=== design 1 ===
`src/rtl/gray_counter_n_pkg.sv`:
```
// Shared constants and Gray/binary helpers for the Gray counter family.
// Helpers operate on MAX_WIDTH-wide values. Zero-extend narrower
// operands; the upper zero bits do not disturb the conversion.
package gray_pkg;

   localparam int MAX_WIDTH = 16;

   localparam int MODE_WRAP = 0;
   localparam int MODE_SAT  = 1;

   // b ^ (b >> 1), one bit at a time
   function automatic logic [MAX_WIDTH-1:0] bin2gray(input logic [MAX_WIDTH-1:0] b);
      logic [MAX_WIDTH-1:0] g;
      g[MAX_WIDTH-1] = b[MAX_WIDTH-1];
      for (int i = 0; i < MAX_WIDTH-1; i++)
         g[i] = b[i] ^ b[i+1];
      return g;
   endfunction

   // each binary bit is the XOR of all Gray bits at or above it
   function automatic logic [MAX_WIDTH-1:0] gray2bin(input logic [MAX_WIDTH-1:0] g);
      logic [MAX_WIDTH-1:0] b;
      b[MAX_WIDTH-1] = g[MAX_WIDTH-1];
      for (int i = MAX_WIDTH-2; i >= 0; i--)
         b[i] = b[i+1] ^ g[i];
      return b;
   endfunction

endpackage

```
`src/rtl/gray_counter_n_if.sv`:
```
// Control/status bundle of the Gray counter.
// The master drives the controls. The slave (the counter) returns the count and flags.
interface gray_counter_n_if #(
   parameter int WIDTH = 3
);
   logic             En;
   logic             Up;
   logic             Load;
   logic [WIDTH-1:0] LoadVal;
   logic             ClrOvf;
   logic [WIDTH-1:0] Output;
   logic             Overflow;
   logic             Wrap;

   modport master (
      output En, Up, Load, LoadVal, ClrOvf,
      input  Output, Overflow, Wrap
   );

   modport slave (
      input  En, Up, Load, LoadVal, ClrOvf,
      output Output, Overflow, Wrap
   );
endinterface

```
`src/rtl/gray_counter_n_gray2bin.sv`:
```
// Combinational Gray-to-binary converter of arbitrary width.
module gray2bin_n #(
   parameter int WIDTH = 3
) (
   input  logic [WIDTH-1:0] gray,
   output logic [WIDTH-1:0] bin
);

   // Prefix XOR from the MSB down, accumulated in a local variable
   always_comb begin
      logic [WIDTH-1:0] acc;
      acc = '0;
      acc[WIDTH-1] = gray[WIDTH-1];
      for (int i = WIDTH-2; i >= 0; i--)
         acc[i] = acc[i+1] ^ gray[i];
      bin = acc;
   end

endmodule

```
`src/rtl/gray_counter_n.sv`:
```
// N-bit up/down Gray counter with parallel load, wrap or saturate mode,
// sticky overflow and a one-cycle wrap pulse. Count, flag and pulse
// are all registered.
module gray_counter_n
   import gray_pkg::*;
#(
   parameter int WIDTH    = 3,
   parameter int SATURATE = MODE_WRAP
) (
   input  logic                Clk,
   input  logic                Reset,
   gray_counter_n_if.slave     bus
);

   localparam logic [WIDTH-1:0] TOP = '1;

   if (WIDTH < 2 || WIDTH > MAX_WIDTH) begin : g_bad_width
      $error("gray_counter_n: WIDTH out of range 2..16");
   end

   logic [WIDTH-1:0] cnt;
   logic [WIDTH-1:0] cnt_nxt;
   logic [WIDTH-1:0] load_bin;
   logic             term;

   // Load value arrives in Gray code; the count is kept in binary
   gray2bin_n #(.WIDTH(WIDTH)) u_load_cvt (
      .gray (bus.LoadVal),
      .bin  (load_bin)
   );

   // Next count and terminal-event detection: Load > En > hold
   always_comb begin
      cnt_nxt = cnt;
      term    = 1'b0;
      if (bus.Load) begin
         cnt_nxt = load_bin;
      end else if (bus.En) begin
         if (bus.Up) begin
            if (cnt == TOP) begin
               term    = 1'b1;
               cnt_nxt = (SATURATE == MODE_SAT) ? cnt : '0;
            end else begin
               cnt_nxt = cnt + 1'b1;
            end
         end else begin
            if (cnt == '0) begin
               term    = 1'b1;
               cnt_nxt = (SATURATE == MODE_SAT) ? cnt : TOP;
            end else begin
               cnt_nxt = cnt - 1'b1;
            end
         end
      end
   end

   // Count, Gray output, pulse and sticky flag; a terminal event beats ClrOvf
   always_ff @(posedge Clk) begin
      if (!Reset) begin
         cnt          <= '0;
         bus.Output   <= '0;
         bus.Wrap     <= 1'b0;
         bus.Overflow <= 1'b0;
      end else begin
         cnt        <= cnt_nxt;
         bus.Output <= WIDTH'(bin2gray(MAX_WIDTH'(cnt_nxt)));
         bus.Wrap   <= term;
         if (term)
            bus.Overflow <= 1'b1;
         else if (bus.ClrOvf)
            bus.Overflow <= 1'b0;
      end
   end

endmodule

```
`src/flat_wrapper.sv`:
```
// flat-port wrapper written by rule: the top's interface ports become plain ports
module gray_counter_n_flat import gray_pkg::*;
#(
   parameter int WIDTH    = 3,
   parameter int SATURATE = MODE_WRAP
)
  (Clk, Reset, bus_En, bus_Up, bus_Load, bus_LoadVal, bus_ClrOvf, bus_Output, bus_Overflow, bus_Wrap);
  gray_counter_n_if #(.WIDTH(WIDTH)) bus_i ();
  input  logic Clk;
  input  logic Reset;
  input wire logic [$bits(bus_i.En)-1:0] bus_En;
  input wire logic [$bits(bus_i.Up)-1:0] bus_Up;
  input wire logic [$bits(bus_i.Load)-1:0] bus_Load;
  input wire logic [$bits(bus_i.LoadVal)-1:0] bus_LoadVal;
  input wire logic [$bits(bus_i.ClrOvf)-1:0] bus_ClrOvf;
  output wire logic [$bits(bus_i.Output)-1:0] bus_Output;
  output wire logic [$bits(bus_i.Overflow)-1:0] bus_Overflow;
  output wire logic [$bits(bus_i.Wrap)-1:0] bus_Wrap;
  assign bus_i.En = bus_En;
  assign bus_i.Up = bus_Up;
  assign bus_i.Load = bus_Load;
  assign bus_i.LoadVal = bus_LoadVal;
  assign bus_i.ClrOvf = bus_ClrOvf;
  assign bus_Output = bus_i.Output;
  assign bus_Overflow = bus_i.Overflow;
  assign bus_Wrap = bus_i.Wrap;
  gray_counter_n #(.WIDTH(WIDTH), .SATURATE(SATURATE)) u_core (.Clk(Clk), .Reset(Reset), .bus(bus_i));
endmodule
```
`config.mk`:
```
export PLATFORM = sky130hd
export DESIGN_NAME = gray_counter_n_flat
export DESIGN_NICKNAME = d
export VERILOG_FILES = /design/src/rtl/gray_counter_n_pkg.sv /design/src/rtl/gray_counter_n_if.sv /design/src/rtl/gray_counter_n_gray2bin.sv /design/src/rtl/gray_counter_n.sv /design/src/flat_wrapper.sv
export SDC_FILE = /design/constraint.sdc
export NUM_CORES = 1
export LEC_CHECK = 0
export CAP_MARGIN = 30
export CORE_AREA = 2 2 39 41
export DETAILED_ROUTE_END_ITERATION = 10
export DIE_AREA = 0 0 41 43
export GPL_TIMING_DRIVEN = 0
export PLACE_DENSITY_LB_ADDON = 0.05
export RECOVER_POWER = 25
export SETUP_SLACK_MARGIN = 0.02
export SYNTH_ARGS = -nofsm -noshare
export SYNTH_HDL_FRONTEND = slang
export SYNTH_SLANG_ARGS = --single-unit
```
`constraint.sdc`:
```
create_clock -name Clk -period 2.2 [get_ports Clk]
set_input_delay 0.22 -clock Clk [delete_from_list [all_inputs] [get_ports Clk]]
set_output_delay 0.22 -clock Clk [all_outputs]
set_load 0.02 [all_outputs]
```
=== design 2 ===
==> src/rtl/man_div_seq.sv <==
// rtl/man_div_seq.sv - sequential restoring divider for normalized mantissas, one quotient bit per cycle.
// Optional zero-divisor short-cut enabled by defining MAN_DIV_DBZ_CHECK_EN.
module man_div_seq #(
   parameter int SIZE_DATA = 24
) (
   input  logic                 i_clk,
   input  logic                 i_rst_n,
   input  logic                 i_start,
   input  logic [SIZE_DATA-1:0] i_data_a,
   input  logic [SIZE_DATA-1:0] i_data_b,
   output logic                 o_busy,
   output logic                 o_valid,
   output logic [SIZE_DATA-1:0] o_data_div,
   output logic                 o_under_flag,
   output logic                 o_rounding,
   output logic                 o_div_zero
);

   localparam int QW = SIZE_DATA + 3;
   localparam int RW = SIZE_DATA + 1;
   localparam int CW = $clog2(QW + 1);

   typedef enum logic [1:0] {
      IDLE,
      CALC,
      DONE
   } state_t;

   state_t               state_q, state_d;
   logic [CW-1:0]        cnt_q, cnt_d;
   logic [RW-1:0]        rem_q, rem_d;
   logic [SIZE_DATA-1:0] div_q, div_d;
   logic [QW-1:0]        quo_q, quo_d;
   logic                 busy_q, busy_d;
   logic                 valid_q, valid_d;
   logic [SIZE_DATA-1:0] data_q, data_d;
   logic                 uf_q, uf_d;
   logic                 rnd_q, rnd_d;
   logic                 dz_q, dz_d;

   logic                 q_bit;
   logic [RW-1:0]        rem_sub;
   logic [RW-1:0]        rem_nx;
   logic [QW-1:0]        quo_nx;
   logic                 g_bit, r_bit, s_bit;

   always_ff @(posedge i_clk or negedge i_rst_n) begin
      if (!i_rst_n) begin
         state_q <= IDLE;
         cnt_q   <= '0;
         rem_q   <= '0;
         div_q   <= '0;
         quo_q   <= '0;
         busy_q  <= 1'b0;
         valid_q <= 1'b0;
         data_q  <= '0;
         uf_q    <= 1'b0;
         rnd_q   <= 1'b0;
         dz_q    <= 1'b0;
      end else begin
         state_q <= state_d;
         cnt_q   <= cnt_d;
         rem_q   <= rem_d;
         div_q   <= div_d;
         quo_q   <= quo_d;
         busy_q  <= busy_d;
         valid_q <= valid_d;
         data_q  <= data_d;
         uf_q    <= uf_d;
         rnd_q   <= rnd_d;
         dz_q    <= dz_d;
      end
   end

   // One restoring step: compare, conditionally subtract, shift left.
   always_comb begin
      q_bit   = (rem_q >= {1'b0, div_q});
      rem_sub = q_bit ? (rem_q - {1'b0, div_q}) : rem_q;
      rem_nx  = {rem_sub[RW-2:0], 1'b0};
      quo_nx  = {quo_q[QW-2:0], q_bit};
   end

   always_comb begin
      state_d = state_q;
      cnt_d   = cnt_q;
      rem_d   = rem_q;
      div_d   = div_q;
      quo_d   = quo_q;
      valid_d = 1'b0;
      data_d  = data_q;
      uf_d    = uf_q;
      rnd_d   = rnd_q;
      dz_d    = dz_q;
      g_bit   = 1'b0;
      r_bit   = 1'b0;
      s_bit   = 1'b0;

      case (state_q)
         IDLE: begin
            if (i_start) begin
               rem_d   = {1'b0, i_data_a};
               div_d   = i_data_b;
               quo_d   = '0;
               cnt_d   = '0;
`ifdef MAN_DIV_DBZ_CHECK_EN
               if (i_data_b == '0) begin
                  state_d = DONE;
                  valid_d = 1'b1;
                  data_d  = '1;
                  uf_d    = 1'b0;
                  rnd_d   = 1'b0;
                  dz_d    = 1'b1;
               end else begin
                  state_d = CALC;
               end
`else
               state_d = CALC;
`endif
            end
         end

         CALC: begin
            rem_d = rem_nx;
            quo_d = quo_nx;
            cnt_d = cnt_q + 1'b1;
            if (cnt_q == CW'(QW - 1)) begin
               state_d = DONE;
               valid_d = 1'b1;
               dz_d    = 1'b0;
               // Quotient below 1.0 shifts one extra bit into the mantissa.
               if (quo_nx[QW-1]) begin
                  uf_d   = 1'b0;
                  data_d = quo_nx[QW-1:3];
                  g_bit  = quo_nx[2];
                  r_bit  = quo_nx[1];
                  s_bit  = quo_nx[0] | (rem_nx != '0);
               end else begin
                  uf_d   = 1'b1;
                  data_d = quo_nx[QW-2:2];
                  g_bit  = quo_nx[1];
                  r_bit  = quo_nx[0];
                  s_bit  = (rem_nx != '0);
               end
               rnd_d = (g_bit & r_bit) | (r_bit & s_bit);
            end
         end

         DONE: begin
            state_d = IDLE;
         end

         default: begin
            state_d = IDLE;
         end
      endcase

      busy_d = (state_d != IDLE);
   end

   assign o_busy       = busy_q;
   assign o_valid      = valid_q;
   assign o_data_div   = data_q;
   assign o_under_flag = uf_q;
   assign o_rounding   = rnd_q;
   assign o_div_zero   = dz_q;

endmodule
==> config.mk <==
export PLATFORM = sky130hd
export DESIGN_NAME = man_div_seq
export DESIGN_NICKNAME = d
export VERILOG_FILES = /design/src/rtl/man_div_seq.sv
export SDC_FILE = /design/constraint.sdc
export NUM_CORES = 1
export LEC_CHECK = 0
export CAP_MARGIN = 20
export CORE_MARGIN = 2
export CORE_UTILIZATION = 45
export CTS_CLUSTER_DIAMETER = 120
export DETAILED_ROUTE_END_ITERATION = 8
export PLACE_DENSITY = 0.67
export REMOVE_ABC_BUFFERS = 1
export SLEW_MARGIN = 20
export SYNTH_ARGS = -nofsm -noshare
export SYNTH_HDL_FRONTEND = slang
export SYNTH_SLANG_ARGS = --single-unit
==> constraint.sdc <==
create_clock -name i_clk -period 4.6 [get_ports i_clk]
set_input_delay 1.15 -clock i_clk [delete_from_list [all_inputs] [get_ports i_clk]]
set_output_delay 1.15 -clock i_clk [all_outputs]
set_load 0.02 [all_outputs]
=== design 3 ===
File: src/rtl/run_ctrl_if.sv
// Board-side bundle for run_ctrl: switch/button/breakpoint inputs and
// the CPU clock-enable plus debug-bus status outputs.
interface run_ctrl_if #(
    parameter int CNT_W = 32
);
    logic             run;
    logic             step;
    logic             bp_en;
    logic [31:0]      bp_addr;
    logic [31:0]      pc;
    logic             cpu_en;
    logic [1:0]       state;
    logic             halted;
    logic [CNT_W-1:0] cyc_cnt;

    modport master (
        output run, step, bp_en, bp_addr, pc,
        input  cpu_en, state, halted, cyc_cnt
    );

    modport slave (
        input  run, step, bp_en, bp_addr, pc,
        output cpu_en, state, halted, cyc_cnt
    );
endinterface

File: src/rtl/run_ctrl.sv
// Run/step/breakpoint controller: generates the CPU-wide clock enable and
// reports controller state and the enabled-cycle count.
module run_ctrl #(
    parameter int STEP_CYCLES = 1,
    parameter int CNT_W       = 32
) (
    input  logic        clk,
    input  logic        rst,
    run_ctrl_if.slave   dbg
);
    localparam int SC_W = (STEP_CYCLES > 1) ? $clog2(STEP_CYCLES) : 1;
    localparam logic [SC_W-1:0] STEP_LOAD = SC_W'(STEP_CYCLES - 1);

    typedef enum logic [1:0] {
        PAUSE = 2'd0,
        RUN   = 2'd1,
        STEP  = 2'd2,
        BREAK = 2'd3
    } state_t;

    state_t           state_r;
    logic             halted_r;
    logic [SC_W-1:0]  step_cnt_r;
    logic [CNT_W-1:0] cyc_cnt_r;
    logic             run_meta_r;
    logic             run_sync_r;
    logic             step_s0_r;
    logic             step_s1_r;
    logic             step_s2_r;
    logic             bp_hit_s;
    logic             step_rise_s;
    logic             cpu_en_s;

    function automatic logic pc_match(input logic en, input logic [31:0] pc,
                                      input logic [31:0] addr);
        return en & (pc == addr);
    endfunction

    assign bp_hit_s    = pc_match(dbg.bp_en, dbg.pc, dbg.bp_addr);
    assign step_rise_s = step_s1_r & ~step_s2_r;

    // Clock enable: RUN freezes in the same cycle the IF-stage PC hits the breakpoint
    always_comb begin
        cpu_en_s = 1'b0;
        case (state_r)
            RUN:     cpu_en_s = ~bp_hit_s;
            STEP:    cpu_en_s = 1'b1;
            PAUSE:   cpu_en_s = 1'b0;
            BREAK:   cpu_en_s = 1'b0;
            default: cpu_en_s = 1'b0;
        endcase
    end

    // Synchronizers for the asynchronous run switch and step button
    always_ff @(posedge clk) begin
        if (rst) begin
            run_meta_r <= 1'b0;
            run_sync_r <= 1'b0;
            step_s0_r  <= 1'b0;
            step_s1_r  <= 1'b0;
            step_s2_r  <= 1'b0;
        end else begin
            run_meta_r <= dbg.run;
            run_sync_r <= run_meta_r;
            step_s0_r  <= dbg.step;
            step_s1_r  <= step_s0_r;
            step_s2_r  <= step_s1_r;
        end
    end

    // Controller FSM with registered halted flag and step down-counter
    always_ff @(posedge clk) begin
        if (rst) begin
            state_r    <= PAUSE;
            halted_r   <= 1'b0;
            step_cnt_r <= {SC_W{1'b0}};
        end else begin
            case (state_r)
                PAUSE: begin
                    halted_r <= 1'b0;
                    if (run_sync_r) begin
                        state_r <= RUN;
                    end else if (step_rise_s) begin
                        state_r    <= STEP;
                        step_cnt_r <= STEP_LOAD;
                    end else begin
                        state_r <= PAUSE;
                    end
                end
                RUN: begin
                    if (bp_hit_s) begin
                        state_r  <= BREAK;
                        halted_r <= 1'b1;
                    end else if (!run_sync_r) begin
                        state_r  <= PAUSE;
                        halted_r <= 1'b0;
                    end else begin
                        state_r  <= RUN;
                        halted_r <= 1'b0;
                    end
                end
                STEP: begin
                    halted_r <= 1'b0;
                    if (step_cnt_r == {SC_W{1'b0}}) begin
                        state_r <= PAUSE;
                    end else begin
                        state_r    <= STEP;
                        step_cnt_r <= step_cnt_r - SC_W'(1'b1);
                    end
                end
                BREAK: begin
                    // Only a run release or a step press leaves BREAK
                    if (!run_sync_r) begin
                        state_r  <= PAUSE;
                        halted_r <= 1'b0;
                    end else if (step_rise_s) begin
                        state_r    <= STEP;
                        step_cnt_r <= STEP_LOAD;
                        halted_r   <= 1'b0;
                    end else begin
                        state_r  <= BREAK;
                        halted_r <= 1'b1;
                    end
                end
                default: begin
                    state_r  <= PAUSE;
                    halted_r <= 1'b0;
                end
            endcase
        end
    end

    // Enabled-cycle counter, wraps freely
    always_ff @(posedge clk) begin
        if (rst) begin
            cyc_cnt_r <= {CNT_W{1'b0}};
        end else if (cpu_en_s) begin
            cyc_cnt_r <= cyc_cnt_r + CNT_W'(1'b1);
        end else begin
            cyc_cnt_r <= cyc_cnt_r;
        end
    end

    assign dbg.cpu_en  = cpu_en_s;
    assign dbg.state   = state_r;
    assign dbg.halted  = halted_r;
    assign dbg.cyc_cnt = cyc_cnt_r;
endmodule

File: src/flat_wrapper.sv
// flat-port wrapper written by rule: the top's interface ports become plain ports
module run_ctrl_flat 
#(
    parameter int STEP_CYCLES = 1,
    parameter int CNT_W       = 32
)
  (clk, rst, dbg_run, dbg_step, dbg_bp_en, dbg_bp_addr, dbg_pc, dbg_cpu_en, dbg_state, dbg_halted, dbg_cyc_cnt);
  run_ctrl_if #(.CNT_W(CNT_W)) dbg_i ();
  input  logic clk;
  input  logic rst;
  input wire logic [$bits(dbg_i.run)-1:0] dbg_run;
  input wire logic [$bits(dbg_i.step)-1:0] dbg_step;
  input wire logic [$bits(dbg_i.bp_en)-1:0] dbg_bp_en;
  input wire logic [$bits(dbg_i.bp_addr)-1:0] dbg_bp_addr;
  input wire logic [$bits(dbg_i.pc)-1:0] dbg_pc;
  output wire logic [$bits(dbg_i.cpu_en)-1:0] dbg_cpu_en;
  output wire logic [$bits(dbg_i.state)-1:0] dbg_state;
  output wire logic [$bits(dbg_i.halted)-1:0] dbg_halted;
  output wire logic [$bits(dbg_i.cyc_cnt)-1:0] dbg_cyc_cnt;
  assign dbg_i.run = dbg_run;
  assign dbg_i.step = dbg_step;
  assign dbg_i.bp_en = dbg_bp_en;
  assign dbg_i.bp_addr = dbg_bp_addr;
  assign dbg_i.pc = dbg_pc;
  assign dbg_cpu_en = dbg_i.cpu_en;
  assign dbg_state = dbg_i.state;
  assign dbg_halted = dbg_i.halted;
  assign dbg_cyc_cnt = dbg_i.cyc_cnt;
  run_ctrl #(.STEP_CYCLES(STEP_CYCLES), .CNT_W(CNT_W)) u_core (.clk(clk), .rst(rst), .dbg(dbg_i));
endmodule
File: config.mk
export PLATFORM = sky130hd
export DESIGN_NAME = run_ctrl_flat
export DESIGN_NICKNAME = d
export VERILOG_FILES = /design/src/rtl/run_ctrl_if.sv /design/src/rtl/run_ctrl.sv /design/src/flat_wrapper.sv
export SDC_FILE = /design/constraint.sdc
export NUM_CORES = 1
export LEC_CHECK = 0
export CORE_MARGIN = 3
export CORE_UTILIZATION = 34
export CTS_CLUSTER_DIAMETER = 150
export DETAILED_ROUTE_END_ITERATION = 7
export PLACE_DENSITY = 0.68
export SLEW_MARGIN = 40
export SYNTH_ARGS = -nofsm -noshare
export SYNTH_HDL_FRONTEND = slang
export SYNTH_SLANG_ARGS = --single-unit
File: constraint.sdc
create_clock -name clk -period 7.5 [get_ports clk]
set_input_delay 1.875 -clock clk [delete_from_list [all_inputs] [get_ports clk]]
set_output_delay 1.875 -clock clk [all_outputs]
set_load 0.005 [all_outputs]
=== design 4 ===
**config.mk**
```make
export PLATFORM = sky130hd
export DESIGN_NAME = conv1d_mac_sequencer
export DESIGN_NICKNAME = d
export VERILOG_FILES = /design/src/rtl/conv1d_pkg.sv /design/src/rtl/conv1d_loop_counter.sv /design/src/rtl/conv1d_mac_sequencer.sv
export SDC_FILE = /design/constraint.sdc
export NUM_CORES = 1
export LEC_CHECK = 0
export ABC_CLOCK_PERIOD_IN_PS = 1900
export CAP_MARGIN = 10
export CORE_ASPECT_RATIO = 0.8
export CORE_MARGIN = 4
export CORE_UTILIZATION = 49
export CTS_BUF_LIST = sky130_fd_sc_hd__clkbuf_2
export DETAILED_ROUTE_END_ITERATION = 7
export HOLD_SLACK_MARGIN = 0.05
export PLACE_DENSITY = 0.78
export SYNTH_ARGS = -nofsm -noshare
export SYNTH_HDL_FRONTEND = slang
export SYNTH_SLANG_ARGS = --single-unit
```
**constraint.sdc**
```tcl
create_clock -name clk -period 1.9 [get_ports clk]
set_input_delay 0.38 -clock clk [delete_from_list [all_inputs] [get_ports clk]]
set_output_delay 0.38 -clock clk [all_outputs]
set_load 0.02 [all_outputs]
```
**src/rtl/conv1d_pkg.sv**
```systemverilog
// Shared types and defaults for the 1-D convolution MAC sequencer.
package conv1d_pkg;

  typedef enum logic [2:0] {
    IDLE,
    CLEAR,
    MAC,
    FOLD,
    WRITE,
    DONE
  } state_t;

  localparam int DEF_KERNEL_LEN  = 3;
  localparam int DEF_NUM_KERNELS = 4;
  localparam int DEF_IN_LEN      = 16;
  localparam int DEF_OUT_LEN     = DEF_IN_LEN - DEF_KERNEL_LEN + 1;

  // Index width that stays at least one bit for single-entry ranges.
  function automatic int clog2_min1(input int v);
    return (v <= 1) ? 1 : $clog2(v);
  endfunction

endpackage

```
**src/rtl/conv1d_loop_counter.sv**
```systemverilog
// Nested tap / output-position / kernel counters with terminal-count flags.
// pos_next/k_next give the position the pass moves to after the current output.
module conv1d_loop_counter
  import conv1d_pkg::*;
#(
  parameter int KERNEL_LEN  = DEF_KERNEL_LEN,
  parameter int NUM_KERNELS = DEF_NUM_KERNELS,
  parameter int OUT_LEN     = DEF_OUT_LEN,
  parameter int TAP_W       = clog2_min1(KERNEL_LEN),
  parameter int POS_W       = clog2_min1(OUT_LEN),
  parameter int KI_W        = clog2_min1(NUM_KERNELS)
) (
  input  logic             clk,
  input  logic             reset,
  input  logic             clear,
  input  logic             inc_tap,
  input  logic             inc_pos,
  output logic [TAP_W-1:0] tap,
  output logic [POS_W-1:0] pos,
  output logic [KI_W-1:0]  k,
  output logic [POS_W-1:0] pos_next,
  output logic [KI_W-1:0]  k_next,
  output logic             last_tap,
  output logic             last_pos,
  output logic             last_kernel
);

  assign last_tap    = (tap == TAP_W'(KERNEL_LEN - 1));
  assign last_pos    = (pos == POS_W'(OUT_LEN - 1));
  assign last_kernel = (k == KI_W'(NUM_KERNELS - 1));

  // After the final output everything wraps to zero so no address overflows.
  always_comb begin
    pos_next = last_pos ? '0 : pos + POS_W'(1);
    k_next   = k;
    if (last_pos) begin
      k_next = last_kernel ? '0 : k + KI_W'(1);
    end
  end

  always_ff @(posedge clk or posedge reset) begin
    if (reset) begin
      tap <= '0;
      pos <= '0;
      k   <= '0;
    end else if (clear) begin
      tap <= '0;
      pos <= '0;
      k   <= '0;
    end else begin
      if (inc_tap) begin
        tap <= last_tap ? '0 : tap + TAP_W'(1);
      end
      if (inc_pos) begin
        pos <= pos_next;
        k   <= k_next;
      end
    end
  end

endmodule

```
**src/rtl/conv1d_mac_sequencer.sv**
```systemverilog
// Sequences a single MAC through every kernel/position/tap of a 1-D convolution.
// Loop order is kernel, then position, then tap; read addresses lead data by one cycle.
module conv1d_mac_sequencer
  import conv1d_pkg::*;
#(
  parameter int KERNEL_LEN  = DEF_KERNEL_LEN,
  parameter int NUM_KERNELS = DEF_NUM_KERNELS,
  parameter int IN_LEN      = DEF_IN_LEN,
  parameter int XA_W        = clog2_min1(IN_LEN),
  parameter int WA_W        = clog2_min1(NUM_KERNELS * KERNEL_LEN),
  parameter int OA_W        = clog2_min1(NUM_KERNELS * (IN_LEN - KERNEL_LEN + 1)),
  parameter int KI_W        = clog2_min1(NUM_KERNELS)
) (
  input  logic            clk,
  input  logic            reset,
  input  logic            start,
  output logic            busy,
  output logic            done,
  output logic [XA_W-1:0] x_addr,
  output logic [WA_W-1:0] w_addr,
  output logic [KI_W-1:0] bias_addr,
  output logic            mac_clear,
  output logic            mac_valid,
  output logic            out_wr_en,
  output logic [OA_W-1:0] out_addr
);

  localparam int OUT_LEN = IN_LEN - KERNEL_LEN + 1;
  localparam int TAP_W   = clog2_min1(KERNEL_LEN);
  localparam int POS_W   = clog2_min1(OUT_LEN);

  state_t state, state_next;

  logic             cnt_clear, inc_tap, inc_pos;
  logic [TAP_W-1:0] tap;
  logic [POS_W-1:0] pos, pos_next;
  logic [KI_W-1:0]  k, k_next;
  logic             last_tap, last_pos, last_kernel;
  logic             pass_end;

  conv1d_loop_counter #(
    .KERNEL_LEN (KERNEL_LEN),
    .NUM_KERNELS(NUM_KERNELS),
    .OUT_LEN    (OUT_LEN),
    .TAP_W      (TAP_W),
    .POS_W      (POS_W),
    .KI_W       (KI_W)
  ) u_cnt (
    .clk        (clk),
    .reset      (reset),
    .clear      (cnt_clear),
    .inc_tap    (inc_tap),
    .inc_pos    (inc_pos),
    .tap        (tap),
    .pos        (pos),
    .k          (k),
    .pos_next   (pos_next),
    .k_next     (k_next),
    .last_tap   (last_tap),
    .last_pos   (last_pos),
    .last_kernel(last_kernel)
  );

  assign pass_end = last_pos && last_kernel;

  always_ff @(posedge clk or posedge reset) begin
    if (reset) begin
      state <= IDLE;
    end else begin
      state <= state_next;
    end
  end

  // The MAC accumulates whenever clear and valid are both low, so clear is
  // held high everywhere except the tap and fold cycles.
  always_comb begin
    state_next = state;
    busy       = 1'b1;
    done       = 1'b0;
    mac_clear  = 1'b1;
    mac_valid  = 1'b0;
    out_wr_en  = 1'b0;
    cnt_clear  = 1'b0;
    inc_tap    = 1'b0;
    inc_pos    = 1'b0;
    case (state)
      IDLE: begin
        busy = 1'b0;
        if (start) begin
          cnt_clear  = 1'b1;
          state_next = CLEAR;
        end
      end
      CLEAR: state_next = MAC;
      MAC: begin
        mac_clear = 1'b0;
        inc_tap   = 1'b1;
        if (last_tap) state_next = FOLD;
      end
      FOLD: begin
        mac_clear  = 1'b0;
        mac_valid  = 1'b1;
        state_next = WRITE;
      end
      WRITE: begin
        out_wr_en  = 1'b1;
        inc_pos    = 1'b1;
        state_next = pass_end ? DONE : MAC;
      end
      DONE: begin
        done       = 1'b1;
        state_next = IDLE;
      end
      default: state_next = IDLE;
    endcase
  end

  // Address shown in cycle t is the one whose data the MAC consumes in t+1.
  always_ff @(posedge clk or posedge reset) begin
    if (reset) begin
      x_addr <= '0;
      w_addr <= '0;
    end else begin
      case (state)
        IDLE: begin
          if (start) begin
            x_addr <= '0;
            w_addr <= '0;
          end
        end
        CLEAR: begin
          x_addr <= x_addr + XA_W'(1);
          w_addr <= w_addr + WA_W'(1);
        end
        MAC: begin
          if (int'(tap) < KERNEL_LEN - 2) begin
            x_addr <= x_addr + XA_W'(1);
            w_addr <= w_addr + WA_W'(1);
          end
        end
        FOLD: begin
          x_addr <= XA_W'(pos_next);
          w_addr <= WA_W'(int'(k_next) * KERNEL_LEN);
        end
        WRITE: begin
          if (!pass_end) begin
            x_addr <= x_addr + XA_W'(1);
            w_addr <= w_addr + WA_W'(1);
          end
        end
        default: begin
          x_addr <= x_addr;
          w_addr <= w_addr;
        end
      endcase
    end
  end

  assign bias_addr = k;
  assign out_addr  = OA_W'(int'(k) * OUT_LEN + int'(pos));

endmodule

```
**Design 2: signal wires by layer**

Scale: 3 px per µm.
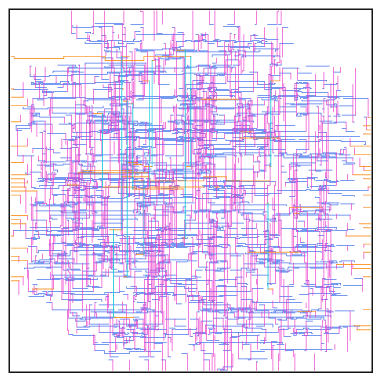
Key: M4 = cyan [wire length 450 µm]; M2 = magenta [wire length 6870 µm]; M1 = blue [wire length 6770 µm]; M3 = orange [wire length 497 µm]

==> flow_summary.rst, design 2 <==
Synthesis and place-and-route
=============================

.. list-table::
   :header-rows: 1

   * - Metric
     - Value
   * - Post-synth mux share
     - 0.0741
   * - Sequential element share of the synthesized area
     - 0.450
   * - Register with the most flip-flops
     - quo_q
   * - Yosys aoi share
     - 0.224
   * - Count of flip-flops with a built-in enable after synthesis
     - 0
   * - Main logic family after synthesis
     - AND-OR/OR-AND gates
   * - Worst R2R Start
     - rem_q[3]$_DFFE_PN0P_
   * - Met3 wire len
     - 496 µm
   * - Final weighted congestion of routability-driven global placement
     - 0.930
   * - Die span in y
     - 121 µm
   * - Buffers inserted by post-CTS timing repair
     - 0
   * - Total placed instance area
     - 7020 µm²
   * - Final WL
     - 14600 µm
   * - DR DRC count
     - 0
   * - Die Outline Area
     - 14500 µm²
   * - Top metal layer carrying routed signals
     - met4
   * - End point of the most critical hold path
     - div_q[0]$_DFFE_PN0P_
   * - Inserted tap cell count
     - 176
   * - Synth area leader
     - dfrtp_1
   * - Number of vias in the routed layout
     - 4846
   * - End of the critical path
     - o_rounding$_DFFE_PN0P_
   * - Transition time at the pin with the least slew margin
     - 0.877 ns
   * - Critical-path cell list
     - ha_1 -> nand3_1 -> o21bai_1 -> a21oi_2 -> o31ai_1 -> a211o_1 -> a22oi_2 -> buf_4 -> mux2i_1 -> a21oi_1
   * - Aggregate negative setup slack
     - 0 ns
   * - Crit path max-delay family
     - AND-OR/OR-AND gates
   * - Busiest layer in global routing
     - met2
   * - Area of the mapped netlist
     - 6110 µm²
   * - Result of the run
     - finished clean
   * - Post-synthesis cell type count
     - 67
   * - Worst slew margin relative to its limit
     - 0.414
   * - Num sequential
     - 110
   * - Instance count along the most critical hold path
     - 2
   * - First element of the critical path
     - rem_q[3]$_DFFE_PN0P_
   * - Area leader share
     - 0.450
   * - Via count of the first global-routing pass
     - 4898
   * - Pins over their slew limit
     - 0
   * - Highest-count logic cell in the final layout
     - dfrtp_1
   * - Wire length of the first global-routing pass
     - 24700 µm
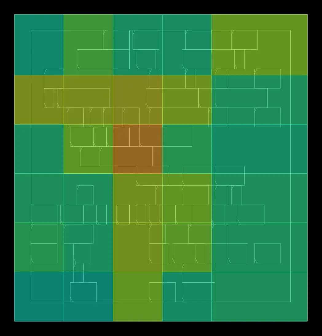
**Above:** design 1 (routing congestion map).
GRT met3 Usage: 0.0942
met2 GRT Util: 0.169
met1 Resource Use GR: 0.130
busiest layer in global routing: met2
Overall Global Routing Usage: 0.119

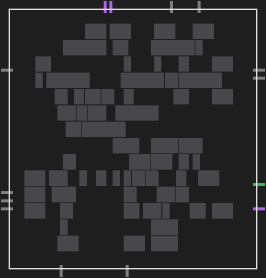
**Above:** design 1 (ports around the boundary).
Scale: 6 px per µm. Pins as bars across the die edge, other pins in grey.
Key: `bus_Up` = green [pins 1, direction input, edge right]; `bus_Output` = purple [pins 3, direction output, edge 2 top, 1 right]

==> flow_summary.rst, design 1 <==
Synthesis and place-and-route
=============================

.. list-table::
   :header-rows: 1

   * - Metric
     - Value
   * - Result of the run
     - finished clean
   * - Fraction of layout instances using a drive strength above 1
     - 0.106
   * - Max incr delay on CP
     - 0.57 ns
   * - Setup-failing EPs final
     - 0
   * - Synthesis warning total
     - 0
   * - Share of synthesized cell area in full adder, half adder and majority cells
     - 0.116
   * - Worst Path Max Fanout
     - 5
   * - Inserted Clock Buffers
     - 3
   * - Via count of the first global-routing pass
     - 347
   * - Synthesized chip area reported by yosys
     - 432 µm²
   * - Area of the mapped netlist
     - 432 µm²
   * - Number of DRC markers in iteration 0
     - 10
   * - Root buffer selected by CTS
     - clkbuf_4
   * - Clock buffers
     - 4
   * - Pin count of the biggest net entering global routing
     - 9
   * - Inserted tap cell count
     - 16
   * - Most numerous logic cells after layout
     - 10 x clkdlybuf4s50_1, 7 x dfxtp_1, 5 x a21oi_1, 4 x inv_1, 4 x ha_1
   * - Num sequential
     - 7
   * - Cts repair resizes
     - 0
   * - Hold Fails Final Rpt
     - 0
   * - Maximum level of the CTS H-tree
     - 1
   * - Core Footprint
     - 1380 µm²
   * - Top metal layer carrying routed signals
     - met3
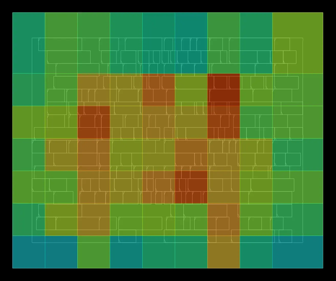
**Above:** design 4 (routing congestion map).
Final Util: 0.787
GRT met3 Usage: 0.0431
Overall Global Routing Usage: 0.188
busiest layer in global routing: met2

==> flow_summary.rst, design 4 <==
Synthesis and place-and-route
=============================

.. list-table::
   :header-rows: 1

   * - Metric
     - Value
   * - Violations in the final reports
     - setup timing
   * - Die span in y
     - 54.4 µm
   * - Non-clk buf share
     - 0.238
   * - Sequential cell area
     - 479 µm²
   * - Top post-synthesis cells by area
     - dfrtp_1 36%, ha_1 11%, o2bb2ai_1 5.3%, mux2_2 4.3%, o21ai_0 3.4%
   * - CP Depth
     - 7
   * - Pins over their slew limit
     - 0
   * - Root buffer selected by CTS
     - clkbuf_2
   * - Count of max-cap constraint violations
     - 0
   * - Setup-failing EPs final
     - 4
   * - M1 wire length
     - 1540 µm
   * - First element of the critical path
     - u_cnt.k[0]$_DFFE_PP0P_
   * - Aggregate negative setup slack
     - -1.30 ns
   * - Post-synth mux share
     - 0.0504
   * - Flip-flop and latch count after synthesis
     - 19
   * - Minimum clock period
     - 2.30 ns
   * - Post-synthesis cell type count
     - 41
   * - Number of hold buffers added after CTS
     - 0
   * - Crit path max-delay family
     - adder cells
   * - Worst-path clk slew
     - 0.18 ns
   * - Post-layout worst setup margin
     - -0.402 ns
   * - Post-detail-place hpwl
     - 2410 µm
   * - Buffers inserted by post-CTS timing repair
     - 4
   * - Share of synthesized cell area in full adder, half adder and majority cells
     - 0.129
   * - Critical path's slowest cell
     - dfrtp_2
   * - Result of the run
     - finished with violations
   * - Fraction of the mapped netlist area in simple logic gates
     - 0.140
   * - Share of flip-flops with an asynchronous set or reset
     - 1.00
   * - Number of warnings in the stage logs
     - 34
   * - Setup slack of the worst register-to-register path
     - 0.04 ns
   * - Inserted Clock Buffers
     - 3
   * - Area grow syn2layout
     - 49.6%
   * - Hold Fails Final Rpt
     - 0
   * - Highest-count logic cell in the final layout
     - buf_4
   * - Total placed instance area
     - 1780 µm²
   * - Share of the clock period used by the worst path after layout
     - 1.21
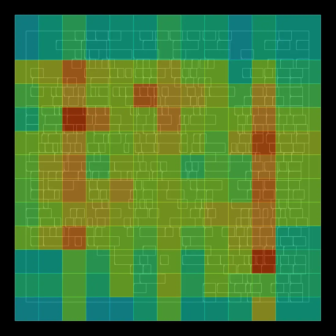
**Above:** design 3 (routing congestion map).
met2 GRT Util: 0.313
met1 Resource Use GR: 0.215
Final Util: 0.547
mean routed wirelength per cell: 15.8 µm

==> flow_summary.rst, design 3 <==
Synthesis and place-and-route
=============================

.. list-table::
   :header-rows: 1

   * - Metric
     - Value
   * - Area leader share
     - 0.342
   * - Post-synthesis cell type count
     - 40
   * - Yosys Instances
     - 287
   * - Transition time at the pin with the least slew margin
     - 0.646 ns
   * - Met3 wire len
     - 761 µm
   * - Share of the clock period used by the worst path after layout
     - 0.770
   * - Buffers inserted by post-CTS timing repair
     - 0
   * - Inserted Clock Buffers
     - 5
   * - Cts repair resizes
     - 0
   * - Worst-path clk slew
     - 0.08 ns
   * - Result of the run
     - finished clean
   * - Multi-input combinational gate total
     - 226
   * - Root buffer selected by CTS
     - clkbuf_8
   * - Worst R2R Start
     - u_core.dbg.cyc_cnt[4]$_SDFFE_PP0P_
   * - Instance count along the most critical hold path
     - 1
   * - Via count of the first global-routing pass
     - 2340

=== design 5 ===
**Design 5: routing congestion map**

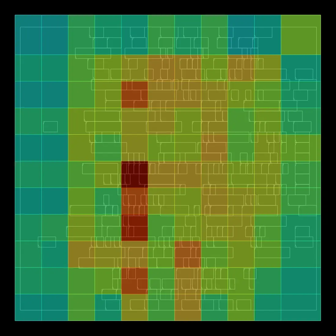

`config.mk`:
```
export PLATFORM = sky130hd
export DESIGN_NAME = dram_m_wr_arb_flat
export DESIGN_NICKNAME = d
export VERILOG_FILES = /design/src/rtl/dram_m_wr_arb_if.sv /design/src/rtl/dram_m_wr_arb.sv /design/src/flat_wrapper.sv
export SDC_FILE = /design/constraint.sdc
export NUM_CORES = 1
export LEC_CHECK = 0
export ABC_AREA = 1
export ABC_CLOCK_PERIOD_IN_PS = 1950
export CAP_MARGIN = 20
export CORE_UTILIZATION = 28
export DETAILED_ROUTE_END_ITERATION = 8
export PLACE_DENSITY_LB_ADDON = 0.3
export SETUP_SLACK_MARGIN = 0.1
export SKIP_CTS_REPAIR_TIMING = 1
export SYNTH_ARGS = -nofsm -noshare
export SYNTH_HDL_FRONTEND = slang
export SYNTH_SLANG_ARGS = --single-unit
```
`constraint.sdc`:
```
create_clock -name clk -period 1.95 [get_ports clk]
set_clock_uncertainty 0.2 [all_clocks]
set_input_delay 0.39 -clock clk [delete_from_list [all_inputs] [get_ports clk]]
set_output_delay 0.39 -clock clk [all_outputs]
set_load 0.02 [all_outputs]
```
`src/rtl/dram_m_wr_arb_if.sv`:
```
// dram_m_wr_arb_if: bundle between the write requesters / clear controller and the write-port scheduler
//   clr_start/clr_data  -> start a full-RAM fill with clr_data
//   clr_busy/clr_done   <- fill in progress / one-cycle pulse with the final fill write
//   wr_req_x/addr/data  -> requester x write, held until wr_ack_x
//   wr_ack_x            <- combinational accept for requester x
//   ram_en/we/addr/din  <- registered drive of the RAM write port
interface dram_m_wr_arb_if #(
   parameter int addr_bits = 6,
   parameter int data_bits = 8
);
   logic                 clr_start;
   logic [data_bits-1:0] clr_data;
   logic                 clr_busy;
   logic                 clr_done;
   logic                 wr_req_0;
   logic [addr_bits-1:0] wr_addr_0;
   logic [data_bits-1:0] wr_data_0;
   logic                 wr_ack_0;
   logic                 wr_req_1;
   logic [addr_bits-1:0] wr_addr_1;
   logic [data_bits-1:0] wr_data_1;
   logic                 wr_ack_1;
   logic                 ram_en;
   logic                 ram_we;
   logic [addr_bits-1:0] ram_addr;
   logic [data_bits-1:0] ram_din;
   modport master (
      output clr_start, clr_data, wr_req_0, wr_addr_0, wr_data_0, wr_req_1, wr_addr_1, wr_data_1,
      input  clr_busy, clr_done, wr_ack_0, wr_ack_1, ram_en, ram_we, ram_addr, ram_din
   );
   modport slave (
      input  clr_start, clr_data, wr_req_0, wr_addr_0, wr_data_0, wr_req_1, wr_addr_1, wr_data_1,
      output clr_busy, clr_done, wr_ack_0, wr_ack_1, ram_en, ram_we, ram_addr, ram_din
   );
endinterface

```
`src/rtl/dram_m_wr_arb.sv`:
```
// dram_m_wr_arb: shares the side-info RAM write port between two requesters and a full-RAM clear sequencer
//   clk    clock
//   rst_n  asynchronous active-low reset
//   bus    dram_m_wr_arb_if.slave: clear control, two request/ack write ports, RAM en/we/addr/din drive
module dram_m_wr_arb #(
   parameter int addr_bits = 6,
   parameter int data_bits = 8
) (
   input logic            clk,
   input logic            rst_n,
   dram_m_wr_arb_if.slave bus
);
   typedef enum logic {IDLE, CLEAR} state_t;
   state_t               state, state_nxt;
   logic [addr_bits-1:0] clr_cnt;
   logic [data_bits-1:0] clr_val;
   logic                 rr_last;
   logic                 last_clr;
   logic                 clr_wr;
   logic                 acc;
   logic [addr_bits-1:0] w_addr;
   logic [data_bits-1:0] w_data;
   assign last_clr = clr_cnt == {addr_bits{1'b1}};
   always_ff @(posedge clk or negedge rst_n)
      if (!rst_n) state <= IDLE;
      else        state <= state_nxt;
   always_comb
      state_nxt = state == IDLE ? (bus.clr_start ? CLEAR : IDLE) : (last_clr ? IDLE : CLEAR);
   // rr_last=1 lets requester 0 win a tie; a clr_start in IDLE blocks both grants that cycle
   always_comb begin
      clr_wr       = state == CLEAR;
      bus.wr_ack_0 = rst_n && state == IDLE && !bus.clr_start && bus.wr_req_0 && (!bus.wr_req_1 || rr_last);
      bus.wr_ack_1 = rst_n && state == IDLE && !bus.clr_start && bus.wr_req_1 && (!bus.wr_req_0 || !rr_last);
      acc          = clr_wr || bus.wr_ack_0 || bus.wr_ack_1;
      w_addr       = clr_wr ? clr_cnt : bus.wr_ack_1 ? bus.wr_addr_1 : bus.wr_addr_0;
      w_data       = clr_wr ? clr_val : bus.wr_ack_1 ? bus.wr_data_1 : bus.wr_data_0;
   end
   always_ff @(posedge clk or negedge rst_n)
      if (!rst_n) begin
         clr_cnt      <= '0;
         clr_val      <= '0;
         rr_last      <= 1'b1;
         bus.clr_busy <= 1'b0;
         bus.clr_done <= 1'b0;
         bus.ram_en   <= 1'b0;
         bus.ram_we   <= 1'b0;
         bus.ram_addr <= '0;
         bus.ram_din  <= '0;
      end else begin
         bus.clr_busy <= clr_wr;
         bus.clr_done <= clr_wr && last_clr;
         bus.ram_en   <= acc;
         bus.ram_we   <= acc;
         if (acc) begin
            bus.ram_addr <= w_addr;
            bus.ram_din  <= w_data;
         end
         if (state == IDLE && bus.clr_start) begin
            clr_val <= bus.clr_data;
            clr_cnt <= '0;
         end else if (clr_wr)
            clr_cnt <= clr_cnt + 1'b1;
         if (bus.wr_ack_0)      rr_last <= 1'b0;
         else if (bus.wr_ack_1) rr_last <= 1'b1;
      end
endmodule

```
`src/flat_wrapper.sv`:
```
// flat-port wrapper written by rule: the top's interface ports become plain ports
module dram_m_wr_arb_flat 
#(
   parameter int addr_bits = 6,
   parameter int data_bits = 8
)
  (clk, rst_n, bus_clr_start, bus_clr_data, bus_wr_req_0, bus_wr_addr_0, bus_wr_data_0, bus_wr_req_1, bus_wr_addr_1, bus_wr_data_1, bus_clr_busy, bus_clr_done, bus_wr_ack_0, bus_wr_ack_1, bus_ram_en, bus_ram_we, bus_ram_addr, bus_ram_din);
  dram_m_wr_arb_if #(.addr_bits(addr_bits), .data_bits(data_bits)) bus_i ();
  input logic clk;
  input logic rst_n;
  input wire logic [$bits(bus_i.clr_start)-1:0] bus_clr_start;
  input wire logic [$bits(bus_i.clr_data)-1:0] bus_clr_data;
  input wire logic [$bits(bus_i.wr_req_0)-1:0] bus_wr_req_0;
  input wire logic [$bits(bus_i.wr_addr_0)-1:0] bus_wr_addr_0;
  input wire logic [$bits(bus_i.wr_data_0)-1:0] bus_wr_data_0;
  input wire logic [$bits(bus_i.wr_req_1)-1:0] bus_wr_req_1;
  input wire logic [$bits(bus_i.wr_addr_1)-1:0] bus_wr_addr_1;
  input wire logic [$bits(bus_i.wr_data_1)-1:0] bus_wr_data_1;
  output wire logic [$bits(bus_i.clr_busy)-1:0] bus_clr_busy;
  output wire logic [$bits(bus_i.clr_done)-1:0] bus_clr_done;
  output wire logic [$bits(bus_i.wr_ack_0)-1:0] bus_wr_ack_0;
  output wire logic [$bits(bus_i.wr_ack_1)-1:0] bus_wr_ack_1;
  output wire logic [$bits(bus_i.ram_en)-1:0] bus_ram_en;
  output wire logic [$bits(bus_i.ram_we)-1:0] bus_ram_we;
  output wire logic [$bits(bus_i.ram_addr)-1:0] bus_ram_addr;
  output wire logic [$bits(bus_i.ram_din)-1:0] bus_ram_din;
  assign bus_i.clr_start = bus_clr_start;
  assign bus_i.clr_data = bus_clr_data;
  assign bus_i.wr_req_0 = bus_wr_req_0;
  assign bus_i.wr_addr_0 = bus_wr_addr_0;
  assign bus_i.wr_data_0 = bus_wr_data_0;
  assign bus_i.wr_req_1 = bus_wr_req_1;
  assign bus_i.wr_addr_1 = bus_wr_addr_1;
  assign bus_i.wr_data_1 = bus_wr_data_1;
  assign bus_clr_busy = bus_i.clr_busy;
  assign bus_clr_done = bus_i.clr_done;
  assign bus_wr_ack_0 = bus_i.wr_ack_0;
  assign bus_wr_ack_1 = bus_i.wr_ack_1;
  assign bus_ram_en = bus_i.ram_en;
  assign bus_ram_we = bus_i.ram_we;
  assign bus_ram_addr = bus_i.ram_addr;
  assign bus_ram_din = bus_i.ram_din;
  dram_m_wr_arb #(.addr_bits(addr_bits), .data_bits(data_bits)) u_core (.clk(clk), .rst_n(rst_n), .bus(bus_i));
endmodule
```
=== design 6 ===
--- src/rtl/vend_pkg.sv ---
`default_nettype none
// ============================================================================
// Module      : vend_pkg
// Description : Shared types and helpers for the vending transaction sequencer.
//               Holds the controller state enum, the coin encoding, the
//               coin-to-cents mapping and the greedy change-coin selector.
// Revision    : 1.0 - initial release
// ============================================================================
package vend_pkg;

    localparam int CREDIT_W_DEFAULT = 10;

    typedef enum logic [2:0] {
        IDLE     = 3'd0,
        LOOKUP   = 3'd1,
        COLLECT  = 3'd2,
        DISPENSE = 3'd3,
        CHANGE   = 3'd4
    } vend_state_t;

    localparam logic [1:0] COIN_5   = 2'd0;
    localparam logic [1:0] COIN_10  = 2'd1;
    localparam logic [1:0] COIN_25  = 2'd2;
    localparam logic [1:0] COIN_100 = 2'd3;

    function automatic logic [6:0] coin_value(input logic [1:0] code);
        logic [6:0] v;
        case (code)
            COIN_5:   v = 7'd5;
            COIN_10:  v = 7'd10;
            COIN_25:  v = 7'd25;
            default:  v = 7'd100;
        endcase
        return v;
    endfunction

    // Largest coin not exceeding the amount; amounts below 5 map to COIN_5
    // and are handled by the caller as a leftover to discard.
    function automatic logic [1:0] greedy_coin(input int unsigned amount);
        logic [1:0] c;
        if (amount >= 100)     c = COIN_100;
        else if (amount >= 25) c = COIN_25;
        else if (amount >= 10) c = COIN_10;
        else                   c = COIN_5;
        return c;
    endfunction

endpackage
`default_nettype wire

--- src/rtl/vend_controller_change_maker.sv ---
`default_nettype none
// ============================================================================
// Module      : change_maker
// Description : Pays out an amount as a greedy coin sequence (100/25/10/5)
//               over the change_valid/change_ready handshake.
//   clk, rst        : clock, asynchronous active-high reset
//   load, amount    : start a payout of 'amount' cents
//   change_ready    : hopper ejected the presented coin
//   change_valid    : a coin is being requested
//   change_coin     : coin to eject, stable until accepted
//   done            : payout complete (same cycle as the final handshake)
// Revision    : 1.0 - initial release
// ============================================================================
module change_maker
    import vend_pkg::*;
#(
    parameter int CREDIT_W = CREDIT_W_DEFAULT
) (
    input  logic                clk,
    input  logic                rst,
    input  logic                load,
    input  logic [CREDIT_W-1:0] amount,
    input  logic                change_ready,
    output logic                change_valid,
    output logic [1:0]          change_coin,
    output logic                done
);

    localparam logic [CREDIT_W-1:0] c_MIN_COIN = CREDIT_W'(5);

    logic [CREDIT_W-1:0] r_remaining;
    logic                r_valid;
    logic [1:0]          r_coin;
    logic                r_flush;

    logic [CREDIT_W-1:0] w_coin_val;
    logic [CREDIT_W-1:0] w_next;
    logic                w_handshake;
    logic                w_last;

    // The greedy coin never exceeds the remaining amount, so w_next cannot wrap.
    assign w_coin_val  = CREDIT_W'(coin_value(r_coin));
    assign w_next      = r_remaining - w_coin_val;
    assign w_handshake = r_valid && change_ready;
    assign w_last      = w_handshake && (w_next < c_MIN_COIN);

    // r_flush covers a sub-5c load that has no coin to pay out.
    assign done         = w_last || r_flush;
    assign change_valid = r_valid;
    assign change_coin  = r_coin;

    always_ff @(posedge clk or posedge rst) begin
        if (rst) begin
            r_remaining <= '0;
            r_valid     <= 1'b0;
            r_coin      <= COIN_5;
            r_flush     <= 1'b0;
        end else begin
            r_flush <= 1'b0;
            if (load) begin
                if (amount >= c_MIN_COIN) begin
                    r_remaining <= amount;
                    r_valid     <= 1'b1;
                    r_coin      <= greedy_coin(32'(amount));
                end else begin
                    r_remaining <= '0;
                    r_valid     <= 1'b0;
                    r_coin      <= COIN_5;
                    r_flush     <= 1'b1;
                end
            end else if (w_handshake) begin
                if (w_last) begin
                    // Any sub-5c residue is unreachable with legal prices; drop it.
                    r_remaining <= '0;
                    r_valid     <= 1'b0;
                    r_coin      <= COIN_5;
                end else begin
                    r_remaining <= w_next;
                    r_coin      <= greedy_coin(32'(w_next));
                end
            end
        end
    end

endmodule
`default_nettype wire

--- src/rtl/vend_controller.sv ---
`default_nettype none
// ============================================================================
// Module      : vend_controller
// Description : Vending transaction sequencer. Latches a selection, looks up
//               its price, accumulates coins, dispenses the item and pays
//               change, or refunds on cancel / inactivity timeout.
//   clk, rst                       : clock, asynchronous active-high reset
//   sel_valid, sel_code            : keypad selection pulse and code
//   coin_valid, coin_type          : coin acceptor pulse and denomination
//   cancel                         : customer abort pulse
//   price_sel / price_in           : price lookup request / response
//   sel_error, coin_reject         : registered one-cycle error pulses
//   credit                         : current credit in cents
//   dispense_valid/_code/_ready    : dispenser handshake
//   change_valid/_coin/_ready      : change hopper handshake
//   busy                           : transaction in progress
// Revision    : 1.0 - initial release
// ============================================================================
module vend_controller
    import vend_pkg::*;
#(
    parameter int MAX_CREDIT     = 500,
    parameter int TIMEOUT_CYCLES = 50_000_000,
    parameter int CREDIT_W       = CREDIT_W_DEFAULT
) (
    input  logic                clk,
    input  logic                rst,
    input  logic                sel_valid,
    input  logic [5:0]          sel_code,
    input  logic                coin_valid,
    input  logic [1:0]          coin_type,
    input  logic                cancel,
    output logic [5:0]          price_sel,
    input  logic [8:0]          price_in,
    output logic                sel_error,
    output logic                coin_reject,
    output logic [CREDIT_W-1:0] credit,
    output logic                dispense_valid,
    output logic [5:0]          dispense_code,
    input  logic                dispense_ready,
    output logic                change_valid,
    output logic [1:0]          change_coin,
    input  logic                change_ready,
    output logic                busy
);

    localparam int                   c_TIMER_W    = (TIMEOUT_CYCLES > 1) ? $clog2(TIMEOUT_CYCLES) : 1;
    localparam logic [c_TIMER_W-1:0] c_TIMER_LAST = c_TIMER_W'(TIMEOUT_CYCLES - 1);
    localparam logic [CREDIT_W:0]    c_MAX        = (CREDIT_W + 1)'(MAX_CREDIT);

    vend_state_t          r_state;
    logic [5:0]           r_code;
    logic [CREDIT_W-1:0]  r_price;
    logic [CREDIT_W-1:0]  r_credit;
    logic [c_TIMER_W-1:0] r_timer;
    logic                 r_sel_error;
    logic                 r_coin_reject;
    logic [5:0]           r_price_sel;
    logic                 r_dispense_valid;
    logic [5:0]           r_dispense_code;

    logic [CREDIT_W:0]    w_sum;
    logic                 w_accept;
    logic [CREDIT_W-1:0]  w_new_credit;
    logic                 w_abort;
    logic [CREDIT_W-1:0]  w_change;
    logic                 w_load;
    logic [CREDIT_W-1:0]  w_load_amt;
    logic                 w_change_done;

    // One extra bit on the sum so the MAX_CREDIT compare sees true magnitude.
    assign w_sum        = {1'b0, r_credit} + (CREDIT_W + 1)'(coin_value(coin_type));
    assign w_accept     = coin_valid && (w_sum <= c_MAX);
    assign w_new_credit = w_accept ? w_sum[CREDIT_W-1:0] : r_credit;
    // An accepted coin restarts the inactivity window, so it also defers a timeout.
    assign w_abort      = cancel || (!w_accept && (r_timer == c_TIMER_LAST));
    assign w_change     = (r_credit >= r_price) ? (r_credit - r_price) : '0;

    // The load is combinational so the first change coin is presented in the
    // same cycle the state becomes CHANGE.
    always_comb begin
        w_load     = 1'b0;
        w_load_amt = '0;
        case (r_state)
            COLLECT: begin
                if (w_abort && (w_new_credit != '0)) begin
                    w_load     = 1'b1;
                    w_load_amt = w_new_credit;
                end
            end
            DISPENSE: begin
                if (dispense_ready && (w_change != '0)) begin
                    w_load     = 1'b1;
                    w_load_amt = w_change;
                end
            end
            default: begin
                w_load     = 1'b0;
                w_load_amt = '0;
            end
        endcase
    end

    always_ff @(posedge clk or posedge rst) begin
        if (rst) begin
            r_state          <= IDLE;
            r_code           <= '0;
            r_price          <= '0;
            r_credit         <= '0;
            r_timer          <= '0;
            r_sel_error      <= 1'b0;
            r_coin_reject    <= 1'b0;
            r_price_sel      <= '0;
            r_dispense_valid <= 1'b0;
            r_dispense_code  <= '0;
        end else begin
            r_sel_error   <= sel_valid && (r_state != IDLE);
            r_coin_reject <= 1'b0;
            case (r_state)
                IDLE: begin
                    r_coin_reject <= coin_valid;
                    if (sel_valid && (sel_code != 6'd0)) begin
                        r_code      <= sel_code;
                        r_price_sel <= sel_code;
                        r_state     <= LOOKUP;
                    end
                end
                LOOKUP: begin
                    r_coin_reject <= coin_valid;
                    r_price_sel   <= '0;
                    if (price_in == 9'd0) begin
                        r_sel_error <= 1'b1;
                        r_state     <= IDLE;
                    end else begin
                        r_price <= CREDIT_W'(price_in);
                        r_timer <= '0;
                        r_state <= COLLECT;
                    end
                end
                COLLECT: begin
                    r_coin_reject <= coin_valid && !w_accept;
                    r_timer       <= w_accept ? '0 : (r_timer + c_TIMER_W'(1));
                    if (w_abort) begin
                        r_credit <= '0;
                        r_state  <= (w_new_credit != '0) ? CHANGE : IDLE;
                    end else if (w_new_credit >= r_price) begin
                        r_credit         <= w_new_credit;
                        r_dispense_valid <= 1'b1;
                        r_dispense_code  <= r_code;
                        r_state          <= DISPENSE;
                    end else begin
                        r_credit <= w_new_credit;
                    end
                end
                DISPENSE: begin
                    r_coin_reject <= coin_valid;
                    if (dispense_ready) begin
                        r_dispense_valid <= 1'b0;
                        r_dispense_code  <= '0;
                        r_credit         <= '0;
                        r_state          <= (w_change != '0) ? CHANGE : IDLE;
                    end
                end
                CHANGE: begin
                    r_coin_reject <= coin_valid;
                    if (w_change_done) begin
                        r_state <= IDLE;
                    end
                end
                default: begin
                    r_state <= IDLE;
                end
            endcase
        end
    end

    change_maker #(
        .CREDIT_W (CREDIT_W)
    ) u_change_maker (
        .clk          (clk),
        .rst          (rst),
        .load         (w_load),
        .amount       (w_load_amt),
        .change_ready (change_ready),
        .change_valid (change_valid),
        .change_coin  (change_coin),
        .done         (w_change_done)
    );

    assign price_sel      = r_price_sel;
    assign sel_error      = r_sel_error;
    assign coin_reject    = r_coin_reject;
    assign credit         = r_credit;
    assign dispense_valid = r_dispense_valid;
    assign dispense_code  = r_dispense_code;
    assign busy           = (r_state != IDLE);

endmodule
`default_nettype wire

--- config.mk ---
export PLATFORM = sky130hd
export DESIGN_NAME = vend_controller
export DESIGN_NICKNAME = d
export VERILOG_FILES = /design/src/rtl/vend_pkg.sv /design/src/rtl/vend_controller_change_maker.sv /design/src/rtl/vend_controller.sv
export SDC_FILE = /design/constraint.sdc
export NUM_CORES = 1
export LEC_CHECK = 0
export CORE_AREA = 8 8 126 140
export CTS_CLUSTER_DIAMETER = 50
export CTS_CLUSTER_SIZE = 10
export DETAILED_ROUTE_END_ITERATION = 8
export DIE_AREA = 0 0 134 148
export SETUP_SLACK_MARGIN = 0.3
export SYNTH_ARGS = -nofsm -noshare
export SYNTH_HDL_FRONTEND = slang
export SYNTH_HIERARCHICAL = 1
export SYNTH_SLANG_ARGS = --single-unit
--- constraint.sdc ---
create_clock -name clk -period 4.4 [get_ports clk]
set_input_delay 0.88 -clock clk [delete_from_list [all_inputs] [get_ports clk]]
set_output_delay 0.88 -clock clk [all_outputs]
set_load 0.005 [all_outputs]
=== design 7 ===
==> config.mk <==
export PLATFORM = sky130hd
export DESIGN_NAME = bus_sel_encoder
export DESIGN_NICKNAME = d
export VERILOG_FILES = /design/src/rtl/bus_pkg.sv /design/src/rtl/bus_sel_encoder_rr_pick.sv /design/src/rtl/bus_sel_encoder.sv
export SDC_FILE = /design/constraint.sdc
export NUM_CORES = 1
export LEC_CHECK = 0
export CORE_MARGIN = 5
export CORE_UTILIZATION = 54
export CTS_BUF_LIST = sky130_fd_sc_hd__clkbuf_16
export CTS_CLUSTER_DIAMETER = 50
export DETAILED_ROUTE_END_ITERATION = 10
export GPL_TIMING_DRIVEN = 1
export PLACE_DENSITY = 0.8
export SLEW_MARGIN = 20
export SYNTH_ARGS = -nofsm -noshare
export SYNTH_HDL_FRONTEND = slang
export SYNTH_SLANG_ARGS = --single-unit
==> constraint.sdc <==
create_clock -name clk -period 3.6 [get_ports clk]
set_clock_uncertainty 0.1 [all_clocks]
set_input_delay 0.54 -clock clk [delete_from_list [all_inputs] [get_ports clk]]
set_output_delay 0.54 -clock clk [all_outputs]
set_load 0.1 [all_outputs]
==> src/rtl/bus_pkg.sv <==
// -----------------------------------------------------------------------------
// bus_pkg
// Shared definitions for the common-bus source select logic.
//   SRC_N / SEL_W : number of select codes (code 0 reserved) and select width
//   SRC_*         : encoded source codes driven onto S2..S0
//   state_t       : arbitration FSM states
// -----------------------------------------------------------------------------
package bus_pkg;

   localparam int SRC_N = 8;
   localparam int SEL_W = 3;

   // Code 0 means nobody drives the bus; the remaining codes name the sources.
   localparam logic [SEL_W-1:0] SRC_NONE = 3'd0;
   localparam logic [SEL_W-1:0] SRC_AR   = 3'd1;
   localparam logic [SEL_W-1:0] SRC_PC   = 3'd2;
   localparam logic [SEL_W-1:0] SRC_DR   = 3'd3;
   localparam logic [SEL_W-1:0] SRC_AC   = 3'd4;
   localparam logic [SEL_W-1:0] SRC_IR   = 3'd5;
   localparam logic [SEL_W-1:0] SRC_TR   = 3'd6;
   localparam logic [SEL_W-1:0] SRC_MEM  = 3'd7;

   typedef enum logic {
      IDLE  = 1'b0,
      GRANT = 1'b1
   } state_t;

endpackage : bus_pkg

==> src/rtl/bus_sel_encoder_rr_pick.sv <==
// -----------------------------------------------------------------------------
// rr_pick
// Combinational round-robin search over the effective request vector.
//   eff    : effective requests (bit 0 is never a real source)
//   rr_ptr : index of the most recent owner; search starts just above it
//   pick   : first requesting index found going upward with wrap
//   any    : at least one effective request is present
// -----------------------------------------------------------------------------
module rr_pick #(
   parameter int SRC_N = 8,
   parameter int SEL_W = 3
) (
   input  logic [SRC_N-1:0] eff,
   input  logic [SEL_W-1:0] rr_ptr,
   output logic [SEL_W-1:0] pick,
   output logic             any
);

   import bus_pkg::*;

   logic [SEL_W-1:0] idx;

   // Walk offsets 1..SRC_N from the pointer. SRC_N is a power of two, so the
   // wrap is just truncation of the sum; the final offset revisits rr_ptr
   // itself so a lone requester that is also the last owner is still found.
   // Index 0 is reserved and skipped even if a stray bit reaches it.
   always_comb begin
      pick = '0;
      any  = 1'b0;
      idx  = '0;
      for (int off = 1; off <= SRC_N; off++) begin
         idx = rr_ptr + SEL_W'(off);
         if (!any && (idx != '0) && eff[idx]) begin
            pick = idx;
            any  = 1'b1;
         end
      end
   end

endmodule : rr_pick

==> src/rtl/bus_sel_encoder.sv <==
// -----------------------------------------------------------------------------
// bus_sel_encoder
// Round-robin arbitrating encoder for the common-bus source select. Requests
// from the sources are arbitrated and the winner is presented as a registered
// 3-bit select plus the matching one-hot grant. The grant is held until the
// owner releases or drops its request; contention cycles are counted.
//   clk            : rising-edge clock
//   rst_n          : synchronous active-low reset
//   req            : per-source requests, bit 0 reserved and ignored
//   bus_release    : owner relinquishes the bus this cycle ("release" is a
//                    reserved word in SystemVerilog, hence the prefix)
//   sel            : encoded source select, 0 when idle
//   grant          : one-hot decode of sel, all-zero when idle
//   busy           : high while a source owns the bus
//   contention_cnt : saturating count of owned cycles with another requester
// -----------------------------------------------------------------------------
module bus_sel_encoder #(
   parameter int SRC_N = bus_pkg::SRC_N,
   parameter int SEL_W = bus_pkg::SEL_W,
   parameter int CNT_W = 8
) (
   input  logic             clk,
   input  logic             rst_n,
   input  logic [SRC_N-1:0] req,
   input  logic             bus_release,
   output logic [SEL_W-1:0] sel,
   output logic [SRC_N-1:0] grant,
   output logic             busy,
   output logic [CNT_W-1:0] contention_cnt
);

   import bus_pkg::*;

   localparam logic [SRC_N-1:0] GRANT_LSB = SRC_N'(1);
   localparam logic [CNT_W-1:0] CNT_MAX   = '1;

   state_t           state;
   logic [SEL_W-1:0] rr_ptr;
   logic [SRC_N-1:0] eff;
   logic [SRC_N-1:0] others;
   logic [SEL_W-1:0] pick;
   logic             any;
   logic             end_cond;

   // Code 0 is "no source", so its request bit can never win arbitration.
   assign eff = {req[SRC_N-1:1], 1'b0};

   // Requesters other than the current owner; zero when idle apart from eff.
   assign others = eff & ~grant;

   // Ownership ends on an explicit release or when the owner drops its request.
   assign end_cond = bus_release | ~req[sel];

   rr_pick #(
      .SRC_N (SRC_N),
      .SEL_W (SEL_W)
   ) u_rr_pick (
      .eff    (eff),
      .rr_ptr (rr_ptr),
      .pick   (pick),
      .any    (any)
   );

   // Arbitration FSM with all outputs registered. On a handover the pointer
   // still holds the old owner, so the search naturally starts just past it
   // and the old owner can only win again if nobody else is waiting (which
   // cannot happen here because handover requires others != 0).
   always_ff @(posedge clk) begin
      if (!rst_n) begin
         state          <= IDLE;
         rr_ptr         <= SEL_W'(SRC_N - 1);
         sel            <= '0;
         grant          <= '0;
         busy           <= 1'b0;
         contention_cnt <= '0;
      end else begin
         unique case (state)
            IDLE: begin
               if (any) begin
                  sel    <= pick;
                  grant  <= GRANT_LSB << pick;
                  busy   <= 1'b1;
                  rr_ptr <= pick;
                  state  <= GRANT;
               end
            end
            GRANT: begin
               if ((others != '0) && (contention_cnt != CNT_MAX)) begin
                  contention_cnt <= contention_cnt + CNT_W'(1);
               end
               if (end_cond) begin
                  if (others != '0) begin
                     sel    <= pick;
                     grant  <= GRANT_LSB << pick;
                     rr_ptr <= pick;
                  end else begin
                     sel   <= '0;
                     grant <= '0;
                     busy  <= 1'b0;
                     state <= IDLE;
                  end
               end
            end
            default: begin
               state <= IDLE;
            end
         endcase
      end
   end

endmodule : bus_sel_encoder

**Design 7: ports around the boundary**

Scale: 4 px per µm. Pins as bars across the die edge, other pins in grey.
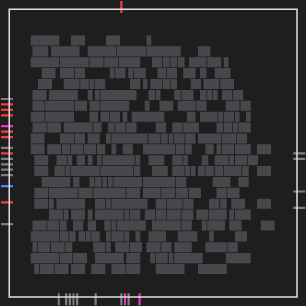
Key: `sel` = magenta [pins 3, direction output, edge 2 bottom, 1 left]; `grant` = red [pins 8, direction output, edge 7 left, 1 top]; `busy` = blue [pins 1, direction output, edge left]

==> flow_summary.rst, design 7 <==
Synthesis and place-and-route
=============================

.. list-table::
   :header-rows: 1

   * - Metric
     - Value
   * - Result of the run
     - finished clean
   * - Net Count, Synth
     - 243
   * - Predominant post-synthesis flop cell
     - dfxtp_1
   * - CP Depth
     - 10
   * - Total placed instance area
     - 2490 µm²
   * - Final weighted congestion of routability-driven global placement
     - 0.979
   * - Fraction of the mapped netlist area in simple logic gates
     - 0.181
   * - Buffer and inverter count on the worst path
     - 2
   * - Class of the most critical hold timing path
     - register to register
   * - Die Outline Area
     - 5120 µm²
   * - Fmax
     - 293 MHz
   * - Hold Fails Final Rpt
     - 0
   * - Worst setup slack before clock tree synthesis
     - -0.0930 ns
   * - Wire length on met2
     - 2680 µm
   * - Area leader share
     - 0.235
   * - Overall Global Routing Usage
     - 0.231
   * - Post-Syn Instances
     - 225
   * - Dominant cell by count in the synthesized netlist
     - dfxtp_1
   * - Num sequential
     - 24
   * - Minimum clock period
     - 3.41 ns
   * - Area-dominant cell class after layout
     - multi-input combinational cells
   * - Root buffer selected by CTS
     - clkbuf_16
   * - Inserted Clock Buffers
     - 3
   * - FP Core Util
     - 0.559
   * - Fraction of layout instances using a drive strength above 1
     - 0.207
   * - Main logic family after synthesis
     - AND-OR/OR-AND gates
   * - Number of vias in the routed layout
     - 2005
   * - Count of max-cap constraint violations
     - 0
   * - Leftover overflow at the end of global routing
     - 0
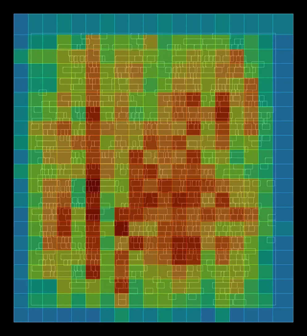
**Above:** design 6 (routing congestion map).
Final Util: 0.543
GRT met3 Usage: 0.0302
met1 Resource Use GR: 0.212
met2 GRT Util: 0.321

==> flow_summary.rst, design 6 <==
Synthesis and place-and-route
=============================

.. list-table::
   :header-rows: 1

   * - Metric
     - Value
   * - Count of inverters other than clock inverters in the layout
     - 50
   * - Root buffer selected by CTS
     - clkbuf_16
   * - Endpoint kind of the worst setup timing path
     - register
   * - Buffers inserted by post-CTS timing repair
     - 15
   * - Class of the most critical hold timing path
     - register to register
   * - Total area of multi-input combinational cells
     - 4100 µm²
   * - Core Footprint
     - 15300 µm²
   * - Worst Path Max Fanout
     - 8
   * - Multi-input combinational gate total
     - 542
   * - Result of the run
     - finished with violations
   * - Startpoint types
     - input pin
   * - Count of flip-flops with a built-in enable after synthesis
     - 0
   * - Aggregate negative setup slack
     - -4.75 ns
   * - Pins over their slew limit
     - 0
   * - DR pass1 iterations
     - 6
   * - Setup-failing EPs final
     - 15
   * - Initial antenna violation count
     - 0
   * - Leftover overflow at the end of global routing
     - 0
   * - Number of warnings in the stage logs
     - 37
   * - Yosys Instances
     - 699
   * - Post-layout worst setup margin
     - -0.395 ns
   * - Share of the clock period used by the worst path after layout
     - 1.09
   * - Count of max-cap constraint violations
     - 0
   * - Share of synthesized cell area in full adder, half adder and majority cells
     - 0.0997
   * - Violations in the final reports
     - setup timing
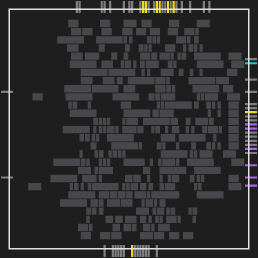
**Above:** design 5 (ports around the boundary).
Scale: 3 px per µm. Pins as bars across the die edge, other pins in grey.
Key: `bus_wr_data_1` = yellow [pins 8, direction input, edge 6 top, 1 right, 1 bottom]; `bus_ram_addr` = purple [pins 6, direction output, edge right]; `bus_ram_en` = cyan [pins 1, direction output, edge right]
All pins by edge: 25 top, 20 right, 14 bottom, 2 left.

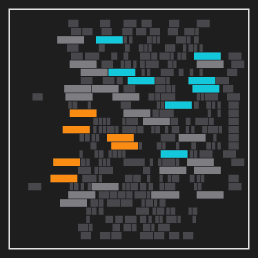
**Above:** design 5 (sequential cells grouped by signal name).
Scale: 3 px per µm. Other sequential cells in the stronger grey, the rest of the logic in the fainter grey.
Key: `u_core.bus.ram_din` = cyan [placed flops 8]; `u_core.clr_cnt` = orange [placed flops 6]
Another 19 sequential cells are not coloured.

## Picture notes: 'routing congestion map' of design 5
busiest layer in global routing: met2
met2 GRT Util: 0.218
mean routed wirelength per cell: 12.2 µm
Overall Global Routing Usage: 0.145

==> flow_summary.rst, design 5 <==
Synthesis and place-and-route
=============================

.. list-table::
   :header-rows: 1

   * - Metric
     - Value
   * - Result of the run
     - finished clean
   * - Endpoint kind of the worst setup timing path
     - output port
   * - Top metal layer carrying routed signals
     - met4
   * - Crit path DRT
     - 1.36 ns
   * - Wire length on met2
     - 1950 µm
   * - Worst Path Max Fanout
     - 4
   * - Worst R2R Path Depth
     - 5
   * - Worst-path clk slew
     - 0.07 ns
   * - Registers with the most flip-flops
     - u_core.bus.ram_din x8, u_core.clr_val x8
   * - Setup slack of the worst register-to-register path
     - 0.30 ns
   * - Setup-failing EPs final
     - 0
   * - GRT met3 Usage
     - 0.0276
   * - Fraction of layout instances using a drive strength above 1
     - 0.191
   * - Count of inverters other than clock inverters in the layout
     - 13
   * - Dominant cell by count in the synthesized netlist
     - nand2_1
   * - Number of I/O pins
     - 61
   * - Met3 wire len
     - 168 µm
   * - Post-layout worst setup margin
     - 0.127 ns
   * - Clock tree from TritonCTS
     - yes
   * - Synth area leader
     - dfrtp_1
   * - Endpoint arrival time on the critical path
     - 1.23 ns
   * - Core Footprint
     - 5640 µm²
   * - Die Outline Area
     - 6290 µm²
   * - Most numerous logic cells after layout
     - 74 x nand2_1, 39 x clkdlybuf4s50_1, 32 x dfrtp_1, 29 x nand3_1, 19 x dlymetal6s2s_1
   * - FP Core Util
     - 0.297
   * - Post-detailed-route via-to-cell ratio
     - 4.37
   * - Placed instance count
     - 341

## Gallery

Signal wires by layer.
picture 1
Scale: 2 px per µm.
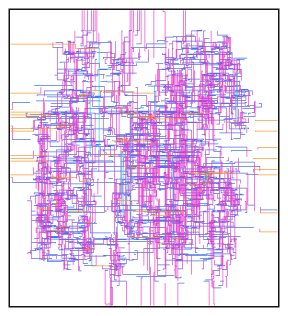
picture 2
Scale: 4 px per µm.
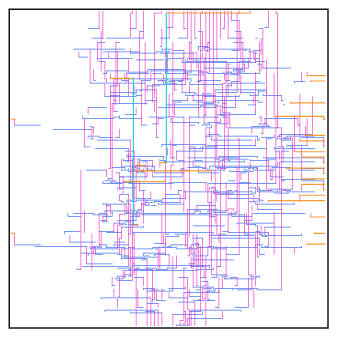
picture 3
Scale: 4 px per µm.
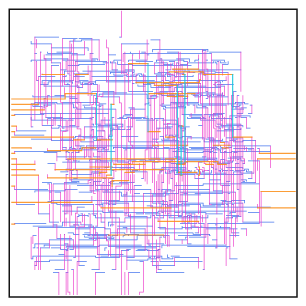
Picture 3 comes from design 7.
Picture 2 comes from design 5.
Picture 1 comes from design 6.
The one with the least wire is picture 2.
The one with the most wire is picture 1.

Key to picture 2:
Key: M2 = magenta [wire length 1950 µm]; M3 = orange [wire length 169 µm]; M1 = blue [wire length 2080 µm]; M4 = cyan [wire length 74.1 µm]


=== design 8 ===
**Design 8: sequential cells grouped by signal name**

Scale: 2 px per µm. Other sequential cells in the stronger grey, the rest of the logic in the fainter grey.
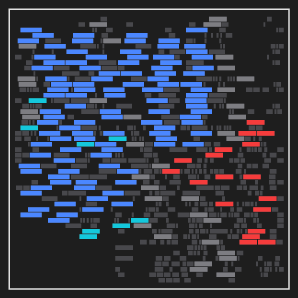

==> config.mk <==
export PLATFORM = sky130hd
export DESIGN_NAME = gaplus_rom_loader
export DESIGN_NICKNAME = d
export VERILOG_FILES = /design/src/rtl/gaplus_rom_loader.sv
export SDC_FILE = /design/constraint.sdc
export NUM_CORES = 1
export LEC_CHECK = 0
export CAP_MARGIN = 10
export CORE_MARGIN = 2
export CORE_UTILIZATION = 38
export DETAILED_ROUTE_END_ITERATION = 12
export GPL_TIMING_DRIVEN = 0
export PLACE_DENSITY = 0.59
export SYNTH_ARGS = -nofsm -noshare
export SYNTH_HDL_FRONTEND = slang
export SYNTH_SLANG_ARGS = --single-unit
export TNS_END_PERCENT = 30
==> constraint.sdc <==
create_clock -name clk -period 4.7 [get_ports clk]
set_input_delay 0.94 -clock clk [delete_from_list [all_inputs] [get_ports clk]]
set_output_delay 0.94 -clock clk [all_outputs]
set_load 0.005 [all_outputs]
==> src/rtl/gaplus_rom_loader.sv <==
// rtl/gaplus_rom_loader.sv - HPS ioctl ROM download into the DLROM write port, CPU reset hold until verified.
// Optional running checksum of written bytes is built when ROMLOAD_CSUM_EN is defined.
module gaplus_rom_loader #(
  parameter logic [7:0]  ROM_INDEX = 8'h00,
  parameter logic [17:0] ROM_SIZE  = 18'h20800
) (
  input  logic        clk,
  input  logic        rst_n,
  input  logic        ioctl_download,
  input  logic [7:0]  ioctl_index,
  input  logic        ioctl_wr,
  input  logic [24:0] ioctl_addr,
  input  logic [7:0]  ioctl_dout,
  output logic        ioctl_wait,
  output logic        ROMCL,
  output logic [17:0] ROMAD,
  output logic [7:0]  ROMDT,
  output logic        ROMEN,
  output logic        cpu_rst,
  output logic        load_done,
  output logic        load_err,
  output logic [17:0] byte_cnt,
  output logic [15:0] csum
);

  typedef enum logic [2:0] {S_IDLE, S_LOAD, S_FLUSH, S_DONE, S_ERR} state_t;

  state_t      state, state_nx;
  logic        sel, sel_q, start;
  logic        strobe, push_req, addr_ok, full, push, drop;
  logic        drain_active, pop, flush_idle, load_enter;
  logic        phase_gap, sticky_err;
  logic [25:0] fifo_mem [0:3];
  logic [25:0] head;
  logic [1:0]  wr_ptr, rd_ptr;
  logic [2:0]  fifo_cnt;

  assign ROMCL = clk;

  assign sel          = ioctl_download && (ioctl_index == ROM_INDEX);
  assign start        = sel && !sel_q;
  assign strobe       = ioctl_wr && sel;
  assign push_req     = (state == S_LOAD) && strobe;
  assign addr_ok      = ioctl_addr < {7'd0, ROM_SIZE};
  assign full         = (fifo_cnt == 3'd4);
  assign push         = push_req && addr_ok && !full;
  assign drop         = push_req && !push;
  assign drain_active = (state == S_LOAD) || (state == S_FLUSH);
  assign pop          = drain_active && !phase_gap && (fifo_cnt != 3'd0);
  assign flush_idle   = (fifo_cnt == 3'd0) && phase_gap;
  assign head         = fifo_mem[rd_ptr];
  assign ioctl_wait   = (fifo_cnt >= 3'd3);
  assign load_enter   = (state != S_LOAD) && (state_nx == S_LOAD);

  always_comb begin
    state_nx = state;
    case (state)
      S_IDLE, S_DONE, S_ERR: if (start) state_nx = S_LOAD;
      S_LOAD:                if (!ioctl_download) state_nx = S_FLUSH;
      S_FLUSH: begin
        // The drain is finished only once the last write pulse has completed (GAP with empty FIFO).
        if (flush_idle)
          state_nx = ((byte_cnt == ROM_SIZE) && !sticky_err) ? S_DONE : S_ERR;
      end
      default:               state_nx = S_IDLE;
    endcase
  end

  always_ff @(posedge clk) begin
    if (push) fifo_mem[wr_ptr] <= {ioctl_addr[17:0], ioctl_dout};
  end

  always_ff @(posedge clk or negedge rst_n) begin
    if (!rst_n) begin
      state      <= S_IDLE;
      sel_q      <= 1'b0;
      wr_ptr     <= 2'd0;
      rd_ptr     <= 2'd0;
      fifo_cnt   <= 3'd0;
      phase_gap  <= 1'b0;
      sticky_err <= 1'b0;
      ROMAD      <= 18'd0;
      ROMDT      <= 8'd0;
      ROMEN      <= 1'b0;
      cpu_rst    <= 1'b1;
      load_done  <= 1'b0;
      load_err   <= 1'b0;
      byte_cnt   <= 18'd0;
    end else begin
      state <= state_nx;
      sel_q <= sel;
      if (load_enter) begin
        wr_ptr     <= 2'd0;
        rd_ptr     <= 2'd0;
        fifo_cnt   <= 3'd0;
        phase_gap  <= 1'b0;
        sticky_err <= 1'b0;
        ROMEN      <= 1'b0;
        cpu_rst    <= 1'b1;
        load_done  <= 1'b0;
        load_err   <= 1'b0;
        byte_cnt   <= 18'd0;
      end else begin
        if (push) wr_ptr <= wr_ptr + 2'd1;
        if (pop)  rd_ptr <= rd_ptr + 2'd1;
        case ({push, pop})
          2'b10:   fifo_cnt <= fifo_cnt + 3'd1;
          2'b01:   fifo_cnt <= fifo_cnt - 3'd1;
          default: fifo_cnt <= fifo_cnt;
        endcase
        if (drop) sticky_err <= 1'b1;

        if (drain_active) begin
          if (phase_gap) begin
            ROMEN     <= 1'b0;
            phase_gap <= 1'b0;
          end else if (pop) begin
            ROMAD     <= head[25:8];
            ROMDT     <= head[7:0];
            ROMEN     <= 1'b1;
            phase_gap <= 1'b1;
            if (byte_cnt != 18'h3FFFF) byte_cnt <= byte_cnt + 18'd1;
          end else if (state == S_FLUSH) begin
            // Empty FIFO in FLUSH: step to GAP so the exit test can fire.
            phase_gap <= 1'b1;
          end
        end else begin
          ROMEN <= 1'b0;
        end

        if (state == S_FLUSH && state_nx == S_DONE) begin
          load_done <= 1'b1;
          cpu_rst   <= 1'b0;
        end
        if (state == S_FLUSH && state_nx == S_ERR) load_err <= 1'b1;
      end
    end
  end

`ifdef ROMLOAD_CSUM_EN
  always_ff @(posedge clk or negedge rst_n) begin
    if (!rst_n)          csum <= 16'h0000;
    else if (load_enter) csum <= 16'h0000;
    else if (pop)        csum <= csum + {8'd0, head[7:0]};
  end
`else
  assign csum = 16'h0000;
`endif

endmodule
=== design 9 ===
<file path="src/rtl/rrat_commit.sv">
// rrat_commit: retirement RAT and physical-register reclaim for one thread.
//
// Commit side: up to two retiring instructions per cycle (head, head_plus1).
// Each one updates the architectural-to-physical map. The PRN it displaces
// is queued for the free list.
// Recovery side: a ROB nuke streams the committed map back to the front-end
// RAT, two ARNs per cycle.
//
// Optional feature macro: RRAT_ZERO_REG_EN. When it is defined, the all-ones
// ARN acts as a hardwired zero register. Its map entry never changes, and a
// commit to it returns its own PRN_dest to the free list.
//
// Ports:
//   clock, reset_n          clock and synchronous active-low reset
//   head, head_plus1        commit slots 0 and 1 (slot 1 is younger)
//   nuke                    ROB flush, aligned with the head fields
//   free_valid/_2, free_prn_0/1, free_ready
//                           freed-PRN handshake, oldest entry first
//   recovering, recov_valid, recov_arn_0/1, recov_prn_0/1, recov_done
//                           committed-map recovery stream
//   overflow, proto_err     sticky error flags
//
// ARN_BITS and PRN_BITS can be overridden on the command line.

`ifndef ARN_BITS
`define ARN_BITS 5
`endif
`ifndef PRN_BITS
`define PRN_BITS 7
`endif

package rrat_pkg;
    localparam int ARN_BITS = `ARN_BITS;
    localparam int PRN_BITS = `PRN_BITS;

    typedef struct packed {
        logic                committed;
        logic [ARN_BITS-1:0] ARN_dest;
        logic [PRN_BITS-1:0] PRN_dest;
    } rob_rrat_t;
endpackage

module rrat_commit
    import rrat_pkg::*;
#(
    parameter int THREAD_ID    = 0,
    parameter int FREE_Q_DEPTH = 8
) (
    input  logic                clock,
    input  logic                reset_n,
    input  rob_rrat_t           head,
    input  rob_rrat_t           head_plus1,
    input  logic                nuke,
    output logic                free_valid,
    output logic                free_valid_2,
    output logic [PRN_BITS-1:0] free_prn_0,
    output logic [PRN_BITS-1:0] free_prn_1,
    input  logic                free_ready,
    output logic                recovering,
    output logic                recov_valid,
    output logic [ARN_BITS-1:0] recov_arn_0,
    output logic [ARN_BITS-1:0] recov_arn_1,
    output logic [PRN_BITS-1:0] recov_prn_0,
    output logic [PRN_BITS-1:0] recov_prn_1,
    output logic                recov_done,
    output logic                overflow,
    output logic                proto_err
);
    localparam int AW    = ARN_BITS;
    localparam int PW    = PRN_BITS;
    localparam int N_ARN = 1 << AW;
    localparam int QAW   = $clog2(FREE_Q_DEPTH);
    localparam int CW    = QAW + 1;

`ifdef RRAT_ZERO_REG_EN
    localparam bit ZERO_REG_EN = 1'b1;
`else
    localparam bit ZERO_REG_EN = 1'b0;
`endif

    if (FREE_Q_DEPTH < 4 || (FREE_Q_DEPTH & (FREE_Q_DEPTH - 1)) != 0 || THREAD_ID < 0) begin : g_bad_cfg
        $error("rrat_commit: FREE_Q_DEPTH must be a power of two >= 4");
    end

    typedef enum logic [1:0] {IDLE, RECOVER, DONE} state_t;

    logic [PW-1:0] map_q [N_ARN];
    logic [PW-1:0] map_d [N_ARN];
    logic [PW-1:0] mem_q [FREE_Q_DEPTH];
    logic [CW-1:0] count_q;
    logic [QAW-1:0] rd_q, wr_q;
    state_t        state_q, state_d;
    logic [AW-2:0] k_q, k_d;

    logic [1:0]    push_cnt, pop_n, acc;
    logic [PW-1:0] push_a, push_b;
    logic [CW-1:0] after_pop, space;
    logic          drop, proto_set;
    logic          zr0, zr1;

    // Commit: slot 1 only retires behind slot 0, and it sees slot 0's map
    // update. A same-ARN pair therefore frees the old value and then
    // head.PRN_dest.
    always_comb begin
        map_d    = map_q;
        push_cnt = 2'd0;
        push_a   = '0;
        push_b   = '0;
        zr0      = ZERO_REG_EN && (&head.ARN_dest);
        zr1      = ZERO_REG_EN && (&head_plus1.ARN_dest);
        if (head.committed) begin
            push_cnt = 2'd1;
            if (zr0) begin
                push_a = head.PRN_dest;
            end else begin
                push_a = map_d[head.ARN_dest];
                map_d[head.ARN_dest] = head.PRN_dest;
            end
            if (head_plus1.committed) begin
                push_cnt = 2'd2;
                if (zr1) begin
                    push_b = head_plus1.PRN_dest;
                end else begin
                    push_b = map_d[head_plus1.ARN_dest];
                    map_d[head_plus1.ARN_dest] = head_plus1.PRN_dest;
                end
            end
        end
    end

    // Free queue: the pop is taken first. Whatever the pushes cannot fit is
    // dropped from the youngest end.
    always_comb begin
        pop_n = 2'd0;
        if (free_ready) begin
            if (count_q >= CW'(2))      pop_n = 2'd2;
            else if (count_q != '0)     pop_n = 2'd1;
        end
        after_pop = count_q - {{(CW-2){1'b0}}, pop_n};
        space     = CW'(FREE_Q_DEPTH) - after_pop;
        drop      = {{(CW-2){1'b0}}, push_cnt} > space;
        acc       = drop ? space[1:0] : push_cnt;
    end

    assign proto_set = (head_plus1.committed && !head.committed) ||
                       ((head.committed || head_plus1.committed) && state_q != IDLE);

    always_ff @(posedge clock) begin
        if (!reset_n) begin
            for (int i = 0; i < N_ARN; i++) map_q[i] <= PW'(i);
            count_q   <= '0;
            rd_q      <= '0;
            wr_q      <= '0;
            overflow  <= 1'b0;
            proto_err <= 1'b0;
        end else begin
            map_q   <= map_d;
            count_q <= after_pop + {{(CW-2){1'b0}}, acc};
            rd_q    <= rd_q + QAW'(pop_n);
            wr_q    <= wr_q + QAW'(acc);
            if (drop)      overflow  <= 1'b1;
            if (proto_set) proto_err <= 1'b1;
        end
    end

    always_ff @(posedge clock) begin
        if (acc != 2'd0) mem_q[wr_q] <= push_a;
        if (acc == 2'd2) mem_q[wr_q + QAW'(1)] <= push_b;
    end

    assign free_valid   = count_q != '0;
    assign free_valid_2 = count_q >= CW'(2);
    assign free_prn_0   = free_valid   ? mem_q[rd_q] : '0;
    assign free_prn_1   = free_valid_2 ? mem_q[rd_q + QAW'(1)] : '0;

    // Recovery FSM
    always_ff @(posedge clock) begin
        if (!reset_n) begin
            state_q <= IDLE;
            k_q     <= '0;
        end else begin
            state_q <= state_d;
            k_q     <= k_d;
        end
    end

    always_comb begin
        state_d = state_q;
        k_d     = k_q;
        case (state_q)
            IDLE: begin
                if (nuke) begin
                    state_d = RECOVER;
                    k_d     = '0;
                end
            end
            RECOVER: begin
                if (nuke) begin
                    k_d = '0;
                end else if (&k_q) begin
                    state_d = DONE;
                    k_d     = '0;
                end else begin
                    k_d = k_q + 1'b1;
                end
            end
            DONE: begin
                state_d = nuke ? RECOVER : IDLE;
                k_d     = '0;
            end
            default: begin
                state_d = IDLE;
                k_d     = '0;
            end
        endcase
    end

    // The stream reads map_q directly. Commits made in the nuke cycle are
    // already in the map by the first pair. Later commits reach only the
    // pairs that have not been streamed yet.
    assign recovering  = state_q != IDLE;
    assign recov_valid = state_q == RECOVER;
    assign recov_done  = state_q == DONE;
    assign recov_arn_0 = recov_valid ? {k_q, 1'b0} : '0;
    assign recov_arn_1 = recov_valid ? {k_q, 1'b1} : '0;
    assign recov_prn_0 = recov_valid ? map_q[{k_q, 1'b0}] : '0;
    assign recov_prn_1 = !recov_valid ? '0 :
                         (ZERO_REG_EN && (&k_q)) ? PW'({AW{1'b1}}) :
                         map_q[{k_q, 1'b1}];
endmodule
</file>
<file path="config.mk">
export PLATFORM = sky130hd
export DESIGN_NAME = rrat_commit
export DESIGN_NICKNAME = d
export VERILOG_FILES = /design/src/rtl/rrat_commit.sv
export SDC_FILE = /design/constraint.sdc
export NUM_CORES = 1
export LEC_CHECK = 0
export CAP_MARGIN = 15
export CORE_MARGIN = 4
export CORE_UTILIZATION = 35
export CTS_CLUSTER_DIAMETER = 80
export CTS_CLUSTER_SIZE = 16
export DETAILED_ROUTE_END_ITERATION = 12
export HOLD_SLACK_MARGIN = 0.06
export PLACE_DENSITY = 0.56
export SLEW_MARGIN = 20
export SYNTH_ARGS = -nofsm -noshare
export SYNTH_HDL_FRONTEND = slang
export SYNTH_SLANG_ARGS = --single-unit
</file>
<file path="constraint.sdc">
create_clock -name clock -period 5.9 [get_ports clock]
set_input_delay 0.885 -clock clock [delete_from_list [all_inputs] [get_ports clock]]
set_output_delay 0.885 -clock clock [all_outputs]
set_load 0.01 [all_outputs]
</file>
=== design 10 ===
[src/rtl/control_sequencer_pkg.sv]
// control_sequencer_pkg: shared state encodings, opcodes and control bit indices for the sequencer, decoder and datapath
package control_sequencer_pkg;
  typedef enum logic [2:0] {
    S_IDLE,
    S_FETCH,
    S_DECODE,
    S_EXECUTE,
    S_WRITEBACK,
    S_HALT
  } state_t;
  localparam logic [3:0] OP_NOP = 4'h0;
  localparam logic [3:0] OP_LDA = 4'h1;
  localparam logic [3:0] OP_LDB = 4'h2;
  localparam logic [3:0] OP_ADD = 4'h3;
  localparam logic [3:0] OP_SUB = 4'h4;
  localparam logic [3:0] OP_AND = 4'h5;
  localparam logic [3:0] OP_OR  = 4'h6;
  localparam logic [3:0] OP_XOR = 4'h7;
  localparam logic [3:0] OP_NOT = 4'h8;
  localparam logic [3:0] OP_OUT = 4'h9;
  localparam logic [3:0] OP_JMP = 4'hA;
  localparam logic [3:0] OP_JZ  = 4'hB;
  localparam logic [3:0] OP_JC  = 4'hC;
  localparam logic [3:0] OP_HLT = 4'hF;
  localparam int CTL_IR_LOAD  = 0;
  localparam int CTL_PC_INC   = 1;
  localparam int CTL_PC_LOAD  = 2;
  localparam int CTL_A_LOAD   = 3;
  localparam int CTL_B_LOAD   = 4;
  localparam int CTL_ACC_LOAD = 5;
  localparam int CTL_OUT_LOAD = 6;
  localparam int CTL_ALU_ADD  = 7;
  localparam int CTL_ALU_SUB  = 8;
  localparam int CTL_ALU_AND  = 9;
  localparam int CTL_ALU_OR   = 10;
  localparam int CTL_ALU_XOR  = 11;
  localparam int CTL_ALU_NOT  = 12;
  localparam int CTL_HALT     = 14;
  function automatic logic is_alu(input logic [3:0] op);
    return op >= OP_ADD && op <= OP_NOT;
  endfunction
endpackage

[src/rtl/instr_decoder.sv]
// instr_decoder: combinational opcode/state to one-hot control word; in opcode,state,zero_flag,carry_flag; out control,needs_wb
module instr_decoder
  import control_sequencer_pkg::*;
(
  input  logic [3:0]  opcode,
  input  state_t      state,
  input  logic        zero_flag,
  input  logic        carry_flag,
  output logic [15:0] control,
  output logic        needs_wb
);
  always_comb begin
    control = '0;
    needs_wb = is_alu(opcode);
    if (state == S_DECODE) control[CTL_PC_INC] = 1'b1;
    else if (state == S_WRITEBACK) control[CTL_ACC_LOAD] = 1'b1;
    else if (state == S_EXECUTE)
      case (opcode)
        OP_LDA: control[CTL_A_LOAD] = 1'b1;
        OP_LDB: control[CTL_B_LOAD] = 1'b1;
        OP_ADD: control[CTL_ALU_ADD] = 1'b1;
        OP_SUB: control[CTL_ALU_SUB] = 1'b1;
        OP_AND: control[CTL_ALU_AND] = 1'b1;
        OP_OR:  control[CTL_ALU_OR] = 1'b1;
        OP_XOR: control[CTL_ALU_XOR] = 1'b1;
        OP_NOT: control[CTL_ALU_NOT] = 1'b1;
        OP_OUT: control[CTL_OUT_LOAD] = 1'b1;
        OP_JMP: control[CTL_PC_LOAD] = 1'b1;
        OP_JZ:  control[CTL_PC_LOAD] = zero_flag;
        OP_JC:  control[CTL_PC_LOAD] = carry_flag;
        OP_HLT: control[CTL_HALT] = 1'b1;
        default: control = '0;
      endcase
  end
endmodule

[src/rtl/control_sequencer.sv]
// control_sequencer: fetch/decode/execute/writeback FSM owning pc and IR; in clk,reset(active-low),run,instr,instr_valid,zero_flag,carry_flag; out fetch_req,pc,operand,alu_op,control,busy,halted
module control_sequencer
  import control_sequencer_pkg::*;
#(
  parameter int PC_WIDTH = 4
) (
  input  logic                clk,
  input  logic                reset,
  input  logic                run,
  input  logic [7:0]          instr,
  input  logic                instr_valid,
  input  logic                zero_flag,
  input  logic                carry_flag,
  output logic                fetch_req,
  output logic [PC_WIDTH-1:0] pc,
  output logic [3:0]          operand,
  output logic [3:0]          alu_op,
  output logic [15:0]         control,
  output logic                busy,
  output logic                halted
);
  state_t state, state_next;
  logic [7:0] ir;
  logic [15:0] dec_ctl;
  logic needs_wb;
  instr_decoder u_dec (
    .opcode    (ir[7:4]),
    .state     (state),
    .zero_flag (zero_flag),
    .carry_flag(carry_flag),
    .control   (dec_ctl),
    .needs_wb  (needs_wb)
  );
  always_ff @(posedge clk)
    if (!reset) begin
      state <= S_IDLE;
      pc <= '0;
      ir <= '0;
    end else begin
      state <= state_next;
      if (state == S_FETCH && instr_valid) ir <= instr;
      pc <= dec_ctl[CTL_PC_INC] ? pc + PC_WIDTH'(1) : dec_ctl[CTL_PC_LOAD] ? PC_WIDTH'(ir[3:0]) : pc;
    end
  always_comb begin
    state_next = state;
    case (state)
      S_IDLE:      state_next = run ? S_FETCH : S_IDLE;
      S_FETCH:     state_next = instr_valid ? S_DECODE : S_FETCH;
      S_DECODE:    state_next = S_EXECUTE;
      S_EXECUTE:   state_next = ir[7:4] == OP_HLT ? S_HALT : needs_wb ? S_WRITEBACK : run ? S_FETCH : S_IDLE;
      S_WRITEBACK: state_next = run ? S_FETCH : S_IDLE;
      default:     state_next = state;
    endcase
    control = !reset ? '0 : state == S_FETCH ? {15'b0, instr_valid} : dec_ctl;
    fetch_req = reset && state == S_FETCH;
  end
  assign operand = ir[3:0];
  assign alu_op = ir[7:4];
  assign busy = state != S_IDLE && state != S_HALT;
  assign halted = state == S_HALT;
endmodule

[config.mk]
export PLATFORM = sky130hd
export DESIGN_NAME = control_sequencer
export DESIGN_NICKNAME = d
export VERILOG_FILES = /design/src/rtl/control_sequencer_pkg.sv /design/src/rtl/instr_decoder.sv /design/src/rtl/control_sequencer.sv
export SDC_FILE = /design/constraint.sdc
export NUM_CORES = 1
export LEC_CHECK = 0
export ABC_AREA = 0
export CAP_MARGIN = 10
export CORE_ASPECT_RATIO = 1.1
export CORE_UTILIZATION = 37
export CTS_CLUSTER_DIAMETER = 80
export DETAILED_ROUTE_END_ITERATION = 16
export HOLD_SLACK_MARGIN = 0.1
export PLACE_DENSITY_LB_ADDON = 0.15
export SETUP_SLACK_MARGIN = 0.4
export SLEW_MARGIN = 20
export SYNTH_ARGS = -nofsm -noshare
export SYNTH_HDL_FRONTEND = slang
export SYNTH_SLANG_ARGS = --single-unit
[constraint.sdc]
create_clock -name clk -period 1.7 [get_ports clk]
set_clock_uncertainty 0.05 [all_clocks]
set_input_delay 0.255 -clock clk [delete_from_list [all_inputs] [get_ports clk]]
set_output_delay 0.255 -clock clk [all_outputs]
set_load 0.05 [all_outputs]
=== design 11 ===
## src/rtl/amba3_apb_arbiter.sv

```systemverilog
// Round-robin arbiter sharing one AMBA 3 APB master among NUM_REQ requesters; optional lock via AMBA3_APB_ARB_LOCK_EN.
// Accept T -> SETUP T+1 -> ACCESS T+2, rsp_valid one cycle after pready; req_ready only at arbitration points, no response backpressure.
module amba3_apb_arbiter #(
    parameter int ADDR_SIZE = 32,
    parameter int DATA_SIZE = 32,
    parameter int NUM_REQ   = 4
) (
    input  logic                           pclk,
    input  logic                           preset_n,
    input  logic [NUM_REQ-1:0]             req_valid,
    output logic [NUM_REQ-1:0]             req_ready,
    input  logic [NUM_REQ*ADDR_SIZE-1:0]   req_addr,
    input  logic [NUM_REQ-1:0]             req_write,
    input  logic [NUM_REQ*DATA_SIZE-1:0]   req_wdata,
`ifdef AMBA3_APB_ARB_LOCK_EN
    input  logic [NUM_REQ-1:0]             req_lock,
`endif
    output logic [NUM_REQ-1:0]             rsp_valid,
    output logic [DATA_SIZE-1:0]           rsp_rdata,
    output logic                           rsp_slverr,
    output logic [ADDR_SIZE-1:0]           paddr,
    output logic                           pwrite,
    output logic [DATA_SIZE-1:0]           pwdata,
    output logic                           psel,
    output logic                           penable,
    input  logic [DATA_SIZE-1:0]           prdata,
    input  logic                           pready,
    input  logic                           pslverr
);

    localparam int PW = (NUM_REQ > 1) ? $clog2(NUM_REQ) : 1;

    typedef enum logic [1:0] {IDLE, SETUP, ACCESS} state_t;

    state_t          state, state_nxt;
    logic [PW-1:0]   ptr;
    logic [PW-1:0]   grant;
    logic [PW-1:0]   rr_win;
    logic [PW-1:0]   win;
    logic            rr_found;
    logic            lock_hit;
    logic            done;
    logic            arb_point;
    logic            accept;

    // Search upward from ptr+1 so the last grantee has lowest priority.
    always_comb begin
        logic [PW-1:0] cand;
        rr_found = 1'b0;
        rr_win   = ptr;
        cand     = '0;
        for (int k = 1; k <= NUM_REQ; k++) begin
            cand = PW'((int'(ptr) + k) % NUM_REQ);
            if (!rr_found && req_valid[cand]) begin
                rr_found = 1'b1;
                rr_win   = cand;
            end
        end
    end

`ifdef AMBA3_APB_ARB_LOCK_EN
    logic lock_q;
    assign lock_hit = lock_q & req_valid[grant];
`else
    assign lock_hit = 1'b0;
`endif

    assign win       = lock_hit ? grant : rr_win;
    assign done      = (state == ACCESS) && pready;
    // Gated by reset so nothing is handed off in a cycle the reset will discard.
    assign arb_point = preset_n && ((state == IDLE) || done);
    assign accept    = arb_point && (lock_hit || rr_found);
    assign req_ready = accept ? (NUM_REQ'(1) << win) : '0;

    assign psel      = (state != IDLE);
    assign penable   = (state == ACCESS);

    always_comb begin
        state_nxt = state;
        case (state)
            IDLE:    if (accept) state_nxt = SETUP;
            SETUP:   state_nxt = ACCESS;
            ACCESS:  if (pready) state_nxt = accept ? SETUP : IDLE;
            default: state_nxt = IDLE;
        endcase
    end

    always_ff @(posedge pclk) begin
        if (!preset_n) begin
            state      <= IDLE;
            ptr        <= PW'(NUM_REQ - 1);
            grant      <= '0;
            paddr      <= '0;
            pwrite     <= 1'b0;
            pwdata     <= '0;
            rsp_valid  <= '0;
            rsp_rdata  <= '0;
            rsp_slverr <= 1'b0;
`ifdef AMBA3_APB_ARB_LOCK_EN
            lock_q     <= 1'b0;
`endif
        end else begin
            state <= state_nxt;
            if (accept) begin
                grant  <= win;
                paddr  <= req_addr[int'(win)*ADDR_SIZE +: ADDR_SIZE];
                pwrite <= req_write[win];
                pwdata <= req_wdata[int'(win)*DATA_SIZE +: DATA_SIZE];
                if (!lock_hit) begin
                    ptr <= win;
                end
            end
            rsp_valid <= done ? (NUM_REQ'(1) << grant) : '0;
            if (done) begin
                rsp_rdata  <= pwrite ? '0 : prdata;
                rsp_slverr <= pslverr;
            end
`ifdef AMBA3_APB_ARB_LOCK_EN
            // An arbitration point without a grant releases any held lock.
            if (arb_point) begin
                lock_q <= accept & req_lock[win];
            end
`endif
        end
    end

endmodule
```

## config.mk

```make
export PLATFORM = sky130hd
export DESIGN_NAME = amba3_apb_arbiter
export DESIGN_NICKNAME = d
export VERILOG_FILES = /design/src/rtl/amba3_apb_arbiter.sv
export SDC_FILE = /design/constraint.sdc
export NUM_CORES = 1
export LEC_CHECK = 0
export CAP_MARGIN = 5
export CORE_AREA = 10 10 151 153
export CTS_BUF_LIST = sky130_fd_sc_hd__clkbuf_8
export CTS_CLUSTER_SIZE = 10
export DETAILED_ROUTE_END_ITERATION = 7
export DIE_AREA = 0 0 161 163
export PLACE_DENSITY = 0.74
export SYNTH_ARGS = -nofsm -noshare
export SYNTH_HDL_FRONTEND = slang
export SYNTH_SLANG_ARGS = --single-unit
export TNS_END_PERCENT = 1
```

## constraint.sdc

```tcl
create_clock -name pclk -period 3 [get_ports pclk]
set_input_delay 0.6 -clock pclk [delete_from_list [all_inputs] [get_ports pclk]]
set_output_delay 0.6 -clock pclk [all_outputs]
set_load 0.03 [all_outputs]
```

**Design 8: wires at chosen ports, followed through buffers**

Scale: 3 px per µm.
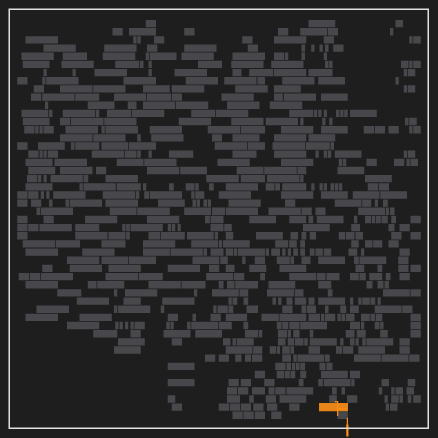
Key: `cpu_rst` = orange [direction output, edge bottom, end cells 1, buffers 1, wire 11.3 µm]

About 'sequential cells grouped by signal name' of design 8:
Key: `fifo_mem` = blue [placed flops 104]; `byte_cnt` = red [placed flops 18]; `ROMDT` = cyan [placed flops 8]
Another 35 sequential cells are not coloured.

==> flow_summary.rst, design 8 <==
Synthesis and place-and-route
=============================

.. list-table::
   :header-rows: 1

   * - Metric
     - Value
   * - Share of synthesized cell area in full adder, half adder and majority cells
     - 0.0137
   * - Layout Cells excl Fill
     - 851
   * - Critical Path Most Common Cell
     - clkbuf_16
   * - Number of I/O pins
     - 111
   * - Leakage power summed over all cells
     - 3.51 nW
   * - Clock network area share
     - 0.0775
   * - Total placed instance area
     - 8230 µm²
   * - Startpoint types
     - clock port
   * - Leading cell types by count after synthesis
     - 104 x edfxtp_1, 93 x nand2_1, 60 x dfrtp_1
   * - Dominant cell by count in the synthesized netlist
     - edfxtp_1
   * - Result of the run
     - finished clean
   * - Sequential portion of the cell area
     - 0.522
   * - Nonclk buf count
     - 127
   * - Synth Area per Inst
     - 14.5 µm²
   * - Endpoint arrival time on the critical path
     - 3.14 ns
   * - Post-Syn Instances
     - 478
   * - PortBufs
     - 94
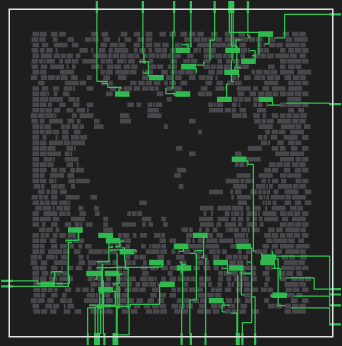
**Above:** design 11 (wires at chosen ports, followed through buffers).
Scale: 2 px per µm.
Key: `paddr` = green [direction output, edge 15 bottom, 9 top, 6 right, 2 left, end cells 32, buffers 32, wire 1560 µm]

==> flow_summary.rst, design 11 <==
Synthesis and place-and-route
=============================

.. list-table::
   :header-rows: 1

   * - Metric
     - Value
   * - Initial antenna violation count
     - 2
   * - R2R Path End
     - paddr[5]$_SDFFE_PN0P_
   * - Instance count along the most critical hold path
     - 2
   * - Share of synthesized cell area in full adder, half adder and majority cells
     - 0
   * - Non-clk buf share
     - 0.404
   * - Net switching fraction of the power
     - 0.398
   * - Hold Fails Final Rpt
     - 0
   * - Yosys aoi share
     - 0.341
   * - Post-detailed-route via-to-cell ratio
     - 5.38
   * - Share of flip-flops with an asynchronous set or reset
     - 0
   * - Placed instance count
     - 1285
   * - Total power after layout
     - 0.00536 W
   * - GRT met3 Usage
     - 0.0837
   * - Worst Path Max Fanout
     - 5
   * - Sequential share of power
     - 0.336
   * - Result of the run
     - finished clean
   * - Power in sequential cells
     - 0.00180 W
   * - Root buffer selected by CTS
     - clkbuf_8
   * - Number of vias in the routed layout
     - 7001
   * - Met1 Resource Use GR
     - 0.250
   * - DR pass1 iterations
     - 5
   * - Crit path DRT
     - 2.40 ns
   * - Buffer and inverter count on the worst path
     - 3
   * - Minimum hold slack
     - 0.469 ns
   * - End of the critical path
     - req_ready[0]
   * - Cts repair resizes
     - 0
   * - Count of nets after finishing
     - 1326
   * - Flip-flop and latch count after synthesis
     - 108
   * - Met2 GRT Util
     - 0.373
   * - Aggregate negative setup slack
     - 0 ns
   * - Post-detail-place hpwl
     - 22600 µm
   * - Critical-path cell list
     - clkdlybuf4s50_1 -> or4_4 -> nand4b_2 -> inv_2 -> o21ai_4 -> nor2_1 -> buf_4
   * - Synth area leader
     - dfxtp_1
   * - Post-synth mux share
     - 0.104
   * - Synth Area per Inst
     - 9.55 µm²
   * - Die Outline Area
     - 26200 µm²
   * - Multi-input combinational gate total
     - 475
   * - Most numerous logic cells after layout
     - 403 x clkdlybuf4s50_1, 108 x dfxtp_1, 70 x nand2_1, 66 x mux2i_1
   * - Top post-synthesis cells by area
     - dfxtp_1 34%, mux2i_1 10%, a21bo_2 8.7%, o31ai_1 7.7%, nand4_1 6.4%
   * - Minimum clock period
     - 2.86 ns
   * - Post-synthesis cell type count
     - 40
   * - Number of nets still failing antenna checks after routing
     - 0
   * - Max clock buf depth
     - 2
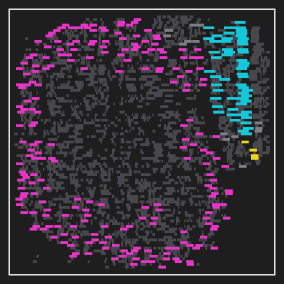
**Above:** design 9 (sequential cells grouped by signal name).
Scale: 1 px per µm. Other sequential cells in the stronger grey, the rest of the logic in the fainter grey.
Key: `mem_q` = cyan [placed flops 56, where top right]; `map_q` = magenta [placed flops 224, where all over the die]; `count_q` = yellow [placed flops 4, where right middle]
Another 14 sequential cells are not coloured.

==> flow_summary.rst, design 9 <==
Synthesis and place-and-route
=============================

.. list-table::
   :header-rows: 1

   * - Metric
     - Value
   * - Share of synthesized cell area in full adder, half adder and majority cells
     - 0.0100
   * - Fraction of area in multi-input gates
     - 0.598
   * - Highest-count logic cell in the final layout
     - o21ai_0
   * - Buffers inserted by post-CTS timing repair
     - 0
   * - Registers with the most flip-flops
     - map_q x224, mem_q x56
   * - Worst setup slack before clock tree synthesis
     - 0.579 ns
   * - Yosys Instances
     - 2595
   * - Synth area leader
     - dfxtp_1
   * - Net switching fraction of the power
     - 0.375
   * - Setup-failing EPs final
     - 0
   * - Final WL
     - 130000 µm
   * - DR DRC count
     - 0
   * - Final Util
     - 0.390
   * - Worst Path Max Fanout
     - 7
   * - Die Span X
     - 264 µm
   * - Result of the run
     - finished clean
   * - Ant. Diodes
     - 12
   * - Number of hold buffers added after CTS
     - 0
   * - Net switching power
     - 0.00238 W
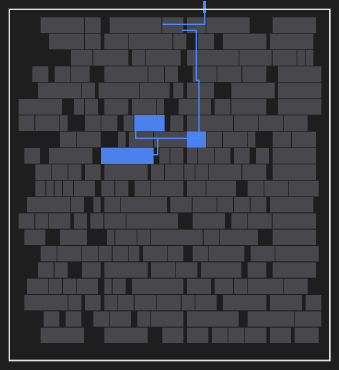
**Above:** design 10 (wires at chosen ports, followed through buffers).
Scale: 6 px per µm.
Key: `instr_valid` = blue [direction input, edge top, end cells 3, buffers 1, wire 46.1 µm]

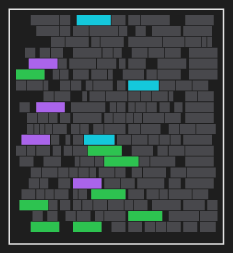
**Above:** design 10 (sequential cells grouped by signal name).
Scale: 4 px per µm. Other cells in grey.
Key: `pc` = purple [placed flops 4, where left middle]; `state` = cyan [placed flops 3]; `ir` = green [placed flops 8]

==> flow_summary.rst, design 10 <==
Synthesis and place-and-route
=============================

.. list-table::
   :header-rows: 1

   * - Metric
     - Value
   * - Result of the run
     - finished with violations
   * - Violations in the final reports
     - setup timing
   * - Endpoint kind of the worst setup timing path
     - output port
   * - Sequential cell area
     - 322 µm²
   * - Class of the most critical hold timing path
     - register to register
   * - Worst-path clk slew
     - 0.11 ns
   * - Number of nets still failing antenna checks after routing
     - 0
   * - Biggest power consumer among the groups
     - combinational logic
   * - Synthesis warning total
     - 0
   * - Post-layout worst setup margin
     - -0.384 ns
   * - Setup-failing EPs final
     - 16
   * - Instance count along the most critical hold path
     - 2
   * - Synthesized chip area reported by yosys
     - 1070 µm²
   * - Net switching power
     - 0.000425 W
   * - Die span in y
     - 58.3 µm
   * - Max incr delay on CP
     - 0.38 ns
   * - Critical-path cell list
     - and3b_1 -> buf_4 -> nand4b_1 -> buf_6 -> nor2_4 -> buf_12
   * - Kind of critical path
     - register to output port
   * - Hold Fails Final Rpt
     - 0
   * - Final WL
     - 4350 µm
   * - Clock Sink Count
     - 15
   * - Number of DRC markers in iteration 0
     - 32
   * - Worst R2R Start
     - ir[4]$_SDFFE_PN0P_
   * - CP Depth
     - 6
   * - Final Util
     - 0.849
   * - Core Footprint
     - 2750 µm²
   * - Total clock network power
     - 0.000216 W
   * - Post-synthesis cell type count
     - 41
   * - Yosys aoi share
     - 0.176


==> notes/layouts.md <==
Pictures saved along the way, in no particular order.

Signal wires by layer.
image #1
Scale: 6 px per µm.
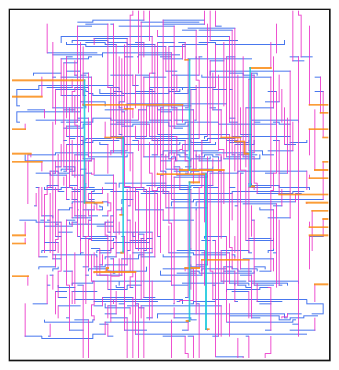
image #2
Scale: 4 px per µm.
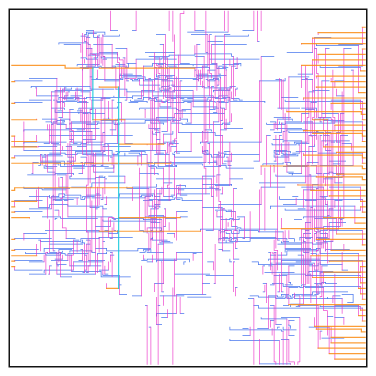
image #3
Scale: 8 px per µm.
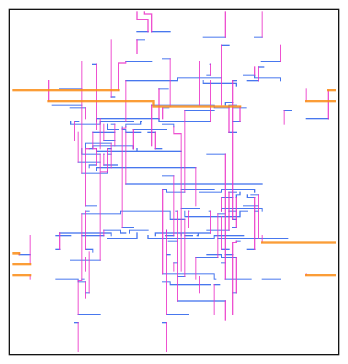
image #4
Scale: 1.5 px per µm.
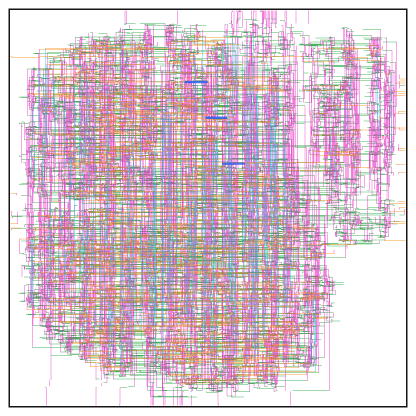
image #5
Scale: 3 px per µm.
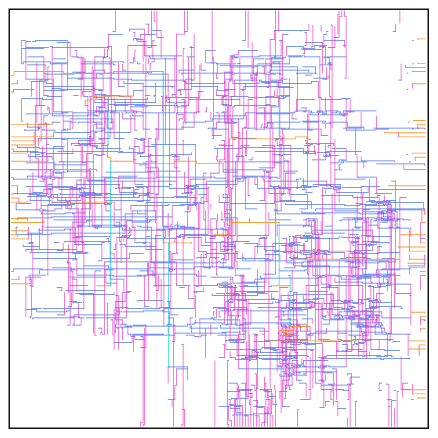
image #6
Scale: 2 px per µm.
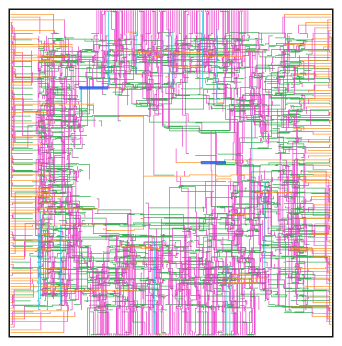
The one with the largest die is image #4.
The one with the most wire is image #4.
image #1 -> design 10
image #6 -> design 11
image #4 -> design 9
image #3 -> design 1
image #2 -> design 3
image #5 -> design 8

Key to image #1:
Key: M4 = cyan [wire length 127 µm]; M2 = magenta [wire length 2390 µm]; M3 = orange [wire length 142 µm]; M1 = blue [wire length 1690 µm]


==> screenshots <==
Wires at chosen ports, followed through buffers.
shot_01.png
Scale: 6 px per µm.
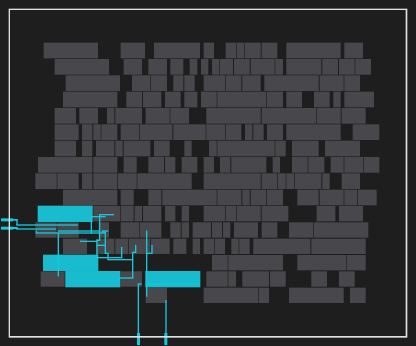
shot_02.png
Scale: 2 px per µm.
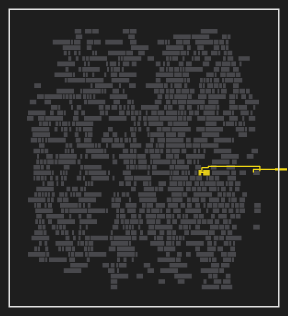
shot_03.png
Scale: 8 px per µm.
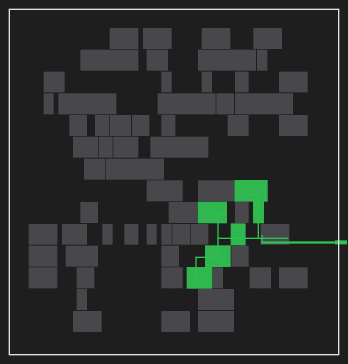
shot_04.png
Scale: 4 px per µm.
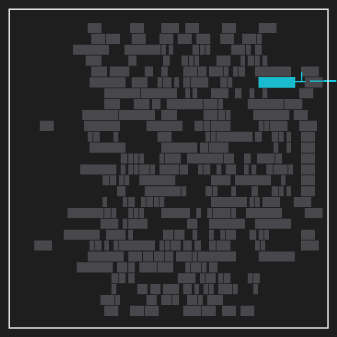
shot_05.png
Scale: 4 px per µm.
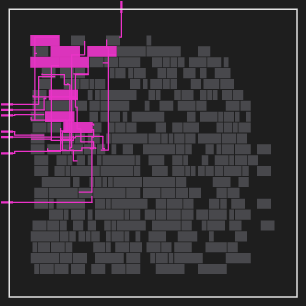
shot_06.png
Scale: 3 px per µm.
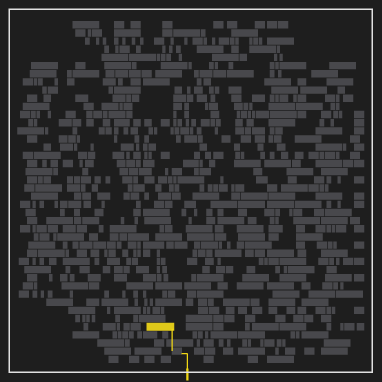
shot_06.png is design 2.
shot_01.png is design 4.
shot_03.png is design 1.
shot_05.png is design 7.
shot_04.png is design 5.
shot_02.png is design 6.

Power figures rest on the tool's default switching activity, not on a simulated workload.
